# hazard_ctrl

**hazard_ctrl: wiring by layer**

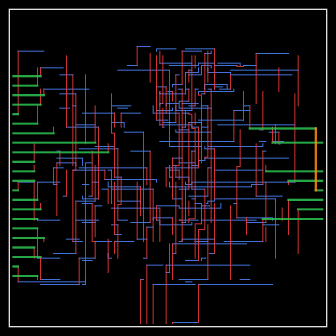

**src/rtl/hazard_ctrl.sv**
```systemverilog
// Pipeline hazard controller: load-use stall, branch flush, HALT drain sequencing
// and single-step debug gating for a 5-stage pipeline.
module hazard_ctrl #(
    parameter logic [5:0] HALT_OPCODE  = 6'b111111,
    parameter int         DRAIN_CYCLES = 3
) (
    input  logic       clk,
    input  logic       i_rst_n,
    input  logic       i_idex_memRead,
    input  logic [4:0] i_idex_rt,
    input  logic [4:0] i_ifid_rs,
    input  logic [4:0] i_ifid_rt,
    input  logic [5:0] i_ifid_opcode,
    input  logic       i_branch_taken,
    input  logic       i_debug_mode,
    input  logic       i_step,
    output logic       o_pc_write,
    output logic       o_ifid_write,
    output logic       o_ifid_flush,
    output logic       o_stall,
    output logic       o_halt,
    output logic [1:0] o_state
);

    localparam int CW = (DRAIN_CYCLES < 1) ? 1 : $clog2(DRAIN_CYCLES + 1);
    localparam logic [CW-1:0] DRAIN_LOAD = (DRAIN_CYCLES < 1) ? '0 : CW'(DRAIN_CYCLES - 1);

    typedef enum logic [1:0] {
        ST_RUN       = 2'b00,
        ST_DRAIN     = 2'b01,
        ST_HALTED    = 2'b10,
        ST_STEP_WAIT = 2'b11
    } state_t;

    state_t        state_r;
    state_t        state_s;
    logic [CW-1:0] cnt_r;
    logic [CW-1:0] cnt_s;
    logic          step_q_r;
    logic          load_use_s;
    logic          step_edge_s;
    logic          halt_req_s;

    // r0 is hard-wired zero, so a load into it can never create a dependency
    assign load_use_s  = i_idex_memRead && (i_idex_rt != 5'd0) &&
                         ((i_idex_rt == i_ifid_rs) || (i_idex_rt == i_ifid_rt));
    assign step_edge_s = i_step && !step_q_r;
    assign halt_req_s  = (i_ifid_opcode == HALT_OPCODE) && !load_use_s;
    assign o_state     = state_r;

    // State, drain counter and step history registers
    always_ff @(posedge clk or negedge i_rst_n) begin
        if (!i_rst_n) begin
            state_r  <= ST_RUN;
            cnt_r    <= '0;
            step_q_r <= 1'b0;
        end else begin
            state_r  <= state_s;
            cnt_r    <= cnt_s;
            step_q_r <= i_step;
        end
    end

    // Next-state and drain counter logic
    always_comb begin
        state_s = state_r;
        cnt_s   = cnt_r;
        case (state_r)
            ST_RUN: begin
                if (halt_req_s) begin
                    state_s = ST_DRAIN;
                    cnt_s   = DRAIN_LOAD;
                end else if (i_debug_mode) begin
                    state_s = ST_STEP_WAIT;
                end else begin
                    state_s = ST_RUN;
                end
            end
            ST_DRAIN: begin
                // counter saturates at zero; zero means the last drain cycle
                if (cnt_r == '0) begin
                    state_s = ST_HALTED;
                end else begin
                    cnt_s = cnt_r - CW'(1);
                end
            end
            ST_HALTED: begin
                state_s = ST_HALTED;
            end
            ST_STEP_WAIT: begin
                if (!i_debug_mode || step_edge_s) begin
                    state_s = ST_RUN;
                end else begin
                    state_s = ST_STEP_WAIT;
                end
            end
            default: begin
                state_s = ST_RUN;
                cnt_s   = '0;
            end
        endcase
    end

    // Pipeline control outputs; reset forces the free-running RUN values
    always_comb begin
        o_pc_write   = 1'b1;
        o_ifid_write = 1'b1;
        o_ifid_flush = 1'b0;
        o_stall      = 1'b0;
        o_halt       = 1'b0;
        if (!i_rst_n) begin
            o_pc_write = 1'b1;
        end else begin
            case (state_r)
                ST_RUN: begin
                    // a stalled branch is re-resolved next cycle, so no flush yet
                    o_stall      = load_use_s;
                    o_pc_write   = !load_use_s;
                    o_ifid_write = !load_use_s;
                    o_ifid_flush = i_branch_taken && !load_use_s;
                end
                ST_DRAIN: begin
                    o_pc_write   = 1'b0;
                    o_ifid_write = 1'b0;
                    o_stall      = 1'b1;
                end
                ST_HALTED, ST_STEP_WAIT: begin
                    o_pc_write   = 1'b0;
                    o_ifid_write = 1'b0;
                    o_halt       = 1'b1;
                end
                default: begin
                    o_pc_write   = 1'b0;
                    o_ifid_write = 1'b0;
                    o_halt       = 1'b1;
                end
            endcase
        end
    end

endmodule
```
**config.mk**
```make
export PLATFORM = sky130hd
export DESIGN_NAME = hazard_ctrl
export DESIGN_NICKNAME = d
export VERILOG_FILES = /design/src/rtl/hazard_ctrl.sv
export SDC_FILE = /design/constraint.sdc
export NUM_CORES = 1
export LEC_CHECK = 0
export ABC_AREA = 0
export ABC_CLOCK_PERIOD_IN_PS = 2800
export CAP_MARGIN = 10
export CORE_MARGIN = 3
export CORE_UTILIZATION = 36
export CTS_CLUSTER_SIZE = 24
export DETAILED_ROUTE_END_ITERATION = 6
export GPL_ROUTABILITY_DRIVEN = 1
export GPL_TIMING_DRIVEN = 0
export PLACE_DENSITY = 0.79
export SLEW_MARGIN = 10
export SYNTH_ARGS = -nofsm -noshare
export SYNTH_HDL_FRONTEND = slang
export SYNTH_SLANG_ARGS = --single-unit
```
**constraint.sdc**
```tcl
create_clock -name clk -period 2.8 [get_ports clk]
set_input_delay 0.56 -clock clk [delete_from_list [all_inputs] [get_ports clk]]
set_output_delay 0.56 -clock clk [all_outputs]
set_load 0.01 [all_outputs]
```
# spfp_issue_ctrl

**config.mk**
```make
export PLATFORM = sky130hd
export DESIGN_NAME = spfp_issue_ctrl
export DESIGN_NICKNAME = d
export VERILOG_FILES = /design/src/rtl/spfp_issue_ctrl_pkg.sv /design/src/rtl/spfp_issue_ctrl_wdog.sv /design/src/rtl/spfp_issue_ctrl.sv
export SDC_FILE = /design/constraint.sdc
export NUM_CORES = 1
export LEC_CHECK = 0
export CORE_AREA = 2 2 187 189
export DETAILED_ROUTE_END_ITERATION = 6
export DIE_AREA = 0 0 189 191
export GPL_ROUTABILITY_DRIVEN = 0
export MAX_ROUTING_LAYER = met4
export PLACE_DENSITY = 0.65
export SYNTH_ARGS = -nofsm -noshare
export SYNTH_HDL_FRONTEND = slang
export SYNTH_SLANG_ARGS = --single-unit
```
**constraint.sdc**
```tcl
create_clock -name clk_in -period 1.46 [get_ports clk_in]
set_input_delay 0.438 -clock clk_in [delete_from_list [all_inputs] [get_ports clk_in]]
set_output_delay 0.438 -clock clk_in [all_outputs]
set_load 0.02 [all_outputs]
```
**src/rtl/spfp_issue_ctrl_pkg.sv**
```systemverilog
// Shared types for the SPFP issue controller: FU operation/select encodings, issue FSM states, watchdog width.
// The watchdog itself is only built when SPFP_TIMEOUT_EN is defined.
package spfp_issue_ctrl_pkg;

  localparam int SPFP_TMO_SZ = 8;

  typedef enum logic [3:0] {
    F_ADD,
    F_SUB,
    F_MUL,
    F_DIV,
    F_SQRT,
    F_MIN,
    F_MAX,
    F_CVT,
    F_LW,
    F_SW
  } SPFP_OP_TYPE;

  typedef enum logic [1:0] {
    SEL_FS1,
    SEL_FS2,
    SEL_IMM,
    SEL_ZERO
  } SPFP_SEL_TYPE;

  typedef enum logic [1:0] {
    ISS_IDLE,
    ISS_BUSY,
    ISS_DONE
  } SPFP_ISS_STATE;

  // Load/store ops produce an address and can raise the misaligned flag.
  function automatic logic is_mem_op(input SPFP_OP_TYPE op);
    return (op == F_LW) || (op == F_SW);
  endfunction

endpackage

```
**src/rtl/spfp_issue_ctrl_wdog.sv**
```systemverilog
// Watchdog for a BUSY operation: counts BUSY cycles without done and flags expiry at TIMEOUT_CYC-1.
// Instantiated by spfp_issue_ctrl only when SPFP_TIMEOUT_EN is defined.
module spfp_wdog
  import spfp_issue_ctrl_pkg::*;
#(
  parameter int TIMEOUT_CYC = 64
) (
  input  logic clk_in,
  input  logic reset_in,
  input  logic clear,
  input  logic busy,
  input  logic done,
  output logic expired
);

  localparam logic [SPFP_TMO_SZ-1:0] LIMIT = SPFP_TMO_SZ'(TIMEOUT_CYC - 1);

  logic [SPFP_TMO_SZ-1:0] cnt;

  always_ff @(posedge clk_in) begin
    if (reset_in || clear) begin
      cnt <= '0;
    end else if (busy && !done) begin
      cnt <= cnt + SPFP_TMO_SZ'(1);
    end
  end

  // A done in the expiry cycle still wins: the real result is taken instead.
  assign expired = busy && !done && (cnt == LIMIT);

endmodule

```
**src/rtl/spfp_issue_ctrl.sv**
```systemverilog
// SPFP issue controller: master end of the FU start/done protocol in EXE, with a result buffer toward MEM/WB.
// Optional watchdog retirement of a hung FU is enabled by defining SPFP_TIMEOUT_EN.
module spfp_issue_ctrl
  import spfp_issue_ctrl_pkg::*;
#(
  parameter int FLEN  = 32,
  parameter int PC_SZ = 32
`ifdef SPFP_TIMEOUT_EN
  ,
  parameter int TIMEOUT_CYC = 64
`endif
) (
  input  logic             clk_in,
  input  logic             reset_in,
  input  logic             flush_in,
  input  logic             ex_valid_in,
  output logic             ex_rdy_out,
  input  logic [FLEN-1:0]  ex_Fs1_in,
  input  logic [FLEN-1:0]  ex_Fs2_in,
  input  logic [FLEN-1:0]  ex_imm_in,
  input  SPFP_SEL_TYPE     ex_selx_in,
  input  SPFP_SEL_TYPE     ex_sely_in,
  input  SPFP_OP_TYPE      ex_op_in,
  input  logic [PC_SZ-1:0] ex_pc_in,
  output logic             fu_start,
  output logic [FLEN-1:0]  fu_Fs1,
  output logic [FLEN-1:0]  fu_Fs2,
  output logic [FLEN-1:0]  fu_imm,
  output SPFP_SEL_TYPE     fu_selx,
  output SPFP_SEL_TYPE     fu_sely,
  output SPFP_OP_TYPE      fu_op,
  input  logic             fu_done,
  input  logic [FLEN-1:0]  fu_Fd,
  input  logic [PC_SZ-1:0] fu_ls_addr,
  input  logic [FLEN-1:0]  fu_st_data,
  input  logic             fu_mis,
  output logic             out_valid,
  input  logic             out_rdy,
  output logic [FLEN-1:0]  out_Fd,
  output logic [PC_SZ-1:0] out_ls_addr,
  output logic [FLEN-1:0]  out_st_data,
  output logic             out_mis,
  output logic             out_tmo,
  output logic [PC_SZ-1:0] out_pc,
  output SPFP_ISS_STATE    iss_state
);

  // Handshakes: a transfer happens on a cycle where valid and ready are both 1 at the clock edge;
  // ex_rdy_out is combinational (1 in IDLE, out_rdy in DONE), out_valid is registered and held until taken.
  logic             accept;
  logic             retire;
  logic [PC_SZ-1:0] pc_q;

  always_comb begin
    ex_rdy_out = 1'b0;
    case (iss_state)
      ISS_IDLE: ex_rdy_out = 1'b1;
      ISS_DONE: ex_rdy_out = out_rdy;
      default:  ex_rdy_out = 1'b0;
    endcase
    accept = ex_valid_in & ex_rdy_out;
    retire = (iss_state == ISS_DONE) & out_rdy;
  end

`ifdef SPFP_TIMEOUT_EN
  logic tmo_hit;

  spfp_wdog #(
    .TIMEOUT_CYC(TIMEOUT_CYC)
  ) u_wdog (
    .clk_in  (clk_in),
    .reset_in(reset_in),
    .clear   (flush_in | accept),
    .busy    (iss_state == ISS_BUSY),
    .done    (fu_done),
    .expired (tmo_hit)
  );
`else
  assign out_tmo = 1'b0;
`endif

  always_ff @(posedge clk_in) begin
    if (reset_in) begin
      iss_state   <= ISS_IDLE;
      fu_start    <= 1'b0;
      fu_Fs1      <= '0;
      fu_Fs2      <= '0;
      fu_imm      <= '0;
      fu_selx     <= SEL_FS1;
      fu_sely     <= SEL_FS1;
      fu_op       <= F_ADD;
      pc_q        <= '0;
      out_valid   <= 1'b0;
      out_Fd      <= '0;
      out_ls_addr <= '0;
      out_st_data <= '0;
      out_mis     <= 1'b0;
      out_pc      <= '0;
`ifdef SPFP_TIMEOUT_EN
      out_tmo     <= 1'b0;
`endif
    end else if (flush_in) begin
      // Flush beats any same-cycle accept, done or retire; operand regs are simply left stale.
      iss_state <= ISS_IDLE;
      fu_start  <= 1'b0;
      out_valid <= 1'b0;
`ifdef SPFP_TIMEOUT_EN
      out_tmo   <= 1'b0;
`endif
    end else begin
      if (accept) begin
        fu_Fs1    <= ex_Fs1_in;
        fu_Fs2    <= ex_Fs2_in;
        fu_imm    <= ex_imm_in;
        fu_selx   <= ex_selx_in;
        fu_sely   <= ex_sely_in;
        fu_op     <= ex_op_in;
        pc_q      <= ex_pc_in;
        fu_start  <= 1'b1;
        iss_state <= ISS_BUSY;
      end

      case (iss_state)
        ISS_IDLE: ;
        ISS_BUSY: begin
          if (fu_done) begin
            out_Fd      <= fu_Fd;
            out_ls_addr <= fu_ls_addr;
            out_st_data <= fu_st_data;
            out_mis     <= fu_mis;
            out_pc      <= pc_q;
            out_valid   <= 1'b1;
            fu_start    <= 1'b0;
            iss_state   <= ISS_DONE;
          end
`ifdef SPFP_TIMEOUT_EN
          else if (tmo_hit) begin
            out_Fd      <= '0;
            out_ls_addr <= '0;
            out_st_data <= '0;
            out_mis     <= 1'b0;
            out_pc      <= pc_q;
            out_tmo     <= 1'b1;
            out_valid   <= 1'b1;
            fu_start    <= 1'b0;
            iss_state   <= ISS_DONE;
          end
`endif
        end
        ISS_DONE: begin
          if (retire) begin
            out_valid <= 1'b0;
`ifdef SPFP_TIMEOUT_EN
            out_tmo   <= 1'b0;
`endif
            if (!accept) begin
              iss_state <= ISS_IDLE;
            end
          end
        end
        default: iss_state <= ISS_IDLE;
      endcase
    end
  end

endmodule
```
**hazard_ctrl: M2 wires**

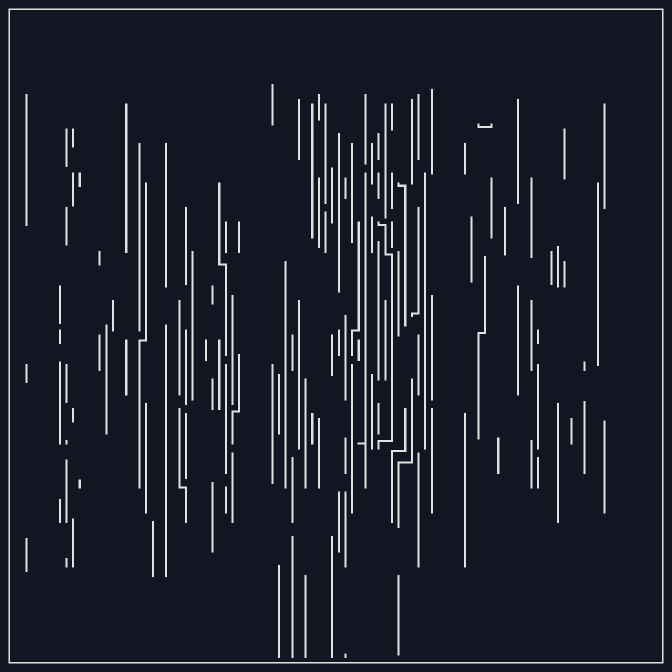
share of all routed wire: 51%
nets with wire on the layer: 115
met2 Resource Use GR: 32.20%
Vias: 622
WL final: 1.485 mm

## Picture notes: 'wiring by layer' of hazard_ctrl
[red] metal 2 | wire length: 756 µm
[orange] metal 4 | wire length: 8.80 µm
[green] metal 3 | wire length: 137 µm
[blue] metal 1 | wire length: 583 µm

==> GITHUB_STEP_SUMMARY, hazard_ctrl <==
## PnR job results

| Metric | Value |
|---|---|
| Init Core Util | `40.38%` |
| Seq pwr share | `31.3%` |
| CP Data Arrival Time | `2.17 ns` |
| Fin nets | `between 100 and 150` |
| Final Cell Area | `929.6 µm²` |
| Synth warn | `0` |
| Final hold vios | `0` |
| Reg2reg path depth | `6` |
| Hold path cells | `2` |
| Max Slew Vio Count | `0` |
| Pleak | `approximately 0.38 nW` |
| GR Overflow Total | `0` |
| CTS tree | `built` |
| Commonest cells in the netlist | `xnor2_1, inv_1, ha_1, nand2_1, dfrtp_1` |
| Top comb family, area | `AND-OR/OR-AND gates` |
| Largest net degree at the start of global routing | `10` |
| Synthesized instance count | `68` |
| Maximum buffer depth of the clock tree | `2` |
| Internal | `0.1729 mW` |
| DR vias/cell | `around 5.2` |
| M1 wire length | `583 µm` |
| F_max | `between 300 and 400 MHz` |
| Min cycle time layout | `around 2.7 ns` |
| Area reported by Yosys stat | `roughly 550 µm²` |
| Crit end category | `primary output` |
| IO Count | `34` |
| DP Area | `900.9 µm²` |
| Status | `complete, no violations` |
==> hazard_ctrl: timing repair <==
item	CTS	global route
pin swaps	1	2
hold buffers	0	0
cloned	0	0
setup endpoints to repair	4	3
gates resized	16	4
==> hazard_ctrl: registers in the layout, indices dropped and copies added (netlist names) <==
name,cells
cnt_r,2
o_state,2
step_q_r,1
==> hazard_ctrl: per-stage QoR <==
stage               cells  setup TNS, ns
finish                120              0
global route          120              0
CTS                   120      -0.003759
detailed placement    116         -2.192
global placement      116         -2.031
floorplan              68              0
==> hazard_ctrl: critical path: cells and delay by family <==
kind	cells	cell delay (ns)
simple gates	2	0.67
buf+inv	3	0.59
compound gates	2	0.35
==> hazard_ctrl: area by class of cell <==
| type | instances | area [µm²] | area share, % |
|---|---|---|---|
| plain buffers | 1 | 7.507 | 0.8075 |
| clock buffers | 3 | 22.52 | 2.423 |
| clock inverters | 1 | 5.005 | 0.5384 |
| inverters | 7 | 26.28 | 2.826 |
| multi-input cells | 55 | 407.9 | 43.88 |
| flip-flops and latches | 5 | 125.1 | 13.46 |
| well taps | 15 | 18.77 | 2.019 |
| repair buffers | 33 | 316.6 | 34.05 |
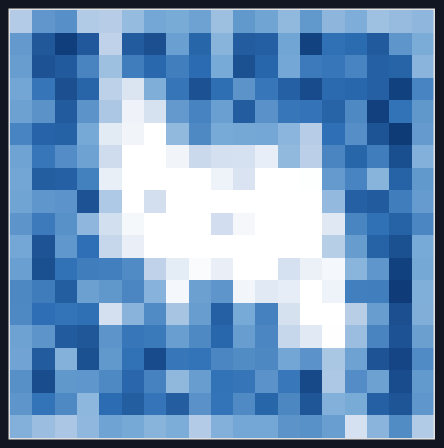
**Above:** spfp_issue_ctrl (placement density heat map).
19 x 19 tiles, from white (low) to dark blue (high), 0 to 100% covered.
mean over tiles: 51%
fullest tile: 96%
emptiest ninth of the die: centre
nearly empty tiles: 11%

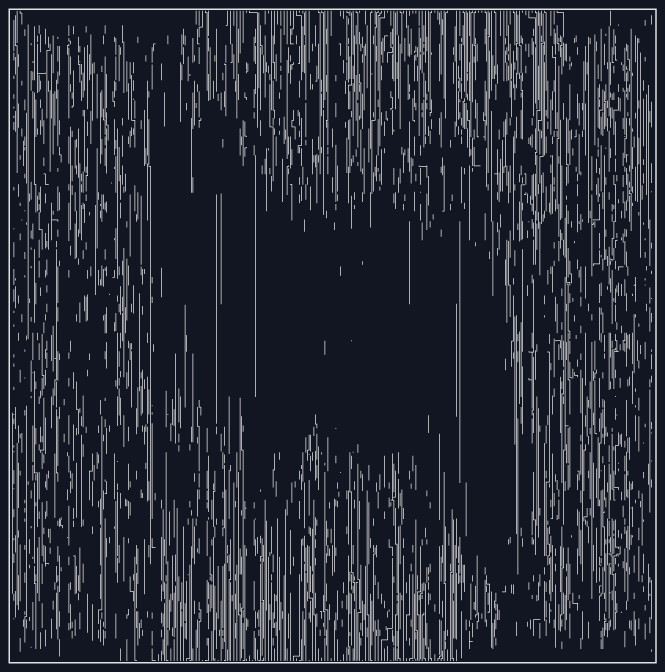
**Above:** spfp_issue_ctrl (M2 wires).
nets with wire on the layer: 1704
share of all routed wire: 49%
main direction: vertical

==> GITHUB_STEP_SUMMARY, spfp_issue_ctrl <==
## PnR job results

| Metric | Value |
|---|---|
| Setup violations, final | `232` |
| CP Class | `in -> reg` |
| Seq pwr share | `43.9%` |
| Final period util | `119.9%` |
| Chip Width | `between 150 and 200 µm` |
| FP Rows | `a little under 70` |
| Total CTS buffers | `29` |
| Commonest cells in the netlist | `nand2b_1, dfxtp_1, nand2_1, mux2i_1, a21oi_1` |
| Setup WS post-layout | `-0.2908 ns` |
| Chip Area | `36100 µm²` |
| Area leader share | `50.52%` |
| Status | `finished, violations left` |
| Hold path cells | `2` |
| Sw frac | `23.28%` |
| Register Area | `5689 µm²` |
| Failing checks | `negative setup slack` |
[spfp_issue_ctrl: how the worst max path moves through the flow]
stage          cells after the start  slack [ns]                      end
2_1_floorplan                      6      0.0007   fu_Fs1[0]$_SDFFE_PP0P_
5_1_grt                            8       -0.33  fu_Fs1[20]$_SDFFE_PP0P_
6_report                           9       -0.29  fu_Fs1[19]$_SDFFE_PP0P_
3_5_place_dp                       7       -0.74  fu_imm[29]$_SDFFE_PP0P_
3_3_place_gp                       7       -0.69  fu_Fs1[31]$_SDFFE_PP0P_
4_1_cts                            3       -0.26               ex_rdy_out
[spfp_issue_ctrl: metal layers]
metal	vias up	routed length (µm)	global-route usage [%]	share of wire (%)
met5	-	0	-	0
li1	4896	-	-	-
met4	0	1073	5.649	3.0
met1	4592	13940	20.01	40
met2	356	17200	30.63	49
met3	67	3035	5.783	8.6
[spfp_issue_ctrl: power groups by stage]
stage	Combinational (mW)	Sequential, mW	Clock [mW]
2_1_floorplan	0.733	8.08	0
3_3_place_gp	2.23	7.86	0
3_5_place_dp	2.24	7.86	0
4_1_cts	2.41	7.78	7.60
5_1_grt	2.72	7.80	7.93
6_report	2.55	7.78	7.40

## Gallery

Selected gate families.
picture 1
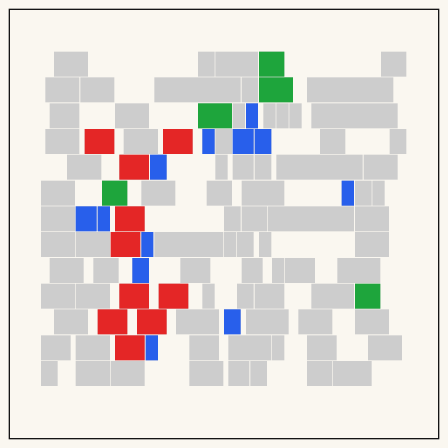
picture 2
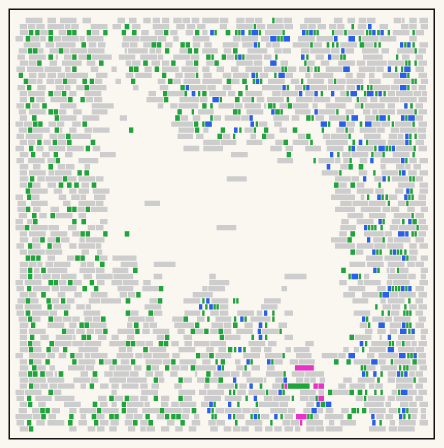
| picture | from |
|---|---|
| picture 2 | spfp_issue_ctrl |
| picture 1 | hazard_ctrl |
- most cells: picture 2


# div_unit

**div_unit: placement density heat map**

16 x 14 tiles, from white (low) to dark blue (high), 0 to 100% covered.
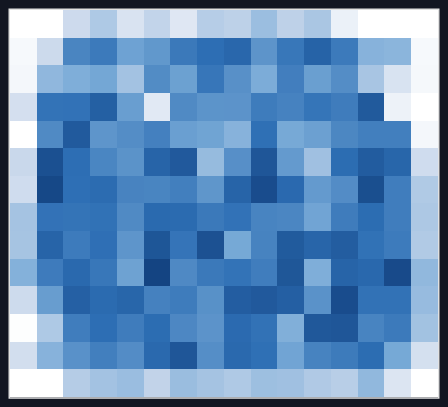

File: src/rtl/div_unit.sv
// rtl/div_unit.sv - iterative restoring divider for RV32M DIV/DIVU/REM/REMU
// One quotient bit per CALC cycle; divide-by-zero and signed overflow bypass to DONE.
module div_unit #(
  parameter int XLEN  = 32,
  parameter int ITERS = XLEN
) (
  input  logic            clk,
  input  logic            rst_n,
  input  logic            start,
  input  logic [1:0]      op,
  input  logic [XLEN-1:0] dividend,
  input  logic [XLEN-1:0] divisor,
  input  logic            flush,
  output logic            busy,
  output logic            done,
  output logic [XLEN-1:0] result
);

  localparam int CW = $clog2(ITERS + 1);

  localparam logic [1:0] S_IDLE  = 2'd0;
  localparam logic [1:0] S_CALC  = 2'd1;
  localparam logic [1:0] S_FIXUP = 2'd2;
  localparam logic [1:0] S_DONE  = 2'd3;

  logic [1:0]      state;
  logic [CW-1:0]   cnt;
  logic [XLEN-1:0] rem_q;
  logic [XLEN-1:0] quo_q;
  logic [XLEN-1:0] dvsr_q;
  logic [1:0]      op_q;
  logic            neg_quo_q;
  logic            neg_rem_q;

  logic            is_signed;
  logic            a_neg;
  logic            b_neg;
  logic [XLEN-1:0] a_abs;
  logic [XLEN-1:0] b_abs;
  logic            div_zero;
  logic            ovf;
  logic [XLEN-1:0] special_res;
  logic [XLEN:0]   shifted;
  logic [XLEN:0]   diff;
  logic            fits;
  logic [XLEN-1:0] quo_fix;
  logic [XLEN-1:0] rem_fix;
  logic [XLEN-1:0] final_res;

  // Operand preparation and special-case detection, evaluated in IDLE.
  always_comb begin
    is_signed   = ~op[0];
    a_neg       = is_signed & dividend[XLEN-1];
    b_neg       = is_signed & divisor[XLEN-1];
    a_abs       = a_neg ? (~dividend + 1'b1) : dividend;
    b_abs       = b_neg ? (~divisor + 1'b1) : divisor;
    div_zero    = (divisor == '0);
    ovf         = is_signed && (dividend == {1'b1, {(XLEN-1){1'b0}}}) && (divisor == '1);
    special_res = '0;
    if (div_zero)
      special_res = op[1] ? dividend : '1;
    else if (!op[1])
      special_res = {1'b1, {(XLEN-1){1'b0}}};
  end

  // Restoring step: remainder stays below the divisor, so the difference fits XLEN bits.
  always_comb begin
    shifted = {rem_q, quo_q[XLEN-1]};
    diff    = shifted - {1'b0, dvsr_q};
    fits    = (shifted >= {1'b0, dvsr_q});
  end

  always_comb begin
    quo_fix   = neg_quo_q ? (~quo_q + 1'b1) : quo_q;
    rem_fix   = neg_rem_q ? (~rem_q + 1'b1) : rem_q;
    final_res = op_q[1] ? rem_fix : quo_fix;
  end

  assign busy = (state == S_CALC) || (state == S_FIXUP) || (start && (state == S_IDLE));

  always_ff @(posedge clk or negedge rst_n) begin
    if (!rst_n) begin
      state     <= S_IDLE;
      cnt       <= '0;
      rem_q     <= '0;
      quo_q     <= '0;
      dvsr_q    <= '0;
      op_q      <= '0;
      neg_quo_q <= 1'b0;
      neg_rem_q <= 1'b0;
      result    <= '0;
      done      <= 1'b0;
    end else begin
      done <= (state == S_DONE) && !flush;
      if (flush) begin
        state <= S_IDLE;
      end else begin
        case (state)
          S_IDLE: begin
            if (start) begin
              op_q <= op;
              if (div_zero || ovf) begin
                result <= special_res;
                state  <= S_DONE;
              end else begin
                rem_q     <= '0;
                quo_q     <= a_abs;
                dvsr_q    <= b_abs;
                neg_quo_q <= a_neg ^ b_neg;
                neg_rem_q <= a_neg;
                cnt       <= CW'(ITERS);
                state     <= S_CALC;
              end
            end
          end
          S_CALC: begin
            rem_q <= fits ? diff[XLEN-1:0] : shifted[XLEN-1:0];
            quo_q <= {quo_q[XLEN-2:0], fits};
            cnt   <= cnt - CW'(1);
            if (cnt == CW'(1))
              state <= S_FIXUP;
          end
          S_FIXUP: begin
            result <= final_res;
            state  <= S_DONE;
          end
          default: state <= S_IDLE;
        endcase
      end
    end
  end

endmodule

File: config.mk
export PLATFORM = sky130hd
export DESIGN_NAME = div_unit
export DESIGN_NICKNAME = d
export VERILOG_FILES = /design/src/rtl/div_unit.sv
export SDC_FILE = /design/constraint.sdc
export NUM_CORES = 1
export LEC_CHECK = 0
export ABC_CLOCK_PERIOD_IN_PS = 6100
export CAP_MARGIN = 40
export CORE_ASPECT_RATIO = 0.9
export CORE_MARGIN = 4
export CORE_UTILIZATION = 55
export DETAILED_ROUTE_END_ITERATION = 10
export PLACE_DENSITY = 0.77
export SYNTH_ARGS = -nofsm -noshare
export SYNTH_HDL_FRONTEND = slang
export SYNTH_SLANG_ARGS = --single-unit
export TNS_END_PERCENT = 20
File: constraint.sdc
create_clock -name clk -period 6.1 [get_ports clk]
set_input_delay 1.22 -clock clk [delete_from_list [all_inputs] [get_ports clk]]
set_output_delay 1.22 -clock clk [all_outputs]
set_load 0.02 [all_outputs]
# pwl_run_ctrl

File: config.mk
export PLATFORM = sky130hd
export DESIGN_NAME = pwl_run_ctrl
export DESIGN_NICKNAME = d
export VERILOG_FILES = /design/src/rtl/mem_layout_pkg.sv /design/src/rtl/pwl_watchdog.sv /design/src/rtl/pwl_run_ctrl.sv
export SDC_FILE = /design/constraint.sdc
export NUM_CORES = 1
export LEC_CHECK = 0
export CAP_MARGIN = 25
export CORE_MARGIN = 5
export CORE_UTILIZATION = 46
export CTS_BUF_LIST = sky130_fd_sc_hd__clkbuf_4
export DETAILED_ROUTE_END_ITERATION = 8
export PLACE_DENSITY = 0.85
export SYNTH_ARGS = -nofsm -noshare
export SYNTH_HDL_FRONTEND = slang
export SYNTH_HIERARCHICAL = 1
export SYNTH_SLANG_ARGS = --single-unit
File: constraint.sdc
create_clock -name clk -period 7.7 [get_ports clk]
set_input_delay 1.925 -clock clk [delete_from_list [all_inputs] [get_ports clk]]
set_output_delay 1.925 -clock clk [all_outputs]
set_load 0.02 [all_outputs]
File: src/rtl/mem_layout_pkg.sv
// Shared constants and types for the PWL generator memory/sequencing slice.
package mem_layout_pkg;

  localparam int unsigned PWL_MAX_LINES = 600;
  localparam int unsigned PWL_LINE_W    = 48;

  typedef enum logic [2:0] {
    ST_IDLE    = 3'd0,
    ST_LOAD    = 3'd1,
    ST_ARM     = 3'd2,
    ST_RUNNING = 3'd3,
    ST_HALT    = 3'd4
  } pwl_ctrl_state_t;

endpackage

File: src/rtl/pwl_watchdog.sv
// Idle-cycle watchdog: counts enabled cycles, flags the TIMEOUT_CYCLES-th one.
module pwl_watchdog #(
  parameter int unsigned TIMEOUT_CYCLES = 1024
) (
  input  logic clk,
  input  logic rstn,
  input  logic clear,
  input  logic en,
  output logic expired
);

  localparam int unsigned CNT_W = $clog2(TIMEOUT_CYCLES + 1);
  localparam logic [CNT_W-1:0] CNT_LAST = CNT_W'(TIMEOUT_CYCLES - 1);

  logic [CNT_W-1:0] cnt_q;

  // Counter clears on request, otherwise advances while enabled and holds at the limit.
  always_ff @(posedge clk or negedge rstn) begin
    if (!rstn) begin
      cnt_q <= '0;
    end else if (clear) begin
      cnt_q <= '0;
    end else if (en && (cnt_q != CNT_LAST)) begin
      cnt_q <= cnt_q + CNT_W'(1);
    end
  end

  // Expiry is seen in the cycle that would be the TIMEOUT_CYCLES-th idle cycle.
  assign expired = en && (cnt_q == CNT_LAST);

endmodule

File: src/rtl/pwl_run_ctrl.sv
// Sequencer: loads N PWL lines into pwl_generator, then issues run/halt.
module pwl_run_ctrl
  import mem_layout_pkg::*;
#(
  parameter int unsigned DMA_DATA_WIDTH = PWL_LINE_W,
  parameter int unsigned MAX_LINES      = PWL_MAX_LINES,
  parameter int unsigned TIMEOUT_CYCLES = 1024
) (
  input  logic                               clk,
  input  logic                               rstn,
  input  logic                               cfg_start,
  input  logic [$clog2(MAX_LINES+1)-1:0]     cfg_num_lines,
  input  logic                               cfg_abort,
  input  logic [DMA_DATA_WIDTH-1:0]          src_data,
  input  logic                               src_valid,
  output logic                               src_ready,
  output logic [DMA_DATA_WIDTH-1:0]          pwl_data,
  output logic                               pwl_valid,
  output logic                               pwl_last,
  input  logic                               pwl_ready,
  input  logic                               pwl_rdy_to_run,
  output logic                               pwl_run,
  output logic                               pwl_halt,
  output logic                               busy,
  output logic                               error,
  output logic [$clog2(MAX_LINES+1)-1:0]     lines_sent
);

  localparam int unsigned CW = $clog2(MAX_LINES + 1);

  pwl_ctrl_state_t state_q, state_d;
  logic [CW-1:0]   n_lines_q, n_lines_d;
  logic [CW-1:0]   lines_sent_q, lines_sent_d;
  logic            error_q, error_d;
  logic            run_q, halt_q, busy_q;

  logic            in_load_c;
  logic            xfer_c;
  logic            last_beat_c;
  logic            start_ok_c;
  logic            wd_en_c;
  logic            wd_clear_c;
  logic            wd_expired;

  assign in_load_c   = (state_q == ST_LOAD);
  assign xfer_c      = in_load_c && src_valid && pwl_ready;
  assign last_beat_c = (lines_sent_q == (n_lines_q - CW'(1)));
  assign start_ok_c  = (cfg_num_lines != '0) && (cfg_num_lines <= CW'(MAX_LINES));

  // Stream is a straight passthrough during LOAD and fully quiet otherwise.
  assign src_ready = in_load_c && pwl_ready;
  assign pwl_valid = in_load_c && src_valid;
  assign pwl_data  = in_load_c ? src_data : '0;
  assign pwl_last  = pwl_valid && last_beat_c;

  assign pwl_run    = run_q;
  assign pwl_halt   = halt_q;
  assign busy       = busy_q;
  assign error      = error_q;
  assign lines_sent = lines_sent_q;

  // Watchdog runs on stalled LOAD cycles and every ARM cycle; any transfer or state change restarts it.
  assign wd_en_c    = (in_load_c && !xfer_c) || (state_q == ST_ARM);
  assign wd_clear_c = xfer_c || (state_d != state_q) ||
                      !((state_q == ST_LOAD) || (state_q == ST_ARM));

  pwl_watchdog #(
    .TIMEOUT_CYCLES(TIMEOUT_CYCLES)
  ) u_watchdog (
    .clk     (clk),
    .rstn    (rstn),
    .clear   (wd_clear_c),
    .en      (wd_en_c),
    .expired (wd_expired)
  );

  // State register.
  always_ff @(posedge clk or negedge rstn) begin
    if (!rstn) begin
      state_q <= ST_IDLE;
    end else begin
      state_q <= state_d;
    end
  end

  // Next state, load bookkeeping and error flag; abort beats completion, completion beats timeout.
  always_comb begin
    state_d      = state_q;
    n_lines_d    = n_lines_q;
    lines_sent_d = lines_sent_q;
    error_d      = error_q;

    unique case (state_q)
      ST_IDLE: begin
        if (cfg_start) begin
          if (start_ok_c) begin
            n_lines_d    = cfg_num_lines;
            lines_sent_d = '0;
            error_d      = 1'b0;
            state_d      = ST_LOAD;
          end else begin
            error_d = 1'b1;
          end
        end
      end
      ST_LOAD: begin
        if (xfer_c && (lines_sent_q != n_lines_q)) begin
          lines_sent_d = lines_sent_q + CW'(1);
        end
        if (cfg_abort) begin
          state_d = ST_HALT;
        end else if (xfer_c && last_beat_c) begin
          state_d = ST_ARM;
        end else if (wd_expired) begin
          error_d = 1'b1;
          state_d = ST_HALT;
        end
      end
      ST_ARM: begin
        if (cfg_abort) begin
          state_d = ST_HALT;
        end else if (pwl_rdy_to_run) begin
          state_d = ST_RUNNING;
        end else if (wd_expired) begin
          error_d = 1'b1;
          state_d = ST_HALT;
        end
      end
      ST_RUNNING: begin
        if (cfg_abort) begin
          state_d = ST_HALT;
        end
      end
      ST_HALT: begin
        state_d = ST_IDLE;
      end
      default: begin
        state_d = ST_IDLE;
      end
    endcase
  end

  // Registered control outputs and load bookkeeping.
  always_ff @(posedge clk or negedge rstn) begin
    if (!rstn) begin
      n_lines_q    <= '0;
      lines_sent_q <= '0;
      error_q      <= 1'b0;
      run_q        <= 1'b0;
      halt_q       <= 1'b0;
      busy_q       <= 1'b0;
    end else begin
      n_lines_q    <= n_lines_d;
      lines_sent_q <= lines_sent_d;
      error_q      <= error_d;
      run_q        <= (state_q == ST_ARM) && (state_d == ST_RUNNING);
      halt_q       <= (state_d == ST_HALT);
      busy_q       <= (state_d != ST_IDLE);
    end
  end

endmodule

# nvme_irq_coalesce

`src/rtl/nvme_irq_coalesce.sv`:
```
// ---------------------------------------------------------------------------
// nvme_irq_coalesce
//
// Per-vector NVMe interrupt coalescing engine. It sits between the
// completion-queue managers and the PCIe interrupt generator. Each vector
// counts posted completions and measures the time since its first
// un-signalled completion. When a vector's threshold or time limit is
// reached, or when coalescing does not apply to it (admin vector 0 and
// vectors with coalescing disabled), the vector becomes pending. Unmasked
// pending vectors are then granted one at a time, in round-robin order,
// over a req/ack handshake.
//
// Ports:
//   pcie_user_clk / pcie_user_rst : clock, synchronous active-high reset
//   cq_valid, cq_irq_en           : per-CQ created / interrupt-enable flags
//   cq_iv                         : packed vector number per CQ (CQ0 -> vector 0)
//   cq_tail_ptr, cq_head_ptr      : packed per-CQ tail / host head pointers
//   cq_tail_update                : per-CQ pulse, one completion posted
//   cq_head_update                : per-CQ pulse, host head doorbell write
//   aggr_thr, aggr_time           : zero-based threshold, time limit (0 = off)
//   iv_cd, iv_mask                : per-vector coalescing disable / mask
//   irq_req, irq_vector, irq_ack  : request handshake to the interrupt generator
//   irq_pending                   : per-vector "armed and fire condition met"
// ---------------------------------------------------------------------------
module nvme_irq_coalesce #(
  parameter int C_NUM_CQ           = 9,
  parameter int C_NUM_IV           = 8,
  parameter int C_IV_WIDTH         = 3,
  parameter int C_PTR_WIDTH        = 8,
  parameter int C_TIME_UNIT_CYCLES = 25000
) (
  input  logic                            pcie_user_clk,
  input  logic                            pcie_user_rst,
  input  logic [C_NUM_CQ-1:0]             cq_valid,
  input  logic [C_NUM_CQ-1:0]             cq_irq_en,
  input  logic [C_NUM_CQ*C_IV_WIDTH-1:0]  cq_iv,
  input  logic [C_NUM_CQ*C_PTR_WIDTH-1:0] cq_tail_ptr,
  input  logic [C_NUM_CQ*C_PTR_WIDTH-1:0] cq_head_ptr,
  input  logic [C_NUM_CQ-1:0]             cq_tail_update,
  input  logic [C_NUM_CQ-1:0]             cq_head_update,
  input  logic [7:0]                      aggr_thr,
  input  logic [7:0]                      aggr_time,
  input  logic [C_NUM_IV-1:0]             iv_cd,
  input  logic [C_NUM_IV-1:0]             iv_mask,
  output logic                            irq_req,
  output logic [C_IV_WIDTH-1:0]           irq_vector,
  input  logic                            irq_ack,
  output logic [C_NUM_IV-1:0]             irq_pending
);

  typedef enum logic {S_IDLE, S_REQ} state_t;

  localparam int PRE_W = (C_TIME_UNIT_CYCLES > 1) ? $clog2(C_TIME_UNIT_CYCLES) : 1;
  // Wide enough for 255 plus one pulse per CQ in the same cycle.
  localparam int INC_W = 16;

  state_t                 state_q, state_d;
  logic [C_IV_WIDTH-1:0]  last_grant;
  logic [PRE_W-1:0]       prescale;
  logic                   tick;
  logic                   ack_take;

  logic [C_NUM_CQ-1:0]    cq_elig;
  logic [C_NUM_CQ-1:0]    cq_ne;
  logic [C_IV_WIDTH-1:0]  cq_vec [C_NUM_CQ];

  logic [C_NUM_IV-1:0]    armed_d, armed_q;
  logic [INC_W-1:0]       inc     [C_NUM_IV];
  logic [INC_W-1:0]       cnt_sum [C_NUM_IV];
  logic [7:0]             agg_cnt [C_NUM_IV];
  logic [7:0]             cnt_d   [C_NUM_IV];
  logic [7:0]             agg_tmr [C_NUM_IV];
  logic [7:0]             tmr_d   [C_NUM_IV];
  logic [C_NUM_IV-1:0]    clr;
  logic [C_NUM_IV-1:0]    fire;
  logic [C_NUM_IV-1:0]    req_vec;
  logic [8:0]             thr_p1;

  logic                   grant_vld;
  logic [C_IV_WIDTH-1:0]  grant_idx;

  assign tick     = (prescale == PRE_W'(C_TIME_UNIT_CYCLES - 1));
  assign ack_take = (state_q == S_REQ) && irq_ack;
  assign irq_req  = (state_q == S_REQ);
  assign thr_p1   = {1'b0, aggr_thr} + 9'd1;

  // Per-CQ decode: eligibility, outstanding entries, and the target vector.
  always_comb begin
    for (int i = 0; i < C_NUM_CQ; i++) begin
      cq_elig[i] = cq_valid[i] & cq_irq_en[i];
      cq_ne[i]   = cq_tail_ptr[i*C_PTR_WIDTH +: C_PTR_WIDTH] !=
                   cq_head_ptr[i*C_PTR_WIDTH +: C_PTR_WIDTH];
      cq_vec[i]  = (i == 0) ? '0 : cq_iv[i*C_IV_WIDTH +: C_IV_WIDTH];
    end
  end

  // Head doorbells take effect only through the head pointers; the pulse
  // itself carries no extra information here.
  logic unused_head_update;
  assign unused_head_update = |cq_head_update;

  // Gather the armed flag and the number of new completions for each vector.
  // NOTE: every variable written in an always_comb gets a value first, so no
  // path leaves it unassigned and no latch is inferred.
  always_comb begin
    for (int v = 0; v < C_NUM_IV; v++) begin
      armed_d[v] = 1'b0;
      inc[v]     = '0;
    end
    for (int v = 0; v < C_NUM_IV; v++) begin
      for (int i = 0; i < C_NUM_CQ; i++) begin
        if (cq_elig[i] && (cq_vec[i] == C_IV_WIDTH'(v))) begin
          armed_d[v] = armed_d[v] | cq_ne[i];
          inc[v]     = inc[v] + INC_W'(cq_tail_update[i]);
        end
      end
    end
  end

  // Counter / timer next state. A vector that is un-armed, or whose interrupt
  // is being acknowledged, restarts from zero; completions arriving in the
  // same cycle still count.
  always_comb begin
    for (int v = 0; v < C_NUM_IV; v++) begin
      clr[v]     = !armed_q[v] || (ack_take && (irq_vector == C_IV_WIDTH'(v)));
      cnt_sum[v] = (clr[v] ? '0 : INC_W'(agg_cnt[v])) + inc[v];
      cnt_d[v]   = (cnt_sum[v] > INC_W'(255)) ? 8'hFF : cnt_sum[v][7:0];
      tmr_d[v]   = agg_tmr[v];
      if (clr[v]) begin
        tmr_d[v] = '0;
      end else if (tick && (agg_cnt[v] != 8'd0) && (agg_tmr[v] != 8'hFF)) begin
        tmr_d[v] = agg_tmr[v] + 8'd1;
      end
    end
  end

  // Fire condition from registered state only.
  always_comb begin
    for (int v = 0; v < C_NUM_IV; v++) begin
      fire[v] = armed_q[v] && (agg_cnt[v] != 8'd0) &&
                ((v == 0) || iv_cd[v] ||
                 ({1'b0, agg_cnt[v]} >= thr_p1) ||
                 ((aggr_time != 8'd0) && (agg_tmr[v] >= aggr_time)));
    end
  end

  assign irq_pending = fire;
  assign req_vec     = fire & ~iv_mask;

  // Round-robin pick: first requester above last_grant, else the lowest one.
  always_comb begin
    grant_vld = 1'b0;
    grant_idx = '0;
    for (int j = 0; j < C_NUM_IV; j++) begin
      if (!grant_vld && req_vec[j] && (C_IV_WIDTH'(j) > last_grant)) begin
        grant_vld = 1'b1;
        grant_idx = C_IV_WIDTH'(j);
      end
    end
    for (int j = 0; j < C_NUM_IV; j++) begin
      if (!grant_vld && req_vec[j]) begin
        grant_vld = 1'b1;
        grant_idx = C_IV_WIDTH'(j);
      end
    end
  end

  // Handshake FSM next state. A request, once raised, is held until acked.
  always_comb begin
    state_d = state_q;
    case (state_q)
      S_IDLE:  if (grant_vld) state_d = S_REQ;
      S_REQ:   if (irq_ack)   state_d = S_IDLE;
      default: state_d = S_IDLE;
    endcase
  end

  // NOTE: state is updated with non-blocking assignments so every register
  // samples pre-edge values regardless of statement order.
  always_ff @(posedge pcie_user_clk) begin
    if (pcie_user_rst) begin
      state_q    <= S_IDLE;
      irq_vector <= '0;
      last_grant <= C_IV_WIDTH'(C_NUM_IV - 1);
      prescale   <= '0;
      armed_q    <= '0;
      // NOTE: the per-vector counters and timers are live control state, not
      // storage, so they are reset like any other register.
      for (int v = 0; v < C_NUM_IV; v++) begin
        agg_cnt[v] <= '0;
        agg_tmr[v] <= '0;
      end
    end else begin
      state_q  <= state_d;
      prescale <= tick ? '0 : prescale + PRE_W'(1);
      armed_q  <= armed_d;
      for (int v = 0; v < C_NUM_IV; v++) begin
        agg_cnt[v] <= cnt_d[v];
        agg_tmr[v] <= tmr_d[v];
      end
      if ((state_q == S_IDLE) && grant_vld) begin
        irq_vector <= grant_idx;
      end
      if (ack_take) begin
        last_grant <= irq_vector;
      end
    end
  end

endmodule
```
`config.mk`:
```
export PLATFORM = sky130hd
export DESIGN_NAME = nvme_irq_coalesce
export DESIGN_NICKNAME = d
export VERILOG_FILES = /design/src/rtl/nvme_irq_coalesce.sv
export SDC_FILE = /design/constraint.sdc
export NUM_CORES = 1
export LEC_CHECK = 0
export CAP_MARGIN = 10
export CORE_ASPECT_RATIO = 0.75
export CORE_MARGIN = 4
export CORE_UTILIZATION = 57
export CTS_CLUSTER_SIZE = 24
export DETAILED_ROUTE_END_ITERATION = 12
export PLACE_DENSITY_LB_ADDON = 0.12
export SKIP_LAST_GASP = 1
export SLEW_MARGIN = 25
export SYNTH_ARGS = -nofsm -noshare
export SYNTH_HDL_FRONTEND = slang
export SYNTH_SLANG_ARGS = --single-unit
```
`constraint.sdc`:
```
create_clock -name pcie_user_clk -period 9.3 [get_ports pcie_user_clk]
set_clock_uncertainty 0.15 [all_clocks]
set_input_delay 1.86 -clock pcie_user_clk [delete_from_list [all_inputs] [get_ports pcie_user_clk]]
set_output_delay 1.86 -clock pcie_user_clk [all_outputs]
set_load 0.02 [all_outputs]
```
# cache_ctrl

**src/rtl/cache_pkg.sv**
```systemverilog
// ============================================================================
//  Module      : cache_pkg
//  Description : Shared types, default widths and packed-bus field helper
//                for the set-associative tag store controller.
//  Revision    : 1.0  initial release
// ============================================================================
`default_nettype none

package cache_pkg;

    // Default geometry of the tag store
    localparam int unsigned TAG_WIDTH_DEF   = 8;
    localparam int unsigned INDEX_WIDTH_DEF = 4;
    localparam int unsigned LRU_WIDTH_DEF   = 3;
    localparam int unsigned CHANNEL_COUNT   = 4;

    // Widest packed per-channel bus the field helper accepts
    localparam int unsigned FIELD_BUS_W = 256;

    // Per-request controller states
    typedef enum logic [2:0] {
        ST_IDLE   = 3'd0,
        ST_LOOKUP = 3'd1,
        ST_WB     = 3'd2,
        ST_FILL   = 3'd3,
        ST_UPDATE = 3'd4
    } state_t;

    // Extract field 'way' of 'width' bits from a packed per-channel bus.
    // Callers zero-extend their bus to FIELD_BUS_W and truncate the result.
    function automatic logic [31:0] get_field(
        input logic [FIELD_BUS_W-1:0] bus,
        input int unsigned            way,
        input int unsigned            width
    );
        logic [31:0] w_mask;
        w_mask = (width >= 32) ? 32'hFFFF_FFFF : ((32'd1 << width) - 32'd1);
        return 32'(bus >> (way * width)) & w_mask;
    endfunction

endpackage

`default_nettype wire

```
**src/rtl/cache_ctrl_victim_sel.sv**
```systemverilog
// ============================================================================
//  Module      : victim_sel
//  Description : Combinational miss-victim chooser. Prefers the lowest
//                invalid way; when every way is valid, takes the lowest way
//                holding the oldest LRU value (CHANNEL_COUNT-1).
//  Revision    : 1.0  initial release
// ============================================================================
`default_nettype none

module victim_sel
    import cache_pkg::*;
#(
    parameter int unsigned CHANNEL_COUNT = cache_pkg::CHANNEL_COUNT,
    parameter int unsigned LRU_WIDTH     = LRU_WIDTH_DEF,
    parameter int unsigned WAY_WIDTH     = (CHANNEL_COUNT > 1) ? $clog2(CHANNEL_COUNT) : 1
) (
    input  logic [CHANNEL_COUNT-1:0]           i_ch_valid,
    input  logic [CHANNEL_COUNT*LRU_WIDTH-1:0] i_ch_lru,
    output logic [WAY_WIDTH-1:0]               o_victim
);

    logic                 w_free_found;
    logic [WAY_WIDTH-1:0] w_free_way;
    logic                 w_old_found;
    logic [WAY_WIDTH-1:0] w_old_way;

    // Scan ways in ascending order so the lowest-numbered candidate wins
    always_comb begin
        w_free_found = 1'b0;
        w_free_way   = '0;
        w_old_found  = 1'b0;
        w_old_way    = '0;
        for (int w = 0; w < CHANNEL_COUNT; w++) begin
            if (!w_free_found && !i_ch_valid[w]) begin
                w_free_found = 1'b1;
                w_free_way   = WAY_WIDTH'(w);
            end
            if (!w_old_found &&
                (LRU_WIDTH'(get_field(FIELD_BUS_W'(i_ch_lru), unsigned'(w), LRU_WIDTH))
                 == LRU_WIDTH'(CHANNEL_COUNT - 1))) begin
                w_old_found = 1'b1;
                w_old_way   = WAY_WIDTH'(w);
            end
        end
        o_victim = w_free_found ? w_free_way : w_old_way;
    end

endmodule

`default_nettype wire

```
**src/rtl/cache_ctrl.sv**
```systemverilog
// ============================================================================
//  Module      : cache_ctrl
//  Description : Per-request control FSM for a set-associative tag store.
//                Looks up all ways, picks a victim on a miss, runs the
//                write-back / fill handshakes and keeps each set's LRU values
//                a permutation of 0..CHANNEL_COUNT-1.
//  Options     : CACHE_CTRL_STATS_EN adds saturating hit_cnt / miss_cnt.
//  Revision    : 1.0  initial release
// ============================================================================
`default_nettype none

module cache_ctrl
    import cache_pkg::*;
#(
    parameter int unsigned TAG_WIDTH     = TAG_WIDTH_DEF,
    parameter int unsigned INDEX_WIDTH   = INDEX_WIDTH_DEF,
    parameter int unsigned LRU_WIDTH     = LRU_WIDTH_DEF,
    parameter int unsigned CHANNEL_COUNT = cache_pkg::CHANNEL_COUNT
) (
    input  logic                                 clk,
    input  logic                                 rst_n,
    // CPU side
    input  logic                                 req_valid,
    output logic                                 req_ready,
    input  logic                                 req_we,
    input  logic [TAG_WIDTH+INDEX_WIDTH-1:0]     req_addr,
    output logic                                 resp_valid,
    output logic                                 resp_hit,
    // Channel side
    output logic [INDEX_WIDTH-1:0]               ch_index,
    output logic [TAG_WIDTH-1:0]                 ch_tag_in,
    input  logic [CHANNEL_COUNT-1:0]             ch_hit,
    input  logic [CHANNEL_COUNT-1:0]             ch_valid,
    input  logic [CHANNEL_COUNT-1:0]             ch_mod,
    input  logic [CHANNEL_COUNT*LRU_WIDTH-1:0]   ch_lru,
    input  logic [CHANNEL_COUNT*TAG_WIDTH-1:0]   ch_tag,
    output logic [CHANNEL_COUNT-1:0]             ch_wr,
    output logic [CHANNEL_COUNT-1:0]             ch_mod_in,
    output logic [CHANNEL_COUNT-1:0]             ch_age,
    output logic [CHANNEL_COUNT-1:0]             ch_lru_clr,
    // Memory side
    output logic                                 mem_req,
    output logic                                 mem_we,
    output logic [TAG_WIDTH+INDEX_WIDTH-1:0]     mem_addr,
    input  logic                                 mem_ack
`ifdef CACHE_CTRL_STATS_EN
    ,
    output logic [15:0]                          hit_cnt,
    output logic [15:0]                          miss_cnt
`endif
);

    localparam int unsigned ADDR_WIDTH = TAG_WIDTH + INDEX_WIDTH;
    localparam int unsigned WAY_WIDTH  = (CHANNEL_COUNT > 1) ? $clog2(CHANNEL_COUNT) : 1;

    state_t                   r_state;
    state_t                   w_next;
    logic [ADDR_WIDTH-1:0]    r_addr;
    logic                     r_we;
    logic [WAY_WIDTH-1:0]     r_target;
    logic                     r_hit;
    logic [TAG_WIDTH-1:0]     r_wb_tag;

    logic                     w_accept;
    logic                     w_hit_any;
    logic [WAY_WIDTH-1:0]     w_hit_way;
    logic [WAY_WIDTH-1:0]     w_victim;
    logic                     w_victim_dirty;
    logic [TAG_WIDTH-1:0]     w_victim_tag;
    logic [LRU_WIDTH-1:0]     w_target_lru;
    logic [CHANNEL_COUNT-1:0] w_age_mask;

    assign w_accept  = req_valid & req_ready;
    assign ch_index  = r_addr[INDEX_WIDTH-1:0];
    assign ch_tag_in = r_addr[ADDR_WIDTH-1:INDEX_WIDTH];

    victim_sel #(
        .CHANNEL_COUNT (CHANNEL_COUNT),
        .LRU_WIDTH     (LRU_WIDTH),
        .WAY_WIDTH     (WAY_WIDTH)
    ) u_victim_sel (
        .i_ch_valid (ch_valid),
        .i_ch_lru   (ch_lru),
        .o_victim   (w_victim)
    );

    assign w_victim_dirty = ch_valid[w_victim] & ch_mod[w_victim];
    assign w_victim_tag   = TAG_WIDTH'(get_field(FIELD_BUS_W'(ch_tag), 32'(w_victim), TAG_WIDTH));
    assign w_target_lru   = LRU_WIDTH'(get_field(FIELD_BUS_W'(ch_lru), 32'(r_target), LRU_WIDTH));

    // Lowest-numbered hitting way (multiple hits are illegal; lowest wins)
    always_comb begin
        w_hit_any = 1'b0;
        w_hit_way = '0;
        for (int w = CHANNEL_COUNT - 1; w >= 0; w--) begin
            if (ch_hit[w]) begin
                w_hit_any = 1'b1;
                w_hit_way = WAY_WIDTH'(w);
            end
        end
    end

    // Ways younger than the target age by one when the target becomes newest
    always_comb begin
        w_age_mask = '0;
        for (int w = 0; w < CHANNEL_COUNT; w++) begin
            if ((WAY_WIDTH'(w) != r_target) &&
                (LRU_WIDTH'(get_field(FIELD_BUS_W'(ch_lru), unsigned'(w), LRU_WIDTH)) < w_target_lru)) begin
                w_age_mask[w] = 1'b1;
            end
        end
    end

    // State register
    always_ff @(posedge clk or negedge rst_n) begin
        if (!rst_n) begin
            r_state <= ST_IDLE;
        end else begin
            r_state <= w_next;
        end
    end

    // Request context: address/write flag at acceptance, target and
    // write-back tag at lookup (held stable for the whole memory handshake)
    always_ff @(posedge clk or negedge rst_n) begin
        if (!rst_n) begin
            r_addr   <= '0;
            r_we     <= 1'b0;
            r_target <= '0;
            r_hit    <= 1'b0;
            r_wb_tag <= '0;
        end else begin
            if (w_accept) begin
                r_addr <= req_addr;
                r_we   <= req_we;
            end
            if (r_state == ST_LOOKUP) begin
                r_hit    <= w_hit_any;
                r_target <= w_hit_any ? w_hit_way : w_victim;
                r_wb_tag <= w_victim_tag;
            end
        end
    end

    // Next-state and all strobes; mod/wr stay low in UPDATE so the
    // channel's write priority cannot mask the LRU clear
    always_comb begin
        w_next     = r_state;
        req_ready  = 1'b0;
        resp_valid = 1'b0;
        resp_hit   = 1'b0;
        mem_req    = 1'b0;
        mem_we     = 1'b0;
        mem_addr   = '0;
        ch_wr      = '0;
        ch_mod_in  = '0;
        ch_age     = '0;
        ch_lru_clr = '0;
        case (r_state)
            ST_IDLE: begin
                req_ready = rst_n;
                if (req_valid) begin
                    w_next = ST_LOOKUP;
                end
            end
            ST_LOOKUP: begin
                if (w_hit_any) begin
                    ch_mod_in[w_hit_way] = r_we;
                    w_next               = ST_UPDATE;
                end else if (w_victim_dirty) begin
                    w_next = ST_WB;
                end else begin
                    w_next = ST_FILL;
                end
            end
            ST_WB: begin
                mem_req  = 1'b1;
                mem_we   = 1'b1;
                mem_addr = {r_wb_tag, r_addr[INDEX_WIDTH-1:0]};
                if (mem_ack) begin
                    w_next = ST_FILL;
                end
            end
            ST_FILL: begin
                mem_req  = 1'b1;
                mem_addr = r_addr;
                if (mem_ack) begin
                    ch_wr[r_target]     = 1'b1;
                    ch_mod_in[r_target] = r_we;
                    w_next              = ST_UPDATE;
                end
            end
            ST_UPDATE: begin
                ch_lru_clr[r_target] = 1'b1;
                ch_age               = w_age_mask;
                resp_valid           = 1'b1;
                resp_hit             = r_hit;
                w_next               = ST_IDLE;
            end
            default: begin
                w_next = ST_IDLE;
            end
        endcase
    end

`ifdef CACHE_CTRL_STATS_EN
    logic [15:0] r_hit_cnt;
    logic [15:0] r_miss_cnt;

    // Saturating per-response hit/miss counters
    always_ff @(posedge clk or negedge rst_n) begin
        if (!rst_n) begin
            r_hit_cnt  <= '0;
            r_miss_cnt <= '0;
        end else if (r_state == ST_UPDATE) begin
            if (r_hit) begin
                if (r_hit_cnt != 16'hFFFF) r_hit_cnt <= r_hit_cnt + 16'd1;
            end else begin
                if (r_miss_cnt != 16'hFFFF) r_miss_cnt <= r_miss_cnt + 16'd1;
            end
        end
    end

    assign hit_cnt  = r_hit_cnt;
    assign miss_cnt = r_miss_cnt;
`endif

endmodule

`default_nettype wire

```
**config.mk**
```make
export PLATFORM = sky130hd
export DESIGN_NAME = cache_ctrl
export DESIGN_NICKNAME = d
export VERILOG_FILES = /design/src/rtl/cache_pkg.sv /design/src/rtl/cache_ctrl_victim_sel.sv /design/src/rtl/cache_ctrl.sv
export SDC_FILE = /design/constraint.sdc
export NUM_CORES = 1
export LEC_CHECK = 0
export ABC_AREA = 1
export CAP_MARGIN = 20
export CORE_MARGIN = 2
export CORE_UTILIZATION = 35
export CTS_BUF_LIST = sky130_fd_sc_hd__clkbuf_16
export DETAILED_ROUTE_END_ITERATION = 10
export GPL_TIMING_DRIVEN = 0
export PLACE_DENSITY = 0.78
export SETUP_SLACK_MARGIN = 0.3
export SYNTH_ARGS = -nofsm -noshare
export SYNTH_HDL_FRONTEND = slang
export SYNTH_SLANG_ARGS = --single-unit
```
**constraint.sdc**
```tcl
create_clock -name clk -period 2.9 [get_ports clk]
set_input_delay 0.87 -clock clk [delete_from_list [all_inputs] [get_ports clk]]
set_output_delay 0.87 -clock clk [all_outputs]
set_load 0.01 [all_outputs]
```

==> screenshots <==
Wiring by layer.
(a)
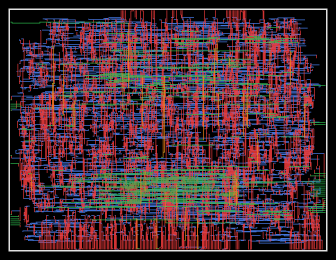
(b)
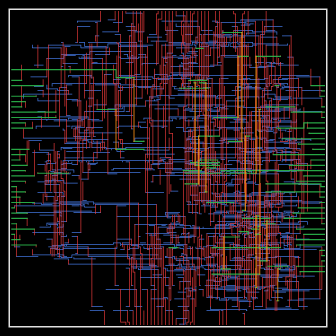
(c)
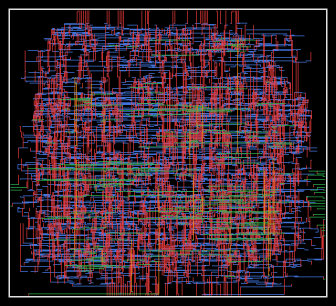
(d)
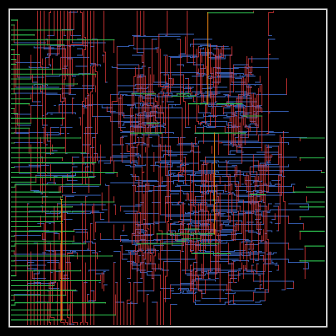
| from | picture |
|---|---|
| cache_ctrl | (b) |
| div_unit | (c) |
| nvme_irq_coalesce | (a) |
| pwl_run_ctrl | (d) |

**cache_ctrl: M2 wires**

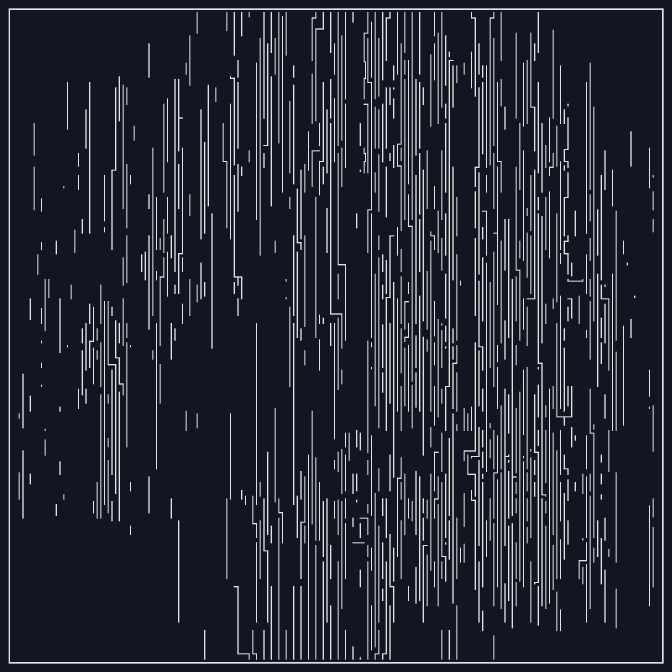
share of all routed wire: 52%
wire length on this layer: 4430 µm
longest straight run: 40.5 µm
main direction: vertical
nets with wire on the layer: 474
met2 Resource Use GR: 45.45%
Vias: 2743
WL final: 8.590 mm

==> GITHUB_STEP_SUMMARY, cache_ctrl <==
## PnR job results

| Metric | Value |
|---|---|
| Multi-input combinational area share | `between 30% and 40%` |
| Syn avg cell area | `around 7 µm²` |
| Register Area | `680.7 µm²` |
| Antenna diodes | `0` |
| Antenna violations before repair | `0` |
| Setup violations, final | `4` |
| Synthesized instance count | `around 290` |
| Setup WS post-layout | `-0.1965 ns` |
| # Cells Yosys | `287` |
| Gr usage total | `roughly 24%` |
| Final period util | `106.8%` |
| Synth warn | `0` |
| Launch point of the worst reg-to-reg path | `r_state[0]$_DFFE_PN0P_` |
| Status | `finished, violations left` |
| Root Buffer | `clkbuf_16` |
| R2R Setup Slk | `1.05 ns` |
| Failing checks | `negative setup slack` |
| Dpl hpwl | `5.209 mm` |
| Top cell excl fill/tap | `clkdlybuf4s50_1` |
-- cache_ctrl: critical path: cells and delay by family --
family / cells / cell delay (ns)
adders and majority gates: 1 / 0.23
AOI/OAI and AO/OA: 1 / 0.28
buffers and inverters: 3 / 0.55
and+or+nand+nor: 3 / 0.29
-- cache_ctrl: timing repair --
| action | in CTS | in global routing |
|---|---|---|
| gates cloned | 1 | 0 |
| resized | 162 | 51 |
| setup endpoints to repair | 32 | 28 |
| setup buffers | 25 | 15 |
| pin swaps | 22 | 14 |
-- cache_ctrl: worst paths after layout --
path | endpoint | depth (start not counted)
max in group asynchronous | r_target[0]$_DFFE_PN0P_ | 2
min | r_addr[10]$_DFFE_PN0P_ | 1
max | ch_age[1] | 8
min in group clk | r_wb_tag[3]$_DFFE_PN0P_ | 2
max reg2reg | r_addr[2]$_DFFE_PN0P_ | 9
min reg2reg | r_wb_tag[3]$_DFFE_PN0P_ | 2
-- cache_ctrl: flip-flops by register name, summed over array words and instances, names as in the netlist --
register	count
r_addr	12
r_wb_tag	8
r_state	3
r_target	2
r_hit	1
r_we	1
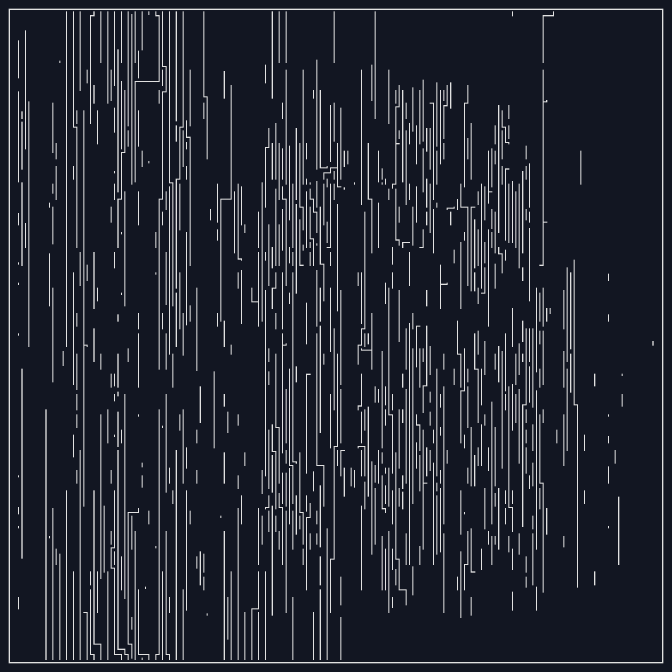
**Above:** pwl_run_ctrl (M2 wires).
wire length on this layer: 4210 µm
share of all routed wire: 51%
nets with wire on the layer: 445

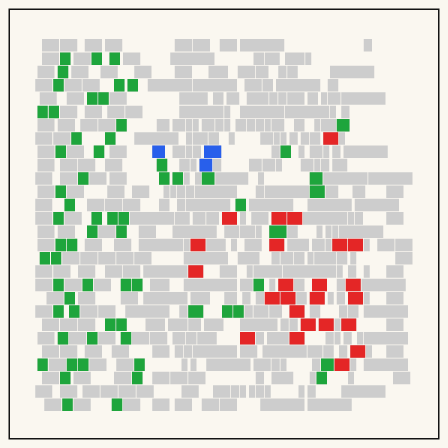
**Above:** pwl_run_ctrl (selected gate families).
[green] and/or cells | cells: 65
[red] xor and xnor cells | cells: 24
[blue] non-inverting ao/oa cells | cells: 3
multi-input combinational area share: 40.43%
Cell Count, Final, Fillers Out: 514
Top cell excl fill/tap: clkdlybuf4s50_1

==> GITHUB_STEP_SUMMARY, pwl_run_ctrl <==
## PnR job results

| Metric | Value |
|---|---|
| Total core area | `5886 µm²` |
| Met2 WL | `about 4.2 mm` |
| F_max | `177.1 MHz` |
| GR Overflow Total | `0` |
| Top Usage Layer GRT | `met2` |
| Setup TNS | `0 ns` |
| GR Util met1 | `between 20% and 30%` |
| FP Rows | `28` |
| Met2 Resource Use GR | `38.77%` |
| Hold_ws | `0.5389 ns` |
| Vias | `2758` |
| Status | `complete, no violations` |
| CP Data Arrival Time | `3.72 ns` |
| Sequential area share after synthesis | `between 30 and 40%` |
| Synthesized instance count | `314` |
| Non-clk buf share | `31.10%` |
| Setup WS pre-CTS | `1.990 ns` |
| Maximum buffer depth of the clock tree | `2` |
| Sequential share of cell area | `22.73%` |
| GR Util met3 | `11.16%` |
| Max Slew Vio Count | `0` |
| Register Area | `950.9 µm²` |
| Pleak | `1.638 nW` |
| Internal | `approximately 0.50 mW` |
## pwl_run_ctrl: power groups by stage
| stage | registers [mW] | logic, mW | clock network [mW] |
|---|---|---|---|
| floorplan | 0.265 | 0.219 | 0 |
| global placement | 0.274 | 0.345 | 0 |
| detailed placement | 0.275 | 0.351 | 0 |
| CTS | 0.271 | 0.354 | 0.174 |
| global route | 0.277 | 0.382 | 0.183 |
| finish | 0.271 | 0.351 | 0.169 |
## pwl_run_ctrl: final timing paths
check,start,to,cells past startpoint
max,src_valid,pwl_last,4
min,n_lines_q[9]$_DFFE_PN0P_,n_lines_q[9]$_DFFE_PN0P_,1
max reg2reg,state_q[0]$_DFF_PN0_,u_watchdog/cnt_q[0]$_DFFE_PN0P_,11
min reg2reg,n_lines_q[9]$_DFFE_PN0P_,n_lines_q[9]$_DFFE_PN0P_,1
max in group asynchronous,rstn,n_lines_q[4]$_DFFE_PN0P_,1
min in group asynchronous,rstn,u_watchdog/cnt_q[4]$_DFFE_PN0P_,1
## pwl_run_ctrl: registers in the layout, indices dropped and copies added, names as in the netlist
register and count:
busy 1, lines_sent 10, n_lines_q 10, pwl_halt 1, error 1, pwl_run 1
state_q 3, u_watchdog/cnt_q 11
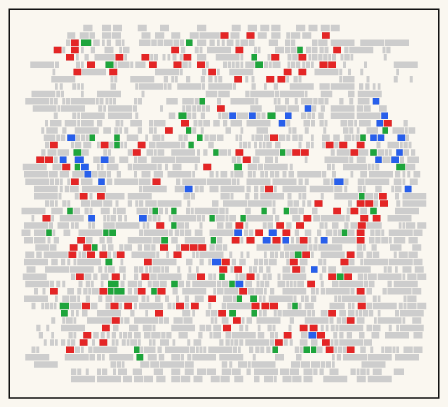
**Above:** div_unit (selected gate families).
[green] and/or cells | cells: 63
[blue] non-inverting ao/oa cells | cells: 35
[red] xor and xnor cells | cells: 144 | where: widely spread

About 'placement density heat map' of div_unit:
mean over tiles: 56%
densest ninth of the die: centre
nearly empty tiles: 4.9%
tiles over 75% full: 21%
fullest tile: 92%

==> GITHUB_STEP_SUMMARY, div_unit <==
## PnR job results

| Metric | Value |
|---|---|
| Status | `complete, no violations` |
| Number of flops mapped to enable cells by yosys | `0` |
| Post-CTS resize count | `0` |
| Die Span Y | `144.1 µm` |
| DP Area | `12480 µm²` |
| Hold endpoint | `result[14]$_DFFE_PN0P_` |
| Area reported by Yosys stat | `~11000 µm²` |
| Synthesized instance count | `1441` |
| Top cell excl fill/tap | `nand2_1` |
| Max Slew Vio Count | `0` |
| WL final | `33.79 mm` |
| Internal | `3.722 mW` |
| Ao+oa area frac | `about a quarter` |
| Number of global-route vias before repair | `a little over 10000` |
| # fillers | `1740` |
| Hold path cells | `2` |
| Synth mux share | `2.763%` |
div_unit: power by group through the flow:
| stage | Sequential (mW) | Clock [mW] | Combinational, mW |
|---|---|---|---|
| 6_report | 1.81 | 1.02 | 4.50 |
| 5_1_grt | 1.86 | 1.07 | 4.97 |
| 4_1_cts | 1.79 | 1.03 | 4.43 |
| 3_5_place_dp | 1.80 | 0 | 4.39 |
| 3_3_place_gp | 1.79 | 0 | 4.30 |
| 2_1_floorplan | 1.73 | 0 | 3.23 |
div_unit: state kept, by name, summed over array words and instances, names as in the netlist:
register   cells
cnt            6
done           1
dvsr_q        32
neg_quo_q      1
neg_rem_q      1
op_q           1
quo_q         32
rem_q         32
result        32
state          2
div_unit: metal layers:
metal / share of wire [%] / up-vias / track usage [%]
li1: - / 5290 / -
met3: 7.8 / 50 / 5.757
met1: 46 / 5306 / 42.08
met4: 1.7 / 0 / 7.215
met2: 45 / 458 / 45.63
met5: 0 / - / 0
div_unit: layout make-up:
cell class,count,area (µm²),area share [%]
inverters,69,259.0,1.985
multi-input cells,1151,7229,55.40
clock buffers,19,452.9,3.471
clock inverters,13,115.1,0.8822
well taps,255,319.1,2.445
repair buffers,121,1170,8.965
flip-flops and latches,140,3503,26.85
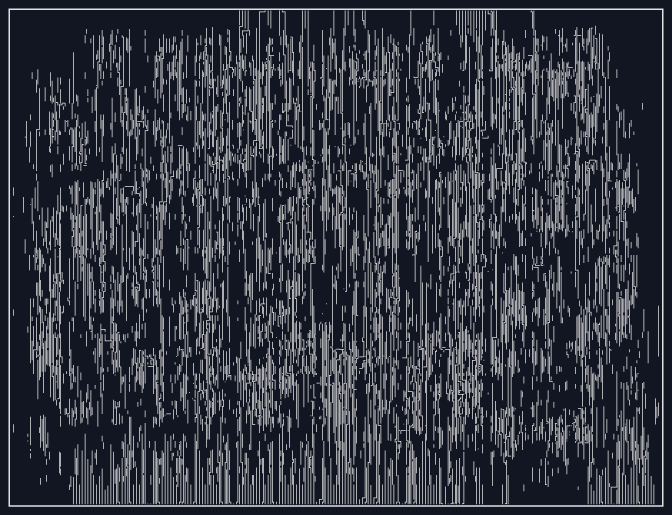
**Above:** nvme_irq_coalesce (M2 wires).
share of all routed wire: 45%
main direction: vertical
longest straight run: 44.5 µm
nets with wire on the layer: 2558
wire length on this layer: 23.0 mm
Vias: 16983
met2 Resource Use GR: 48.00%
WL final: 51.67 mm

==> GITHUB_STEP_SUMMARY, nvme_irq_coalesce <==
## PnR job results

| Metric | Value |
|---|---|
| Number of global-route vias before repair | `about 17000` |
| Reg2reg path depth | `14` |
| Comb gate area | `13960 µm²` |
| Launch point of the worst reg-to-reg path | `irq_req$_SDFF_PP0_` |
| Fin nets | `2939` |
| Power Dens Cells | `88.11 nW/µm²` |
| Simple Share, Synth | `23.28%` |
| Setup repair bufs after CTS | `0` |
| Init Core Util | `57.77%` |
| Most common cell in the netlist | `ha_1` |
| IR drop worst, VDD | `between 0.1 and 0.15 mV` |
| CP max stage cell | `clkdlybuf4s50_1` |
| 1st-iter DRT viols | `1323` |
| CP delay by family, top | `adder cells` |
| Register Area | `between 3000 and 4000 µm²` |
| Status | `complete, no violations` |
| Flops & latches, synth | `150` |
| Hold endpoint | `prescale[0]$_SDFF_PP0_` |
| Chip Width | `209.8 µm` |
| Worst setup startpoint | `cq_valid[1]` |
| Hold Buf Count CTS | `0` |
| CP Data Arrival Time | `between 9 and 10 ns` |
| Commonest cells in the netlist | `ha_1, nand2_1, a21oi_1, nor2_1, dfxtp_1` |
| Worst-path maximum fanout | `8` |
| Internal | `1.327 mW` |
| Synth area leader | `ha_1` |
| Detailed Routing Iterations Pass 1 | `6` |
| H-tree Lvls | `4` |
| Sw frac | `around 29%` |
| # fillers | `roughly 2500` |
## nvme_irq_coalesce: metrics by stage
step / setup slack (ns) / hold slack, ns / utilization (%) / TNS, ns
global route: -0.04801 / 0.3331 / 69.94 / -0.07958
detailed placement: -0.004714 / 0.2908 / 67.78 / -0.004714
floorplan: 0.7923 / 0.2675 / - / 0
global placement: 0.1567 / 0.2807 / 67.78 / 0
CTS: 0.4563 / 0.3033 / 69.89 / 0
finish: 0.4199 / 0.2993 / 69.94 / 0
## nvme_irq_coalesce: final cells by class
class	instances	share of cell area (%)
multi-input combinational	1869	66.20
sequential	150	14.25
timing repair buffer	269	12.41
tap	399	2.368
clock buffer	18	2.083
inverter	99	1.763
clock inverter	13	0.9319
## nvme_irq_coalesce: metal layers
| layer | vias to the layer above | global-route usage [%] | routed length, µm |
|---|---|---|---|
| li1 | 8332 | - | - |
| met1 | 7975 | 40.36 | 23220 |
| met2 | 595 | 48.00 | 23030 |
| met3 | 81 | 7.307 | 4539 |
| met4 | 0 | 6.522 | 877 |
| met5 | - | 0 | 0 |

# uart_tx

**uart_tx: wiring by layer**

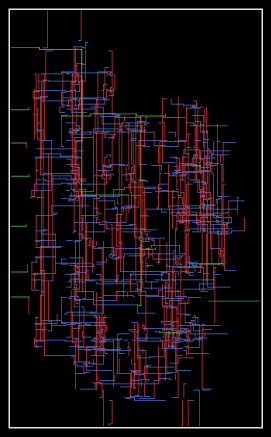

===== src/rtl/uart_pkg.sv =====
`default_nettype none
// ============================================================================
// uart_pkg : shared state encoding, defaults and bit-period derivation
// rev 1.0
// ============================================================================
package uart_pkg;

  localparam int DEF_CLK_FREQ = 50_000_000;
  localparam int DEF_BAUD     = 9600;

  localparam int FIFO_DEPTH = 4;
  localparam int FIFO_AW    = 2;
  localparam int FIFO_CW    = 3;

  typedef enum logic [2:0] {
    IDLE   = 3'd0,
    START  = 3'd1,
    DATA   = 3'd2,
    PARITY = 3'd3,
    STOP   = 3'd4
  } state_t;

  function automatic int bit_cycles(input int clk_freq, input int baud);
    return clk_freq / baud;
  endfunction

endpackage
`default_nettype wire


===== src/rtl/sync_fifo_4x8.sv =====
`default_nettype none
// ============================================================================
// sync_fifo_4x8 : 4-entry byte FIFO, accepts a push on full when popping
// rev 1.0
// ============================================================================
module sync_fifo_4x8
  import uart_pkg::*;
(
  input  logic                 clk,
  input  logic                 rst,
  input  logic                 push,
  input  logic                 pop,
  input  logic [7:0]           din,
  output logic [7:0]           dout,
  output logic                 full,
  output logic                 empty,
  output logic [FIFO_CW-1:0]   count
);

  logic [7:0]         mem [FIFO_DEPTH];
  logic [FIFO_AW-1:0] wr_ptr;
  logic [FIFO_AW-1:0] rd_ptr;
  logic               do_push;
  logic               do_pop;

  assign full    = (count == FIFO_CW'(FIFO_DEPTH));
  assign empty   = (count == '0);
  assign do_pop  = pop & ~empty;
  assign do_push = push & (~full | do_pop);
  assign dout    = mem[rd_ptr];

  // Storage carries no reset; only entries covered by count are ever read.
  always_ff @(posedge clk) begin
    if (do_push) begin
      mem[wr_ptr] <= din;
    end
  end

  always_ff @(posedge clk or posedge rst) begin
    if (rst) begin
      wr_ptr <= '0;
      rd_ptr <= '0;
      count  <= '0;
    end else begin
      if (do_push) begin
        wr_ptr <= wr_ptr + FIFO_AW'(1);
      end
      if (do_pop) begin
        rd_ptr <= rd_ptr + FIFO_AW'(1);
      end
      case ({do_push, do_pop})
        2'b10:   count <= count + FIFO_CW'(1);
        2'b01:   count <= count - FIFO_CW'(1);
        default: count <= count;
      endcase
    end
  end

endmodule
`default_nettype wire


===== src/rtl/uart_tx.sv =====
`default_nettype none
// ============================================================================
// uart_tx : buffered 8-bit UART transmitter, optional parity, 1 or 2 stop bits
// rev 1.0
// ============================================================================
module uart_tx
  import uart_pkg::*;
#(
  parameter int CLK_FREQ   = DEF_CLK_FREQ,
  parameter int BAUD       = DEF_BAUD,
  parameter int PARITY_EN  = 0,
  parameter int PARITY_ODD = 0,
  parameter int STOP_BITS  = 1
) (
  input  logic       clk,
  input  logic       rst,
  input  logic       tx_flag,
  input  logic [7:0] tx_data,
  output logic       tx,
  output logic       tx_busy,
  output logic       tx_done,
  output logic       ovf
);

  localparam int BIT_CYC  = bit_cycles(CLK_FREQ, BAUD);
  localparam int STOP_N   = (STOP_BITS == 2) ? 2 : 1;
  localparam int STOP_CYC = BIT_CYC * STOP_N;
  localparam int CNT_W    = ($clog2(STOP_CYC) < 1) ? 1 : $clog2(STOP_CYC);

  localparam logic [CNT_W-1:0] BIT_LAST  = CNT_W'(BIT_CYC - 1);
  localparam logic [CNT_W-1:0] STOP_LAST = CNT_W'(STOP_CYC - 1);
  localparam logic             ODD       = (PARITY_ODD != 0);

  state_t             state, state_n;
  logic [CNT_W-1:0]   cnt, cnt_n;
  logic [2:0]         idx, idx_n;
  logic [7:0]         shreg, shreg_n;
  logic               par, par_n;
  logic               tx_n;
  logic               done_n;
  logic               bit_end;
  logic               load;

  logic               pop;
  logic               push;
  logic               drop;
  logic [7:0]         fifo_dout;
  logic               fifo_full;
  logic               fifo_empty;
  logic [FIFO_CW-1:0] fifo_count;

  assign push    = tx_flag & (~fifo_full | pop);
  assign drop    = tx_flag & fifo_full & ~pop;
  assign tx_busy = (state != IDLE) | (fifo_count != '0);

  sync_fifo_4x8 u_fifo (
    .clk   (clk),
    .rst   (rst),
    .push  (push),
    .pop   (pop),
    .din   (tx_data),
    .dout  (fifo_dout),
    .full  (fifo_full),
    .empty (fifo_empty),
    .count (fifo_count)
  );

  always_ff @(posedge clk or posedge rst) begin
    if (rst) begin
      state   <= IDLE;
      cnt     <= '0;
      idx     <= '0;
      shreg   <= '0;
      par     <= 1'b0;
      tx      <= 1'b1;
      tx_done <= 1'b0;
      ovf     <= 1'b0;
    end else begin
      state   <= state_n;
      cnt     <= cnt_n;
      idx     <= idx_n;
      shreg   <= shreg_n;
      par     <= par_n;
      tx      <= tx_n;
      tx_done <= done_n;
      ovf     <= ovf | drop;
    end
  end

  // tx_n is the line level for the state being entered, so tx is a pure flop.
  always_comb begin
    state_n = state;
    cnt_n   = cnt + CNT_W'(1);
    idx_n   = idx;
    shreg_n = shreg;
    par_n   = par;
    tx_n    = tx;
    done_n  = 1'b0;
    pop     = 1'b0;
    load    = 1'b0;
    bit_end = (state == STOP) ? (cnt == STOP_LAST) : (cnt == BIT_LAST);

    case (state)
      IDLE: begin
        cnt_n = '0;
        tx_n  = 1'b1;
        load  = ~fifo_empty;
      end
      START: begin
        if (bit_end) begin
          state_n = DATA;
          cnt_n   = '0;
          idx_n   = '0;
          tx_n    = shreg[0];
        end
      end
      DATA: begin
        if (bit_end) begin
          cnt_n = '0;
          if (idx == 3'd7) begin
            if (PARITY_EN != 0) begin
              state_n = PARITY;
              tx_n    = par;
            end else begin
              state_n = STOP;
              tx_n    = 1'b1;
            end
          end else begin
            idx_n   = idx + 3'd1;
            shreg_n = shreg >> 1;
            tx_n    = shreg[1];
          end
        end
      end
      PARITY: begin
        if (bit_end) begin
          state_n = STOP;
          cnt_n   = '0;
          tx_n    = 1'b1;
        end
      end
      STOP: begin
        if (bit_end) begin
          done_n  = 1'b1;
          cnt_n   = '0;
          state_n = IDLE;
          tx_n    = 1'b1;
          load    = ~fifo_empty;
        end
      end
      default: begin
        state_n = IDLE;
        cnt_n   = '0;
        tx_n    = 1'b1;
      end
    endcase

    // Back-to-back frames start straight out of STOP with no idle cycle.
    if (load) begin
      pop     = 1'b1;
      shreg_n = fifo_dout;
      par_n   = (^fifo_dout) ^ ODD;
      state_n = START;
      cnt_n   = '0;
      tx_n    = 1'b0;
    end
  end

endmodule
`default_nettype wire


===== config.mk =====
export PLATFORM = sky130hd
export DESIGN_NAME = uart_tx
export DESIGN_NICKNAME = d
export VERILOG_FILES = /design/src/rtl/uart_pkg.sv /design/src/rtl/sync_fifo_4x8.sv /design/src/rtl/uart_tx.sv
export SDC_FILE = /design/constraint.sdc
export NUM_CORES = 1
export LEC_CHECK = 0
export ABC_AREA = 1
export CAP_MARGIN = 0
export CORE_ASPECT_RATIO = 1.75
export CORE_MARGIN = 5
export CORE_UTILIZATION = 35
export DETAILED_ROUTE_END_ITERATION = 7
export PLACE_DENSITY = 0.5
export SLEW_MARGIN = 0
export SYNTH_ARGS = -nofsm -noshare
export SYNTH_HDL_FRONTEND = slang
export SYNTH_SLANG_ARGS = --single-unit
export TNS_END_PERCENT = 10

===== constraint.sdc =====
create_clock -name clk -period 2.6 [get_ports clk]
set_clock_uncertainty 0.1 [all_clocks]
set_input_delay 0.52 -clock clk [delete_from_list [all_inputs] [get_ports clk]]
set_output_delay 0.52 -clock clk [all_outputs]
set_load 0.05 [all_outputs]

# fetch_queue

`config.mk`:
```
export PLATFORM = sky130hd
export DESIGN_NAME = fetch_queue
export DESIGN_NICKNAME = d
export VERILOG_FILES = /design/src/rtl/fetch_pkg.sv /design/src/rtl/fq_storage.sv /design/src/rtl/fetch_queue.sv
export SDC_FILE = /design/constraint.sdc
export NUM_CORES = 1
export LEC_CHECK = 0
export CELL_PAD_IN_SITES_DETAIL_PLACEMENT = 0
export CELL_PAD_IN_SITES_GLOBAL_PLACEMENT = 1
export CORE_ASPECT_RATIO = 0.5
export CORE_MARGIN = 2
export CORE_UTILIZATION = 43
export DETAILED_ROUTE_END_ITERATION = 8
export PLACE_DENSITY = 0.86
export SETUP_SLACK_MARGIN = 0.5
export SYNTH_ARGS = -nofsm -noshare
export SYNTH_HDL_FRONTEND = slang
export SYNTH_SLANG_ARGS = --single-unit
```
`constraint.sdc`:
```
create_clock -name clock_i -period 2.99 [get_ports clock_i]
set_input_delay 0.7475 -clock clock_i [delete_from_list [all_inputs] [get_ports clock_i]]
set_output_delay 0.7475 -clock clock_i [all_outputs]
set_load 0.01 [all_outputs]
```
`src/rtl/fetch_pkg.sv`:
```
// Shared constants for the fetch queue: packet geometry and the
// {mask, addr, data} layout of one storage entry.
package fetch_pkg;

   localparam int unsigned FQ_DATA_W = 64;
   localparam int unsigned FQ_ADDR_W = 10;
   localparam int unsigned FQ_SLOTS  = 2;
   localparam int unsigned FQ_INSN_W = FQ_DATA_W / FQ_SLOTS;

   // Entry layout, LSB first: data, then addr, then mask.
   function automatic int unsigned fq_data_lsb();
      return 0;
   endfunction

   function automatic int unsigned fq_addr_lsb(input int unsigned data_w);
      return data_w;
   endfunction

   function automatic int unsigned fq_mask_lsb(input int unsigned data_w,
                                               input int unsigned addr_w);
      return data_w + addr_w;
   endfunction

   function automatic int unsigned fq_entry_w(input int unsigned data_w,
                                              input int unsigned addr_w);
      return data_w + addr_w + FQ_SLOTS;
   endfunction

endpackage

```
`src/rtl/fq_storage.sv`:
```
// Fetch queue entry array: one synchronous write port, one asynchronous
// read port, no reset on the contents.
module fq_storage #(
   parameter int unsigned DEPTH = 4,
   parameter int unsigned WIDTH = 76
) (
   input  logic                     clock_i,
   input  logic                     we_i,
   input  logic [$clog2(DEPTH)-1:0] waddr_i,
   input  logic [WIDTH-1:0]         wdata_i,
   input  logic [$clog2(DEPTH)-1:0] raddr_i,
   output logic [WIDTH-1:0]         rdata_o
);

   logic [WIDTH-1:0] mem_q [DEPTH];

   always_ff @(posedge clock_i) begin
      if (we_i) begin
         mem_q[waddr_i] <= wdata_i;
      end
   end

   assign rdata_o = mem_q[raddr_i];

endmodule

```
`src/rtl/fetch_queue.sv`:
```
// Fetch packet queue between the instruction memory read port and decode,
// with early memory stall, sticky overflow flag and redirect flush.
module fetch_queue
   import fetch_pkg::*;
#(
   parameter int unsigned DEPTH  = 4,
   parameter int unsigned DATA_W = FQ_DATA_W,
   parameter int unsigned ADDR_W = FQ_ADDR_W
) (
   input  logic                     clock_i,
   input  logic                     reset_ni,
   input  logic                     enq_valid_i,
   input  logic [DATA_W-1:0]        enq_data_i,
   input  logic [ADDR_W-1:0]        enq_addr_i,
   input  logic [1:0]               enq_mask_i,
   output logic                     enq_ready_o,
   output logic                     stall_o,
   output logic                     deq_valid_o,
   output logic [DATA_W-1:0]        deq_data_o,
   output logic [ADDR_W-1:0]        deq_addr_o,
   output logic [1:0]               deq_mask_o,
   input  logic                     deq_ready_i,
   input  logic                     flush_i,
   output logic [$clog2(DEPTH):0]   count_o,
   output logic                     overflow_o
);

   localparam int unsigned PW       = $clog2(DEPTH);
   localparam int unsigned CW       = PW + 1;
   localparam int unsigned ENTRY_W  = fq_entry_w(DATA_W, ADDR_W);
   localparam int unsigned DATA_LSB = fq_data_lsb();
   localparam int unsigned ADDR_LSB = fq_addr_lsb(DATA_W);
   localparam int unsigned MASK_LSB = fq_mask_lsb(DATA_W, ADDR_W);

   logic [PW-1:0]      wr_ptr_q, wr_ptr_d;
   logic [PW-1:0]      rd_ptr_q, rd_ptr_d;
   logic [CW-1:0]      count_q,  count_d;
   logic               overflow_q, overflow_d;
   logic               enq_fire, deq_fire, enq_attempt;
   logic [ENTRY_W-1:0] wr_entry, rd_entry;

   // Status is decoded from registered count only, so ready/stall never
   // depend combinationally on decode's handshake.
   assign enq_ready_o = (count_q < CW'(DEPTH));
   assign stall_o     = (count_q >= CW'(DEPTH - 1));
   assign deq_valid_o = (count_q != '0);
   assign count_o     = count_q;
   assign overflow_o  = overflow_q;

   assign enq_attempt = enq_valid_i & ~flush_i & (enq_mask_i != 2'b00);
   assign enq_fire    = enq_attempt & enq_ready_o;
   assign deq_fire    = deq_valid_o & deq_ready_i & ~flush_i;

   always_comb begin
      wr_entry = '0;
      wr_entry[DATA_LSB +: DATA_W] = enq_data_i;
      wr_entry[ADDR_LSB +: ADDR_W] = enq_addr_i;
      wr_entry[MASK_LSB +: 2]      = enq_mask_i;
   end

   fq_storage #(
      .DEPTH (DEPTH),
      .WIDTH (ENTRY_W)
   ) u_storage (
      .clock_i (clock_i),
      .we_i    (enq_fire),
      .waddr_i (wr_ptr_q),
      .wdata_i (wr_entry),
      .raddr_i (rd_ptr_q),
      .rdata_o (rd_entry)
   );

   assign deq_data_o = deq_valid_o ? rd_entry[DATA_LSB +: DATA_W] : '0;
   assign deq_addr_o = deq_valid_o ? rd_entry[ADDR_LSB +: ADDR_W] : '0;
   assign deq_mask_o = deq_valid_o ? rd_entry[MASK_LSB +: 2]      : '0;

   always_comb begin
      wr_ptr_d   = wr_ptr_q;
      rd_ptr_d   = rd_ptr_q;
      count_d    = count_q;
      overflow_d = overflow_q | (enq_attempt & ~enq_ready_o);
      if (flush_i) begin
         wr_ptr_d = '0;
         rd_ptr_d = '0;
         count_d  = '0;
      end else begin
         if (enq_fire) wr_ptr_d = wr_ptr_q + PW'(1);
         if (deq_fire) rd_ptr_d = rd_ptr_q + PW'(1);
         unique case ({enq_fire, deq_fire})
            2'b10:   count_d = count_q + CW'(1);
            2'b01:   count_d = count_q - CW'(1);
            default: count_d = count_q;
         endcase
      end
   end

   always_ff @(posedge clock_i or negedge reset_ni) begin
      if (!reset_ni) begin
         wr_ptr_q   <= '0;
         rd_ptr_q   <= '0;
         count_q    <= '0;
         overflow_q <= 1'b0;
      end else begin
         wr_ptr_q   <= wr_ptr_d;
         rd_ptr_q   <= rd_ptr_d;
         count_q    <= count_d;
         overflow_q <= overflow_d;
      end
   end

endmodule

```
**fetch_queue: placement density heat map**

24 x 12 tiles, from white (low) to dark blue (high), 0 to 100% covered.
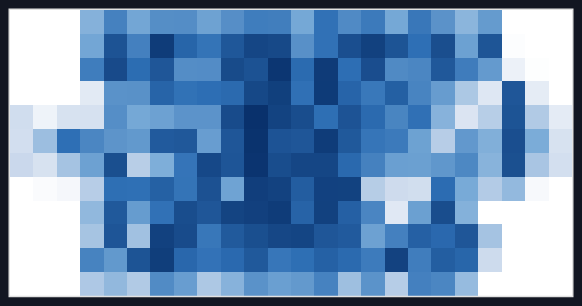
mean over tiles: 54%
nearly empty tiles: 17%
fullest tile: 100%
emptiest ninth of the die: south-east
tiles over 75% full: 33%

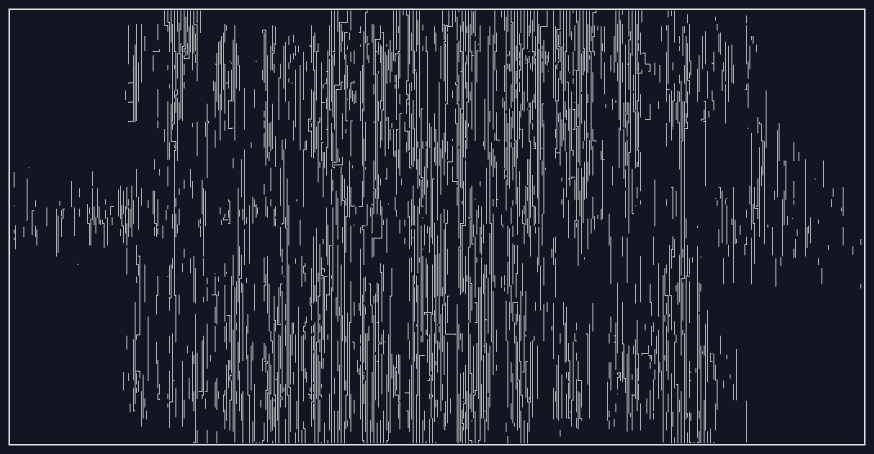
**Above:** fetch_queue (M2 wires).
wire length on this layer: 13800 µm
longest straight run: 53.7 µm
WL final: 26.84 mm
met2 Resource Use GR: 30.73%
Vias: 6140

==> GITHUB_STEP_SUMMARY, fetch_queue <==
## PnR job results

| Metric | Value |
|---|---|
| Hold_ws | `0.4870 ns` |
| Worst-path maximum fanout | `7` |
| Status | `finished, violations left` |
| DRC | `0` |
| 1st-iter DRT viols | `533` |
| Setup violations, final | `33` |
| Most instantiated logic cells after routing | `edfxtp_1, clkdlybuf4s50_1, mux4_2` |
| DR vias/cell | `5.234` |
| Setup WS post-layout | `-0.08752 ns` |
| IO Count | `roughly 160` |
| End of the worst register-to-register path | `count_o[2]$_DFFE_PN0P_` |
| Per-cell routed wire length | `22.88 µm` |
| Synthesized instance count | `533` |
| Clock power share | `26.2%` |
| Commonest flop | `edfxtp_1` |
| Syn avg cell area | `22.52 µm²` |
| CP Data Arrival Time | `~2.3 ns` |
| Power Dens Cells | `933.0 nW/µm²` |
| Number of flops mapped to enable cells by yosys | `just over 300` |
| Maxcap violations | `0` |
| Synth warn | `0` |
| Failing checks | `negative setup slack` |
| Logic gate share of total power | `40.3%` |
| Synthesized area | `12000 µm²` |
| Placed Instances | `1075` |
| Non-clk invs | `3` |
==> fetch_queue: worst register-to-register path, stage by stage (launching register included) <==
cell,delay [ns]
dfrtp_2,0.41
buf_4,0.16
nor4b_2,0.33
nor2_1,0.10
and2_1,0.18
fa_1,0.37
nor3b_1,0.16
a2111oi_2,0.31
==> fetch_queue: registers in the layout, summed over array words and instances, names as in the netlist <==
signal / flops
count_o: 3
overflow_o: 1
rd_ptr_q: 2
u_storage.mem_q: 304
wr_ptr_q: 2
==> fetch_queue: layer usage <==
metal | vias to the layer above | global-route usage [%]
li1 | 2646 | -
met1 | 3274 | 24.52
met2 | 177 | 30.73
met3 | 43 | 2.923
met4 | 0 | 4.736
met5 | - | 0
==> fetch_queue: power by group through the flow <==
stage                     logic (mW)  registers, mW  clock network (mW)
after floorplan                 2.23           5.17                   0
after global placement          4.31           5.19                   0
after detailed placement        4.34           5.21                   0
after CTS                       5.46           5.09                4.03
after global routing            6.43           5.10                4.21
final                           6.11           5.09                3.97
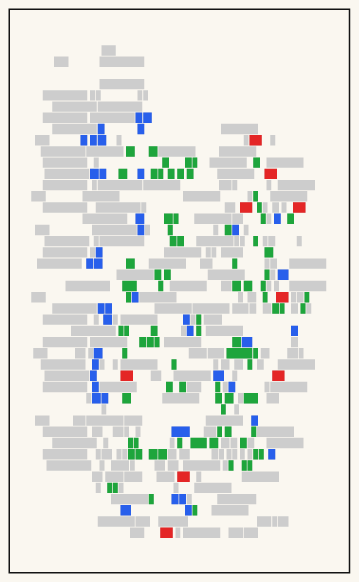
**Above:** uart_tx (selected gate families).
[red] xor and xnor cells | cells: 9
[blue] aoi and oai cells | cells: 41
[green] nand cells | cells: 84
Top cell excl fill/tap: nand2_1
multi-input combinational area share: 29.49%
Cell Count, Final, Fillers Out: 467

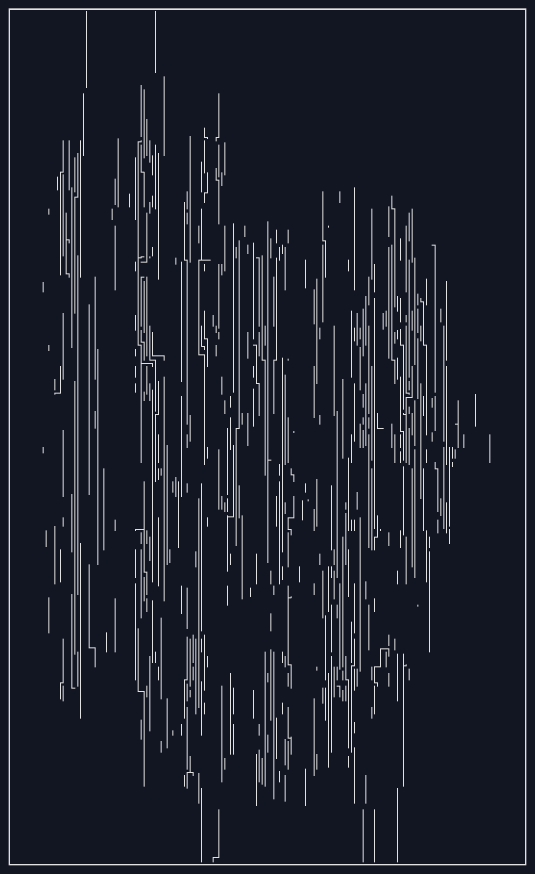
**Above:** uart_tx (M2 wires).
nets with wire on the layer: 283
share of all routed wire: 56%
main direction: vertical
wire length on this layer: 3430 µm
longest straight run: 54.4 µm

Notes on 'wiring by layer' of uart_tx above:
[blue] metal 1 | wire length: 2420 µm
[red] metal 2 | wire length: 3430 µm
[orange] metal 4 | wire length: 110 µm
[green] metal 3 | wire length: 154 µm

==> GITHUB_STEP_SUMMARY, uart_tx <==
## PnR job results

| Metric | Value |
|---|---|
| Clk ins delay skew pair | `between 0.3 and 0.4 ns` |
| Max reg flops | `32` |
| Synthesized instance count | `approximately 310` |
| Relative slew slack | `between 60% and 70%` |
| Dominant kind of cell by area | `flip-flops and latches` |
| H-tree Lvls | `3` |
| Final total power | `2.937 mW` |
| GR Util met1 | `13.49%` |
| Fin nets | `roughly 360` |
| Min cycle time layout | `approximately 2.4 ns` |
| Library cells used by synthesis | `33` |
| Per-cell routed wire length | `13.08 µm` |
| Highest Signal Layer | `met4` |
| Sink Count | `69` |
| Status | `complete, no violations` |
| Maxcap violations | `0` |
| DR vias/cell | `4.726` |
| Worst setup startpoint | `cnt[0]$_DFF_PP0_` |
==> uart_tx: cell families after synthesis <==
group / Yosys count / share of synthesized area (%)
buffers and inverters: 41 / 5.804
multiplexers: 1 / 0.3137
adder cells (fa/ha/maj): 9 / 3.765
flip-flops: 69 / 59.18
AND-OR/OR-AND: 41 / 7.294
AND/OR/NAND/NOR: 143 / 21.18
XOR/XNOR: 9 / 2.471
==> uart_tx: repair_timing <==
item | CTS | global route
buffers inserted | 0 | 1
resized | 1 | 3
pin swaps | 0 | 0
endpoints found under the hold margin | 0 | 0
endpoints found under the setup margin | 1 | 1
==> uart_tx: where the power goes <==
| group | switching, mW | internal (mW) |
|---|---|---|
| registers | 0.0478 | 1.29 |
| clock network | 0.479 | 0.756 |
| logic | 0.229 | 0.132 |
| total | 0.757 | 2.18 |
==> uart_tx: stage by stage <==
| stage | utilization (%) | instances | hold WS (ns) |
|---|---|---|---|
| after floorplan | - | 313 | 0.3465 |
| after global placement | 38.95 | 450 | 0.3611 |
| after detailed placement | 38.95 | 450 | 0.3646 |
| after CTS | 42.38 | 466 | 0.3803 |
| after global routing | 42.57 | 467 | 0.4026 |
| final | 42.57 | 467 | 0.3751 |

# axi4_lite_master

**axi4_lite_master: selected gate families**

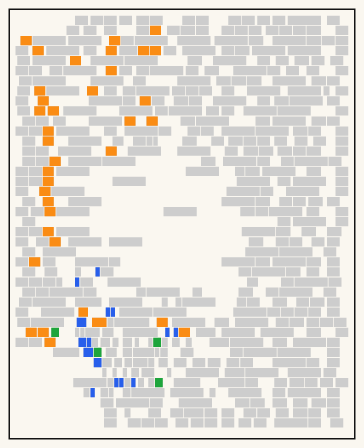

==> src/rtl/axi4_lite_master.sv <==
// -----------------------------------------------------------------------------
// axi4_lite_master
//
// Single-outstanding AXI4-Lite master. Accepts one read or write command on a
// valid/ready command port, runs the matching AXI4-Lite transaction and
// returns the read data / response code on a valid/ready response port.
//
// Ports
//   aclk, aresetn                      clock, async active-low reset
//   cmd_valid/cmd_ready                command handshake (cmd_ready decoded)
//   cmd_write/addr/wdata/wstrb/prot    command payload
//   rsp_valid/rsp_ready                response handshake
//   rsp_write/rsp_rdata/rsp_resp       response payload
//   aw*, w*, b*, ar*, r*               AXI4-Lite master channels
//
// Optional feature (macro AXI4_MASTER_TIMEOUT_EN):
//   TIMEOUT_W-bit watchdog that abandons a stalled transaction and reports
//   rsp_resp = 2'b11. Without the macro the master waits indefinitely.
// -----------------------------------------------------------------------------
module axi4_lite_master #(
   parameter int unsigned TIMEOUT_W = 8
) (
   input  logic        aclk,
   input  logic        aresetn,
   // command port
   input  logic        cmd_valid,
   output logic        cmd_ready,
   input  logic        cmd_write,
   input  logic [15:0] cmd_addr,
   input  logic [31:0] cmd_wdata,
   input  logic [3:0]  cmd_wstrb,
   input  logic [2:0]  cmd_prot,
   // response port
   output logic        rsp_valid,
   input  logic        rsp_ready,
   output logic        rsp_write,
   output logic [31:0] rsp_rdata,
   output logic [1:0]  rsp_resp,
   // write address
   output logic        awvalid,
   input  logic        awready,
   output logic [15:0] awaddr,
   output logic [2:0]  awprot,
   // write data
   output logic        wvalid,
   input  logic        wready,
   output logic [31:0] wdata,
   output logic [3:0]  wstrb,
   // write response
   input  logic        bvalid,
   output logic        bready,
   input  logic [1:0]  bresp,
   // read address
   output logic        arvalid,
   input  logic        arready,
   output logic [15:0] araddr,
   output logic [2:0]  arprot,
   // read data
   input  logic        rvalid,
   output logic        rready,
   input  logic [31:0] rdata,
   input  logic [1:0]  rresp
);

   localparam logic [2:0] StIdle  = 3'd0;
   localparam logic [2:0] StWrite = 3'd1;
   localparam logic [2:0] StWresp = 3'd2;
   localparam logic [2:0] StRaddr = 3'd3;
   localparam logic [2:0] StRdata = 3'd4;
   localparam logic [2:0] StResp  = 3'd5;

   logic [2:0]  state_q, state_d;
   logic        aw_done_q, aw_done_d;
   logic        w_done_q, w_done_d;
   logic        awvalid_q, awvalid_d;
   logic        wvalid_q, wvalid_d;
   logic        bready_q, bready_d;
   logic        arvalid_q, arvalid_d;
   logic        rready_q, rready_d;
   logic        rsp_valid_q, rsp_valid_d;
   logic        rsp_write_q, rsp_write_d;
   logic [31:0] rsp_rdata_q, rsp_rdata_d;
   logic [1:0]  rsp_resp_q, rsp_resp_d;
   logic [15:0] addr_q, addr_d;
   logic [31:0] wdata_q, wdata_d;
   logic [3:0]  wstrb_q, wstrb_d;
   logic [2:0]  prot_q, prot_d;
   logic        tmo_fire;

`ifdef AXI4_MASTER_TIMEOUT_EN
   localparam logic [TIMEOUT_W-1:0] TmoMax = '1;

   logic [TIMEOUT_W-1:0] tmo_cnt_q, tmo_cnt_d;
   logic                 tmo_busy;

   assign tmo_busy = (state_q == StWrite) || (state_q == StWresp) ||
                     (state_q == StRaddr) || (state_q == StRdata);
   // Fires on the cycle whose increment would saturate the counter.
   assign tmo_fire = tmo_busy && ((tmo_cnt_q + 1'b1) == TmoMax);

   always_comb begin
      tmo_cnt_d = tmo_cnt_q;
      if (state_d != state_q) begin
         tmo_cnt_d = '0;
      end else if (tmo_busy) begin
         tmo_cnt_d = tmo_cnt_q + 1'b1;
      end
   end

   always_ff @(posedge aclk or negedge aresetn) begin
      if (!aresetn) begin
         tmo_cnt_q <= '0;
      end else begin
         tmo_cnt_q <= tmo_cnt_d;
      end
   end
`else
   logic unused_timeout_w;
   assign unused_timeout_w = (TIMEOUT_W != 0);
   assign tmo_fire         = 1'b0;
`endif

   always_comb begin
      state_d     = state_q;
      aw_done_d   = aw_done_q;
      w_done_d    = w_done_q;
      awvalid_d   = awvalid_q;
      wvalid_d    = wvalid_q;
      bready_d    = bready_q;
      arvalid_d   = arvalid_q;
      rready_d    = rready_q;
      rsp_valid_d = rsp_valid_q;
      rsp_write_d = rsp_write_q;
      rsp_rdata_d = rsp_rdata_q;
      rsp_resp_d  = rsp_resp_q;
      addr_d      = addr_q;
      wdata_d     = wdata_q;
      wstrb_d     = wstrb_q;
      prot_d      = prot_q;

      case (state_q)
         StIdle: begin
            if (cmd_valid) begin
               addr_d  = cmd_addr;
               wdata_d = cmd_wdata;
               wstrb_d = cmd_wstrb;
               prot_d  = cmd_prot;
               if (cmd_write) begin
                  awvalid_d = 1'b1;
                  wvalid_d  = 1'b1;
                  aw_done_d = 1'b0;
                  w_done_d  = 1'b0;
                  state_d   = StWrite;
               end else begin
                  arvalid_d = 1'b1;
                  state_d   = StRaddr;
               end
            end
         end
         StWrite: begin
            // AW and W retire independently; each valid drops after its own handshake.
            if (awvalid_q && awready) begin
               awvalid_d = 1'b0;
               aw_done_d = 1'b1;
            end
            if (wvalid_q && wready) begin
               wvalid_d = 1'b0;
               w_done_d = 1'b1;
            end
            if (aw_done_d && w_done_d) begin
               bready_d = 1'b1;
               state_d  = StWresp;
            end
         end
         StWresp: begin
            if (bvalid) begin
               bready_d    = 1'b0;
               rsp_valid_d = 1'b1;
               rsp_write_d = 1'b1;
               rsp_rdata_d = '0;
               rsp_resp_d  = bresp;
               state_d     = StResp;
            end
         end
         StRaddr: begin
            if (arready) begin
               arvalid_d = 1'b0;
               rready_d  = 1'b1;
               state_d   = StRdata;
            end
         end
         StRdata: begin
            if (rvalid) begin
               rready_d    = 1'b0;
               rsp_valid_d = 1'b1;
               rsp_write_d = 1'b0;
               rsp_rdata_d = rdata;
               rsp_resp_d  = rresp;
               state_d     = StResp;
            end
         end
         StResp: begin
            if (rsp_ready) begin
               rsp_valid_d = 1'b0;
               state_d     = StIdle;
            end
         end
         default: begin
            state_d = StIdle;
         end
      endcase

      // A handshake completing on the same cycle takes precedence over the watchdog.
      if (tmo_fire && (state_d == state_q)) begin
         awvalid_d   = 1'b0;
         wvalid_d    = 1'b0;
         bready_d    = 1'b0;
         arvalid_d   = 1'b0;
         rready_d    = 1'b0;
         rsp_valid_d = 1'b1;
         rsp_write_d = (state_q == StWrite) || (state_q == StWresp);
         rsp_rdata_d = '0;
         rsp_resp_d  = 2'b11;
         state_d     = StResp;
      end
   end

   always_ff @(posedge aclk or negedge aresetn) begin
      if (!aresetn) begin
         state_q     <= StIdle;
         aw_done_q   <= 1'b0;
         w_done_q    <= 1'b0;
         awvalid_q   <= 1'b0;
         wvalid_q    <= 1'b0;
         bready_q    <= 1'b0;
         arvalid_q   <= 1'b0;
         rready_q    <= 1'b0;
         rsp_valid_q <= 1'b0;
         rsp_write_q <= 1'b0;
         rsp_rdata_q <= '0;
         rsp_resp_q  <= '0;
         addr_q      <= '0;
         wdata_q     <= '0;
         wstrb_q     <= '0;
         prot_q      <= '0;
      end else begin
         state_q     <= state_d;
         aw_done_q   <= aw_done_d;
         w_done_q    <= w_done_d;
         awvalid_q   <= awvalid_d;
         wvalid_q    <= wvalid_d;
         bready_q    <= bready_d;
         arvalid_q   <= arvalid_d;
         rready_q    <= rready_d;
         rsp_valid_q <= rsp_valid_d;
         rsp_write_q <= rsp_write_d;
         rsp_rdata_q <= rsp_rdata_d;
         rsp_resp_q  <= rsp_resp_d;
         addr_q      <= addr_d;
         wdata_q     <= wdata_d;
         wstrb_q     <= wstrb_d;
         prot_q      <= prot_d;
      end
   end

   assign cmd_ready = (state_q == StIdle);
   assign rsp_valid = rsp_valid_q;
   assign rsp_write = rsp_write_q;
   assign rsp_rdata = rsp_rdata_q;
   assign rsp_resp  = rsp_resp_q;
   assign awvalid   = awvalid_q;
   assign awaddr    = addr_q;
   assign awprot    = prot_q;
   assign wvalid    = wvalid_q;
   assign wdata     = wdata_q;
   assign wstrb     = wstrb_q;
   assign bready    = bready_q;
   assign arvalid   = arvalid_q;
   assign araddr    = addr_q;
   assign arprot    = prot_q;
   assign rready    = rready_q;

endmodule

==> config.mk <==
export PLATFORM = sky130hd
export DESIGN_NAME = axi4_lite_master
export DESIGN_NICKNAME = d
export VERILOG_FILES = /design/src/rtl/axi4_lite_master.sv
export SDC_FILE = /design/constraint.sdc
export NUM_CORES = 1
export LEC_CHECK = 0
export CAP_MARGIN = 30
export CORE_ASPECT_RATIO = 1.25
export CORE_UTILIZATION = 40
export CTS_CLUSTER_SIZE = 40
export DETAILED_ROUTE_END_ITERATION = 7
export GPL_ROUTABILITY_DRIVEN = 0
export PLACE_DENSITY = 0.81
export RECOVER_POWER = 100
export SLEW_MARGIN = 10
export SYNTH_ARGS = -nofsm -noshare
export SYNTH_HDL_FRONTEND = slang
export SYNTH_SLANG_ARGS = --single-unit
==> constraint.sdc <==
create_clock -name aclk -period 2.05 [get_ports aclk]
set_input_delay 0.41 -clock aclk [delete_from_list [all_inputs] [get_ports aclk]]
set_output_delay 0.41 -clock aclk [all_outputs]
set_load 0.005 [all_outputs]
# mem_arbiter

File: config.mk
export PLATFORM = sky130hd
export DESIGN_NAME = mem_arbiter
export DESIGN_NICKNAME = d
export VERILOG_FILES = /design/src/rtl/mem_arbiter.sv
export SDC_FILE = /design/constraint.sdc
export NUM_CORES = 1
export LEC_CHECK = 0
export ABC_AREA = 1
export ABC_CLOCK_PERIOD_IN_PS = 1500
export CORE_AREA = 2 2 287 289
export DETAILED_ROUTE_END_ITERATION = 10
export DIE_AREA = 0 0 289 291
export PLACE_DENSITY = 0.47
export SLEW_MARGIN = 10
export SYNTH_ARGS = -nofsm -noshare
export SYNTH_HDL_FRONTEND = slang
export SYNTH_SLANG_ARGS = --single-unit
File: constraint.sdc
create_clock -name clk -period 1.5 [get_ports clk]
set_clock_uncertainty 0.1 [all_clocks]
set_input_delay 0.3 -clock clk [delete_from_list [all_inputs] [get_ports clk]]
set_output_delay 0.3 -clock clk [all_outputs]
set_load 0.005 [all_outputs]
File: src/rtl/mem_arbiter.sv
// mem_arbiter: shares one 128-bit memory port between I-cache and D-cache.
// Define ARB_RR_EN for round-robin; default build gives the D-cache priority.
module mem_arbiter #(
  parameter int ADDR_W = 28,
  parameter int DATA_W = 128
) (
  input  logic              clk,
  input  logic              proc_reset_n,
  input  logic              ic_read,
  input  logic [ADDR_W-1:0] ic_addr,
  output logic [DATA_W-1:0] ic_rdata,
  output logic              ic_ready,
  input  logic              dc_read,
  input  logic              dc_write,
  input  logic [ADDR_W-1:0] dc_addr,
  input  logic [DATA_W-1:0] dc_wdata,
  output logic [DATA_W-1:0] dc_rdata,
  output logic              dc_ready,
  output logic              mem_read,
  output logic              mem_write,
  output logic [ADDR_W-1:0] mem_addr,
  output logic [DATA_W-1:0] mem_wdata,
  input  logic [DATA_W-1:0] mem_rdata,
  input  logic              mem_ready
);

  typedef enum logic [1:0] {
    IDLE,
    GNT_I,
    GNT_D
  } state_t;

  state_t state;
  logic   ic_req;
  logic   dc_req;
  logic   ic_win;

  assign ic_req = ic_read;
  assign dc_req = dc_read | dc_write;

`ifdef ARB_RR_EN
  logic rr_last_dc;
  assign ic_win = ic_req & (~dc_req | rr_last_dc);
`else
  assign ic_win = ic_req & ~dc_req;
`endif

  always_ff @(posedge clk or negedge proc_reset_n) begin
    if (!proc_reset_n) begin
      state     <= IDLE;
      mem_read  <= 1'b0;
      mem_write <= 1'b0;
      mem_addr  <= '0;
      mem_wdata <= '0;
`ifdef ARB_RR_EN
      rr_last_dc <= 1'b1;
`endif
    end else begin
      unique case (state)
        IDLE: begin
          if (ic_win) begin
            state     <= GNT_I;
            mem_read  <= 1'b1;
            mem_write <= 1'b0;
            mem_addr  <= ic_addr;
          end else if (dc_req) begin
            // write-back first; the allocate read comes back later
            state     <= GNT_D;
            mem_read  <= ~dc_write;
            mem_write <= dc_write;
            mem_addr  <= dc_addr;
            if (dc_write) mem_wdata <= dc_wdata;
          end
        end
        GNT_I, GNT_D: begin
          if (mem_ready) begin
            state     <= IDLE;
            mem_read  <= 1'b0;
            mem_write <= 1'b0;
`ifdef ARB_RR_EN
            rr_last_dc <= (state == GNT_D);
`endif
          end
        end
        default: state <= IDLE;
      endcase
    end
  end

  assign ic_ready = (state == GNT_I) & mem_ready;
  assign dc_ready = (state == GNT_D) & mem_ready;
  assign ic_rdata = mem_rdata;
  assign dc_rdata = mem_rdata;

endmodule
**mem_arbiter: placement density heat map**

29 x 29 tiles, from white (low) to dark blue (high), 0 to 100% covered.
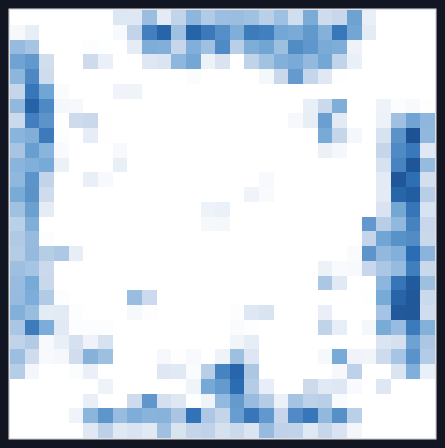
fullest tile: 86%
tiles over 75% full: 1.9%
mean over tiles: 15%
emptiest ninth of the die: centre
nearly empty tiles: 56%
Init Core Util: 10.75%
total core area: 81190 µm²
fin util: 16.75%

==> GITHUB_STEP_SUMMARY, mem_arbiter <==
## PnR job results

| Metric | Value |
|---|---|
| Status | `finished, violations left` |
| Failing checks | `negative setup slack` |
| Hold_ws | `0.1361 ns` |
| Ao+oa area frac | `under 10%` |
| Sink Count | `160` |
| Maxcap violations | `0` |
| Antenna diodes | `2` |
| Area share of xor/xnor cells in the synthesized design | `0%` |
| Asr flop ratio synth | `100.0%` |
| DRC | `0` |
| Power Dens Cells | `around 1700 nW/µm²` |
| CP Data Arrival Time | `2.04 ns` |
| Syn avg cell area | `8.330 µm²` |
| Final Cell Area | `between 10000 and 15000 µm²` |
| Setup WS post-layout | `-0.2796 ns` |
| Chip Width | `289 µm` |
| Total CTS buffers | `17` |
| Hold endpoint | `mem_addr[4]$_DFFE_PN0P_` |
| End of the worst register-to-register path | `mem_wdata[112]$_DFFE_PN0P_` |
| Setup violations, final | `151` |
| 1st-iter DRT viols | `~220` |
| Synth mux share | `0%` |
| Top cells by area | `dfrtp_1, buf_4, nand2_1, o21ai_1, inv_1` |
| Dominant kind of cell by area | `buffers` |
| Pleak | `6.724 nW` |
| CP Class | `reg -> reg` |
| Most instantiated logic cells after routing | `nand2_1, clkdlybuf4s50_1, dfrtp_1` |
| CTS tree | `built` |
| Worst setup startpoint | `state[0]$_DFFE_PN0P_` |
| Comb gate area | `2435 µm²` |
## mem_arbiter: what timing repair did
item	in CTS	in global routing
gates cloned	22	6
setup endpoints to repair	300	171
buffers inserted	52	6
hold endpoints to repair	155	0
gates resized	785	68
pin swaps	5	7
hold buffers	1	0
## mem_arbiter: power groups by stage
stage / Clock, mW / Sequential, mW / Combinational, mW
6_report: 4.58 / 7.60 / 10.9
5_1_grt: 4.98 / 7.84 / 11.9
4_1_cts: 4.86 / 7.54 / 10.4
3_5_place_dp: 0 / 7.66 / 9.01
3_3_place_gp: 0 / 7.66 / 8.93
2_1_floorplan: 0 / 7.64 / 3.41
## mem_arbiter: routing by layer
layer / up-vias / GRT usage [%] / share of wire (%)
li1: 3330 / - / -
met1: 3301 / 8.749 / 39
met2: 478 / 11.40 / 42
met3: 121 / 4.859 / 13
met4: 10 / 5.167 / 5.2
met5: - / 1.453 / 0.56
## mem_arbiter: cells by family after synthesis
family,after synthesis
adder cells (fa/ha/maj),3
AND-OR/OR-AND,130
flip-flops,160
buffers and inverters,436
AND/OR/NAND/NOR,319
## mem_arbiter: state kept, by name, indices dropped and copies added (netlist names)
name       cells
mem_addr      28
mem_write      1
state          2
mem_read       1
mem_wdata    128
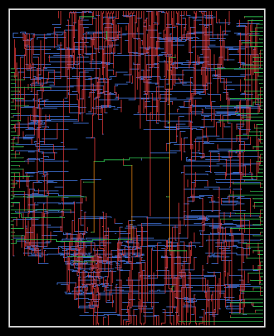
**Above:** axi4_lite_master (wiring by layer).
[red] metal 2 | wire length: 5330 µm
[green] metal 3 | wire length: 745 µm
[blue] metal 1 | wire length: 3970 µm
[orange] metal 4 | wire length: 124 µm
per-cell routed wire length: 16.27 µm
Vias: 3087

Notes on 'selected gate families' of axi4_lite_master above:
[orange] non-inverting ao/oa cells | cells: 36
[blue] nand cells | cells: 15 | where: south-west
[green] and/or cells | cells: 4

==> GITHUB_STEP_SUMMARY, axi4_lite_master <==
## PnR job results

| Metric | Value |
|---|---|
| Net Sw Power | `2.731 mW` |
| Largest net degree at the start of global routing | `45` |
| IR drop worst, VDD | `0.6047 mV` |
| CP delay by family, top | `buffers and inverters` |
| First-pass GRT wire length | `16.24 mm` |
| Crit end category | `primary output` |
| 1st-iter DRT viols | `around 84` |
| Crit-path cells | `nor3_4 -> clkdlybuf4s50_1` |
| Total core area | `between 10000 and 15000 µm²` |
| CP Data Arrival Time | `1.55 ns` |
| GR Overflow Total | `0` |
| Final Cell Area | `6558 µm²` |
| End of the worst register-to-register path | `wdata[28]$_DFFE_PN0P_` |
| Worst-path maximum fanout | `8` |
| Power Dens Cells | `1413 nW/µm²` |
| RSZ-0062 raised after global routing | `false` |
| Seq_cells | `101` |
| Synth Net Count | `392` |
| Gr usage total | `between 10% and 20%` |
| Status | `complete, no violations` |
| CP max stage cell | `clkdlybuf4s50_1` |
==> axi4_lite_master: power groups by stage <==
| stage | Clock [mW] | Sequential, mW | Combinational (mW) |
|---|---|---|---|
| finish | 1.64 | 3.56 | 4.06 |
| global route | 1.77 | 3.70 | 4.42 |
| CTS | 1.69 | 3.63 | 4.60 |
| detailed placement | 0 | 3.65 | 4.55 |
| global placement | 0 | 3.61 | 4.42 |
| floorplan | 0 | 3.62 | 1.95 |
==> axi4_lite_master: cell usage in the layout, fill, tap and decap left out, drive strengths merged, types with 2 or more instances in the layout <==
cell type and count:
o21ai 10, nand3b 2, buf 6, dfrtp 101, nor3b 2, mux2i 2
nand2 11, nand2b 2, inv 8, nor2 4, and2 2, dlygate4sd3 115
clkdlybuf4s50 100, clkinvlp 2, mux2 56, a31oi 5, a21oi 6, a22o 34
clkbuf 16, nor3 2
==> axi4_lite_master: logic make-up (layout without fill, tap and decap cells) <==
family,after synthesis,count (layout),share of synthesized area [%]
AOI/OAI and AO/OA,62,62,11.28
buffers and inverters,42,247,7.834
DFF,101,101,61.10
muxes,58,58,16.27
and+or+nand+nor,28,28,3.509


==> layout pictures side by side <==
Placement density heat map.
shot_01.png
8 x 14 tiles, from white (low) to dark blue (high), 0 to 100% covered.
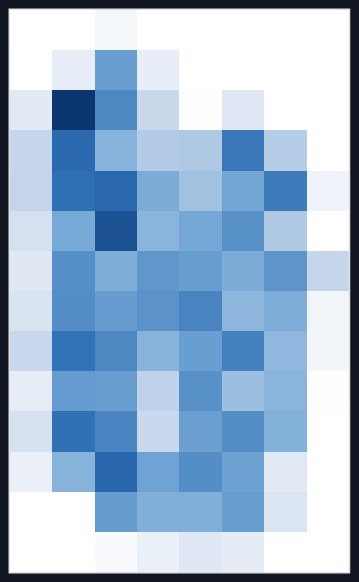
shot_02.png
8 x 8 tiles, from white (low) to dark blue (high), 0 to 100% covered.
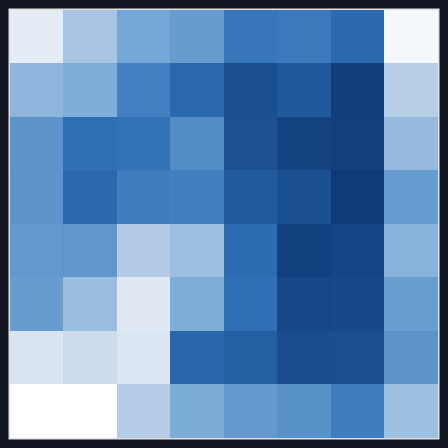
shot_03.png
9 x 12 tiles, from white (low) to dark blue (high), 0 to 100% covered.
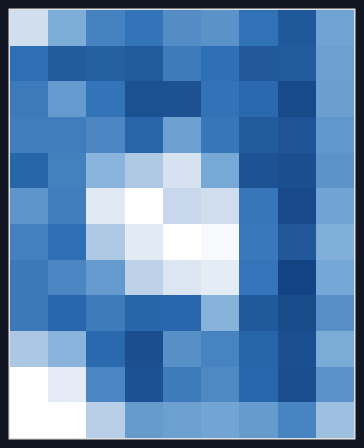
shot_04.png
9 x 9 tiles, from white (low) to dark blue (high), 0 to 100% covered.
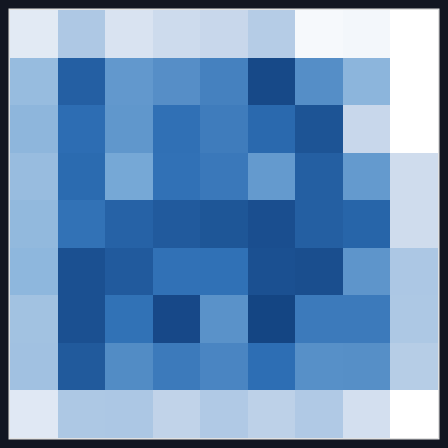
shot_05.png
21 x 16 tiles, from white (low) to dark blue (high), 0 to 100% covered.
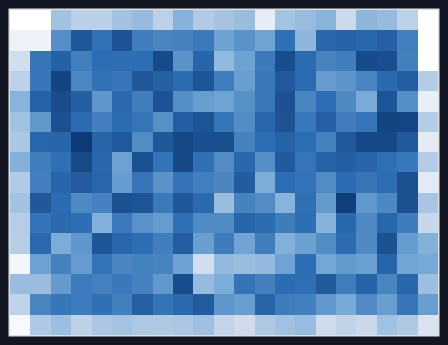
shot_06.png
9 x 9 tiles, from white (low) to dark blue (high), 0 to 100% covered.
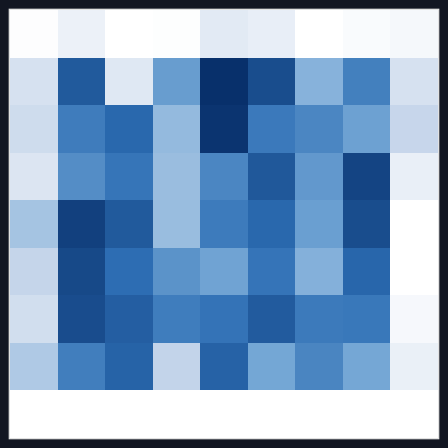
- lowest utilization: shot_01.png
| from | picture |
|---|---|
| axi4_lite_master | shot_03.png |
| nvme_irq_coalesce | shot_05.png |
| pwl_run_ctrl | shot_04.png |
| cache_ctrl | shot_02.png |
| uart_tx | shot_01.png |
| hazard_ctrl | shot_06.png |

Key to shot_02.png:
tiles over 75% full: 33%
fullest tile: 95%
emptiest ninth of the die: south-west
mean over tiles: 59%
nearly empty tiles: 3.1%


==> screenshots <==
M2 wires.
panel A
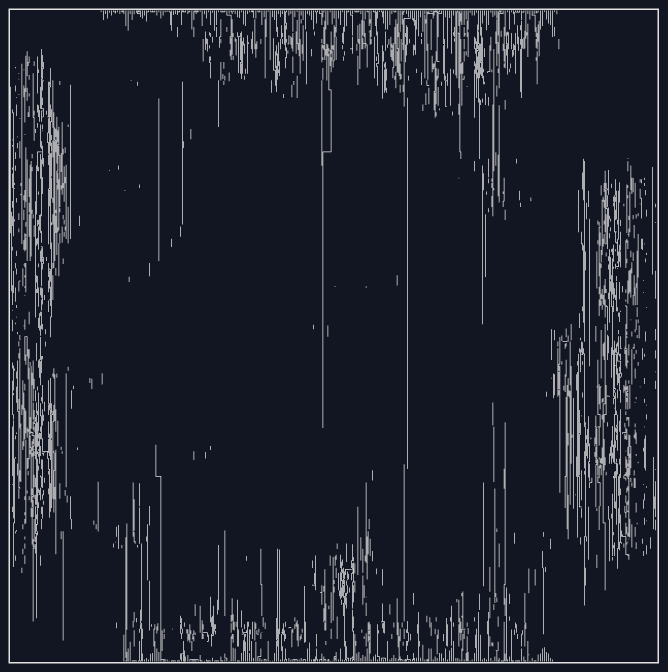
panel B
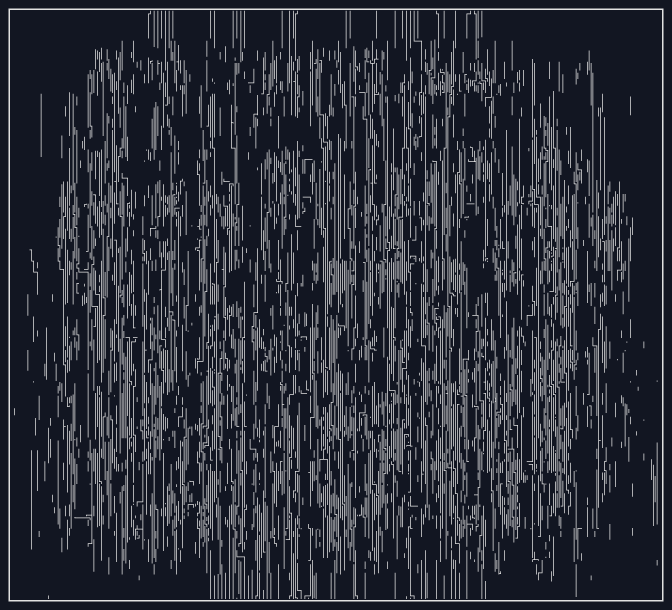
panel C
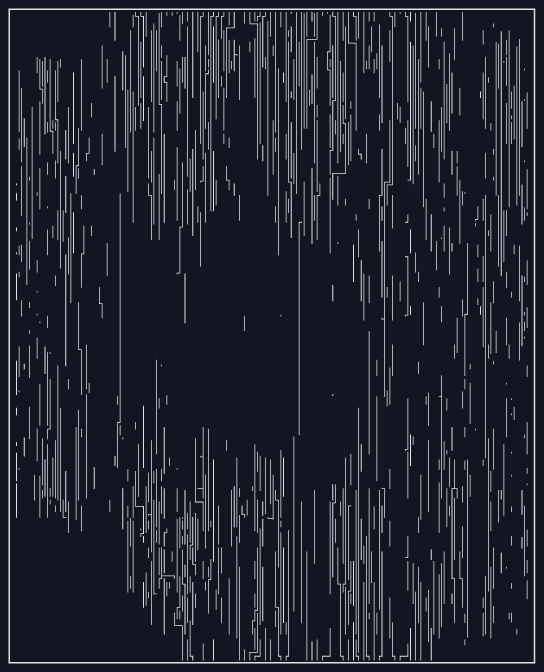
- axi4_lite_master = panel C
- mem_arbiter = panel A
- div_unit = panel B

Key to panel B:
wire length on this layer: 15100 µm
main direction: vertical
longest straight run: 57.5 µm
share of all routed wire: 45%

Power is estimated from default activity; no workload was simulated.
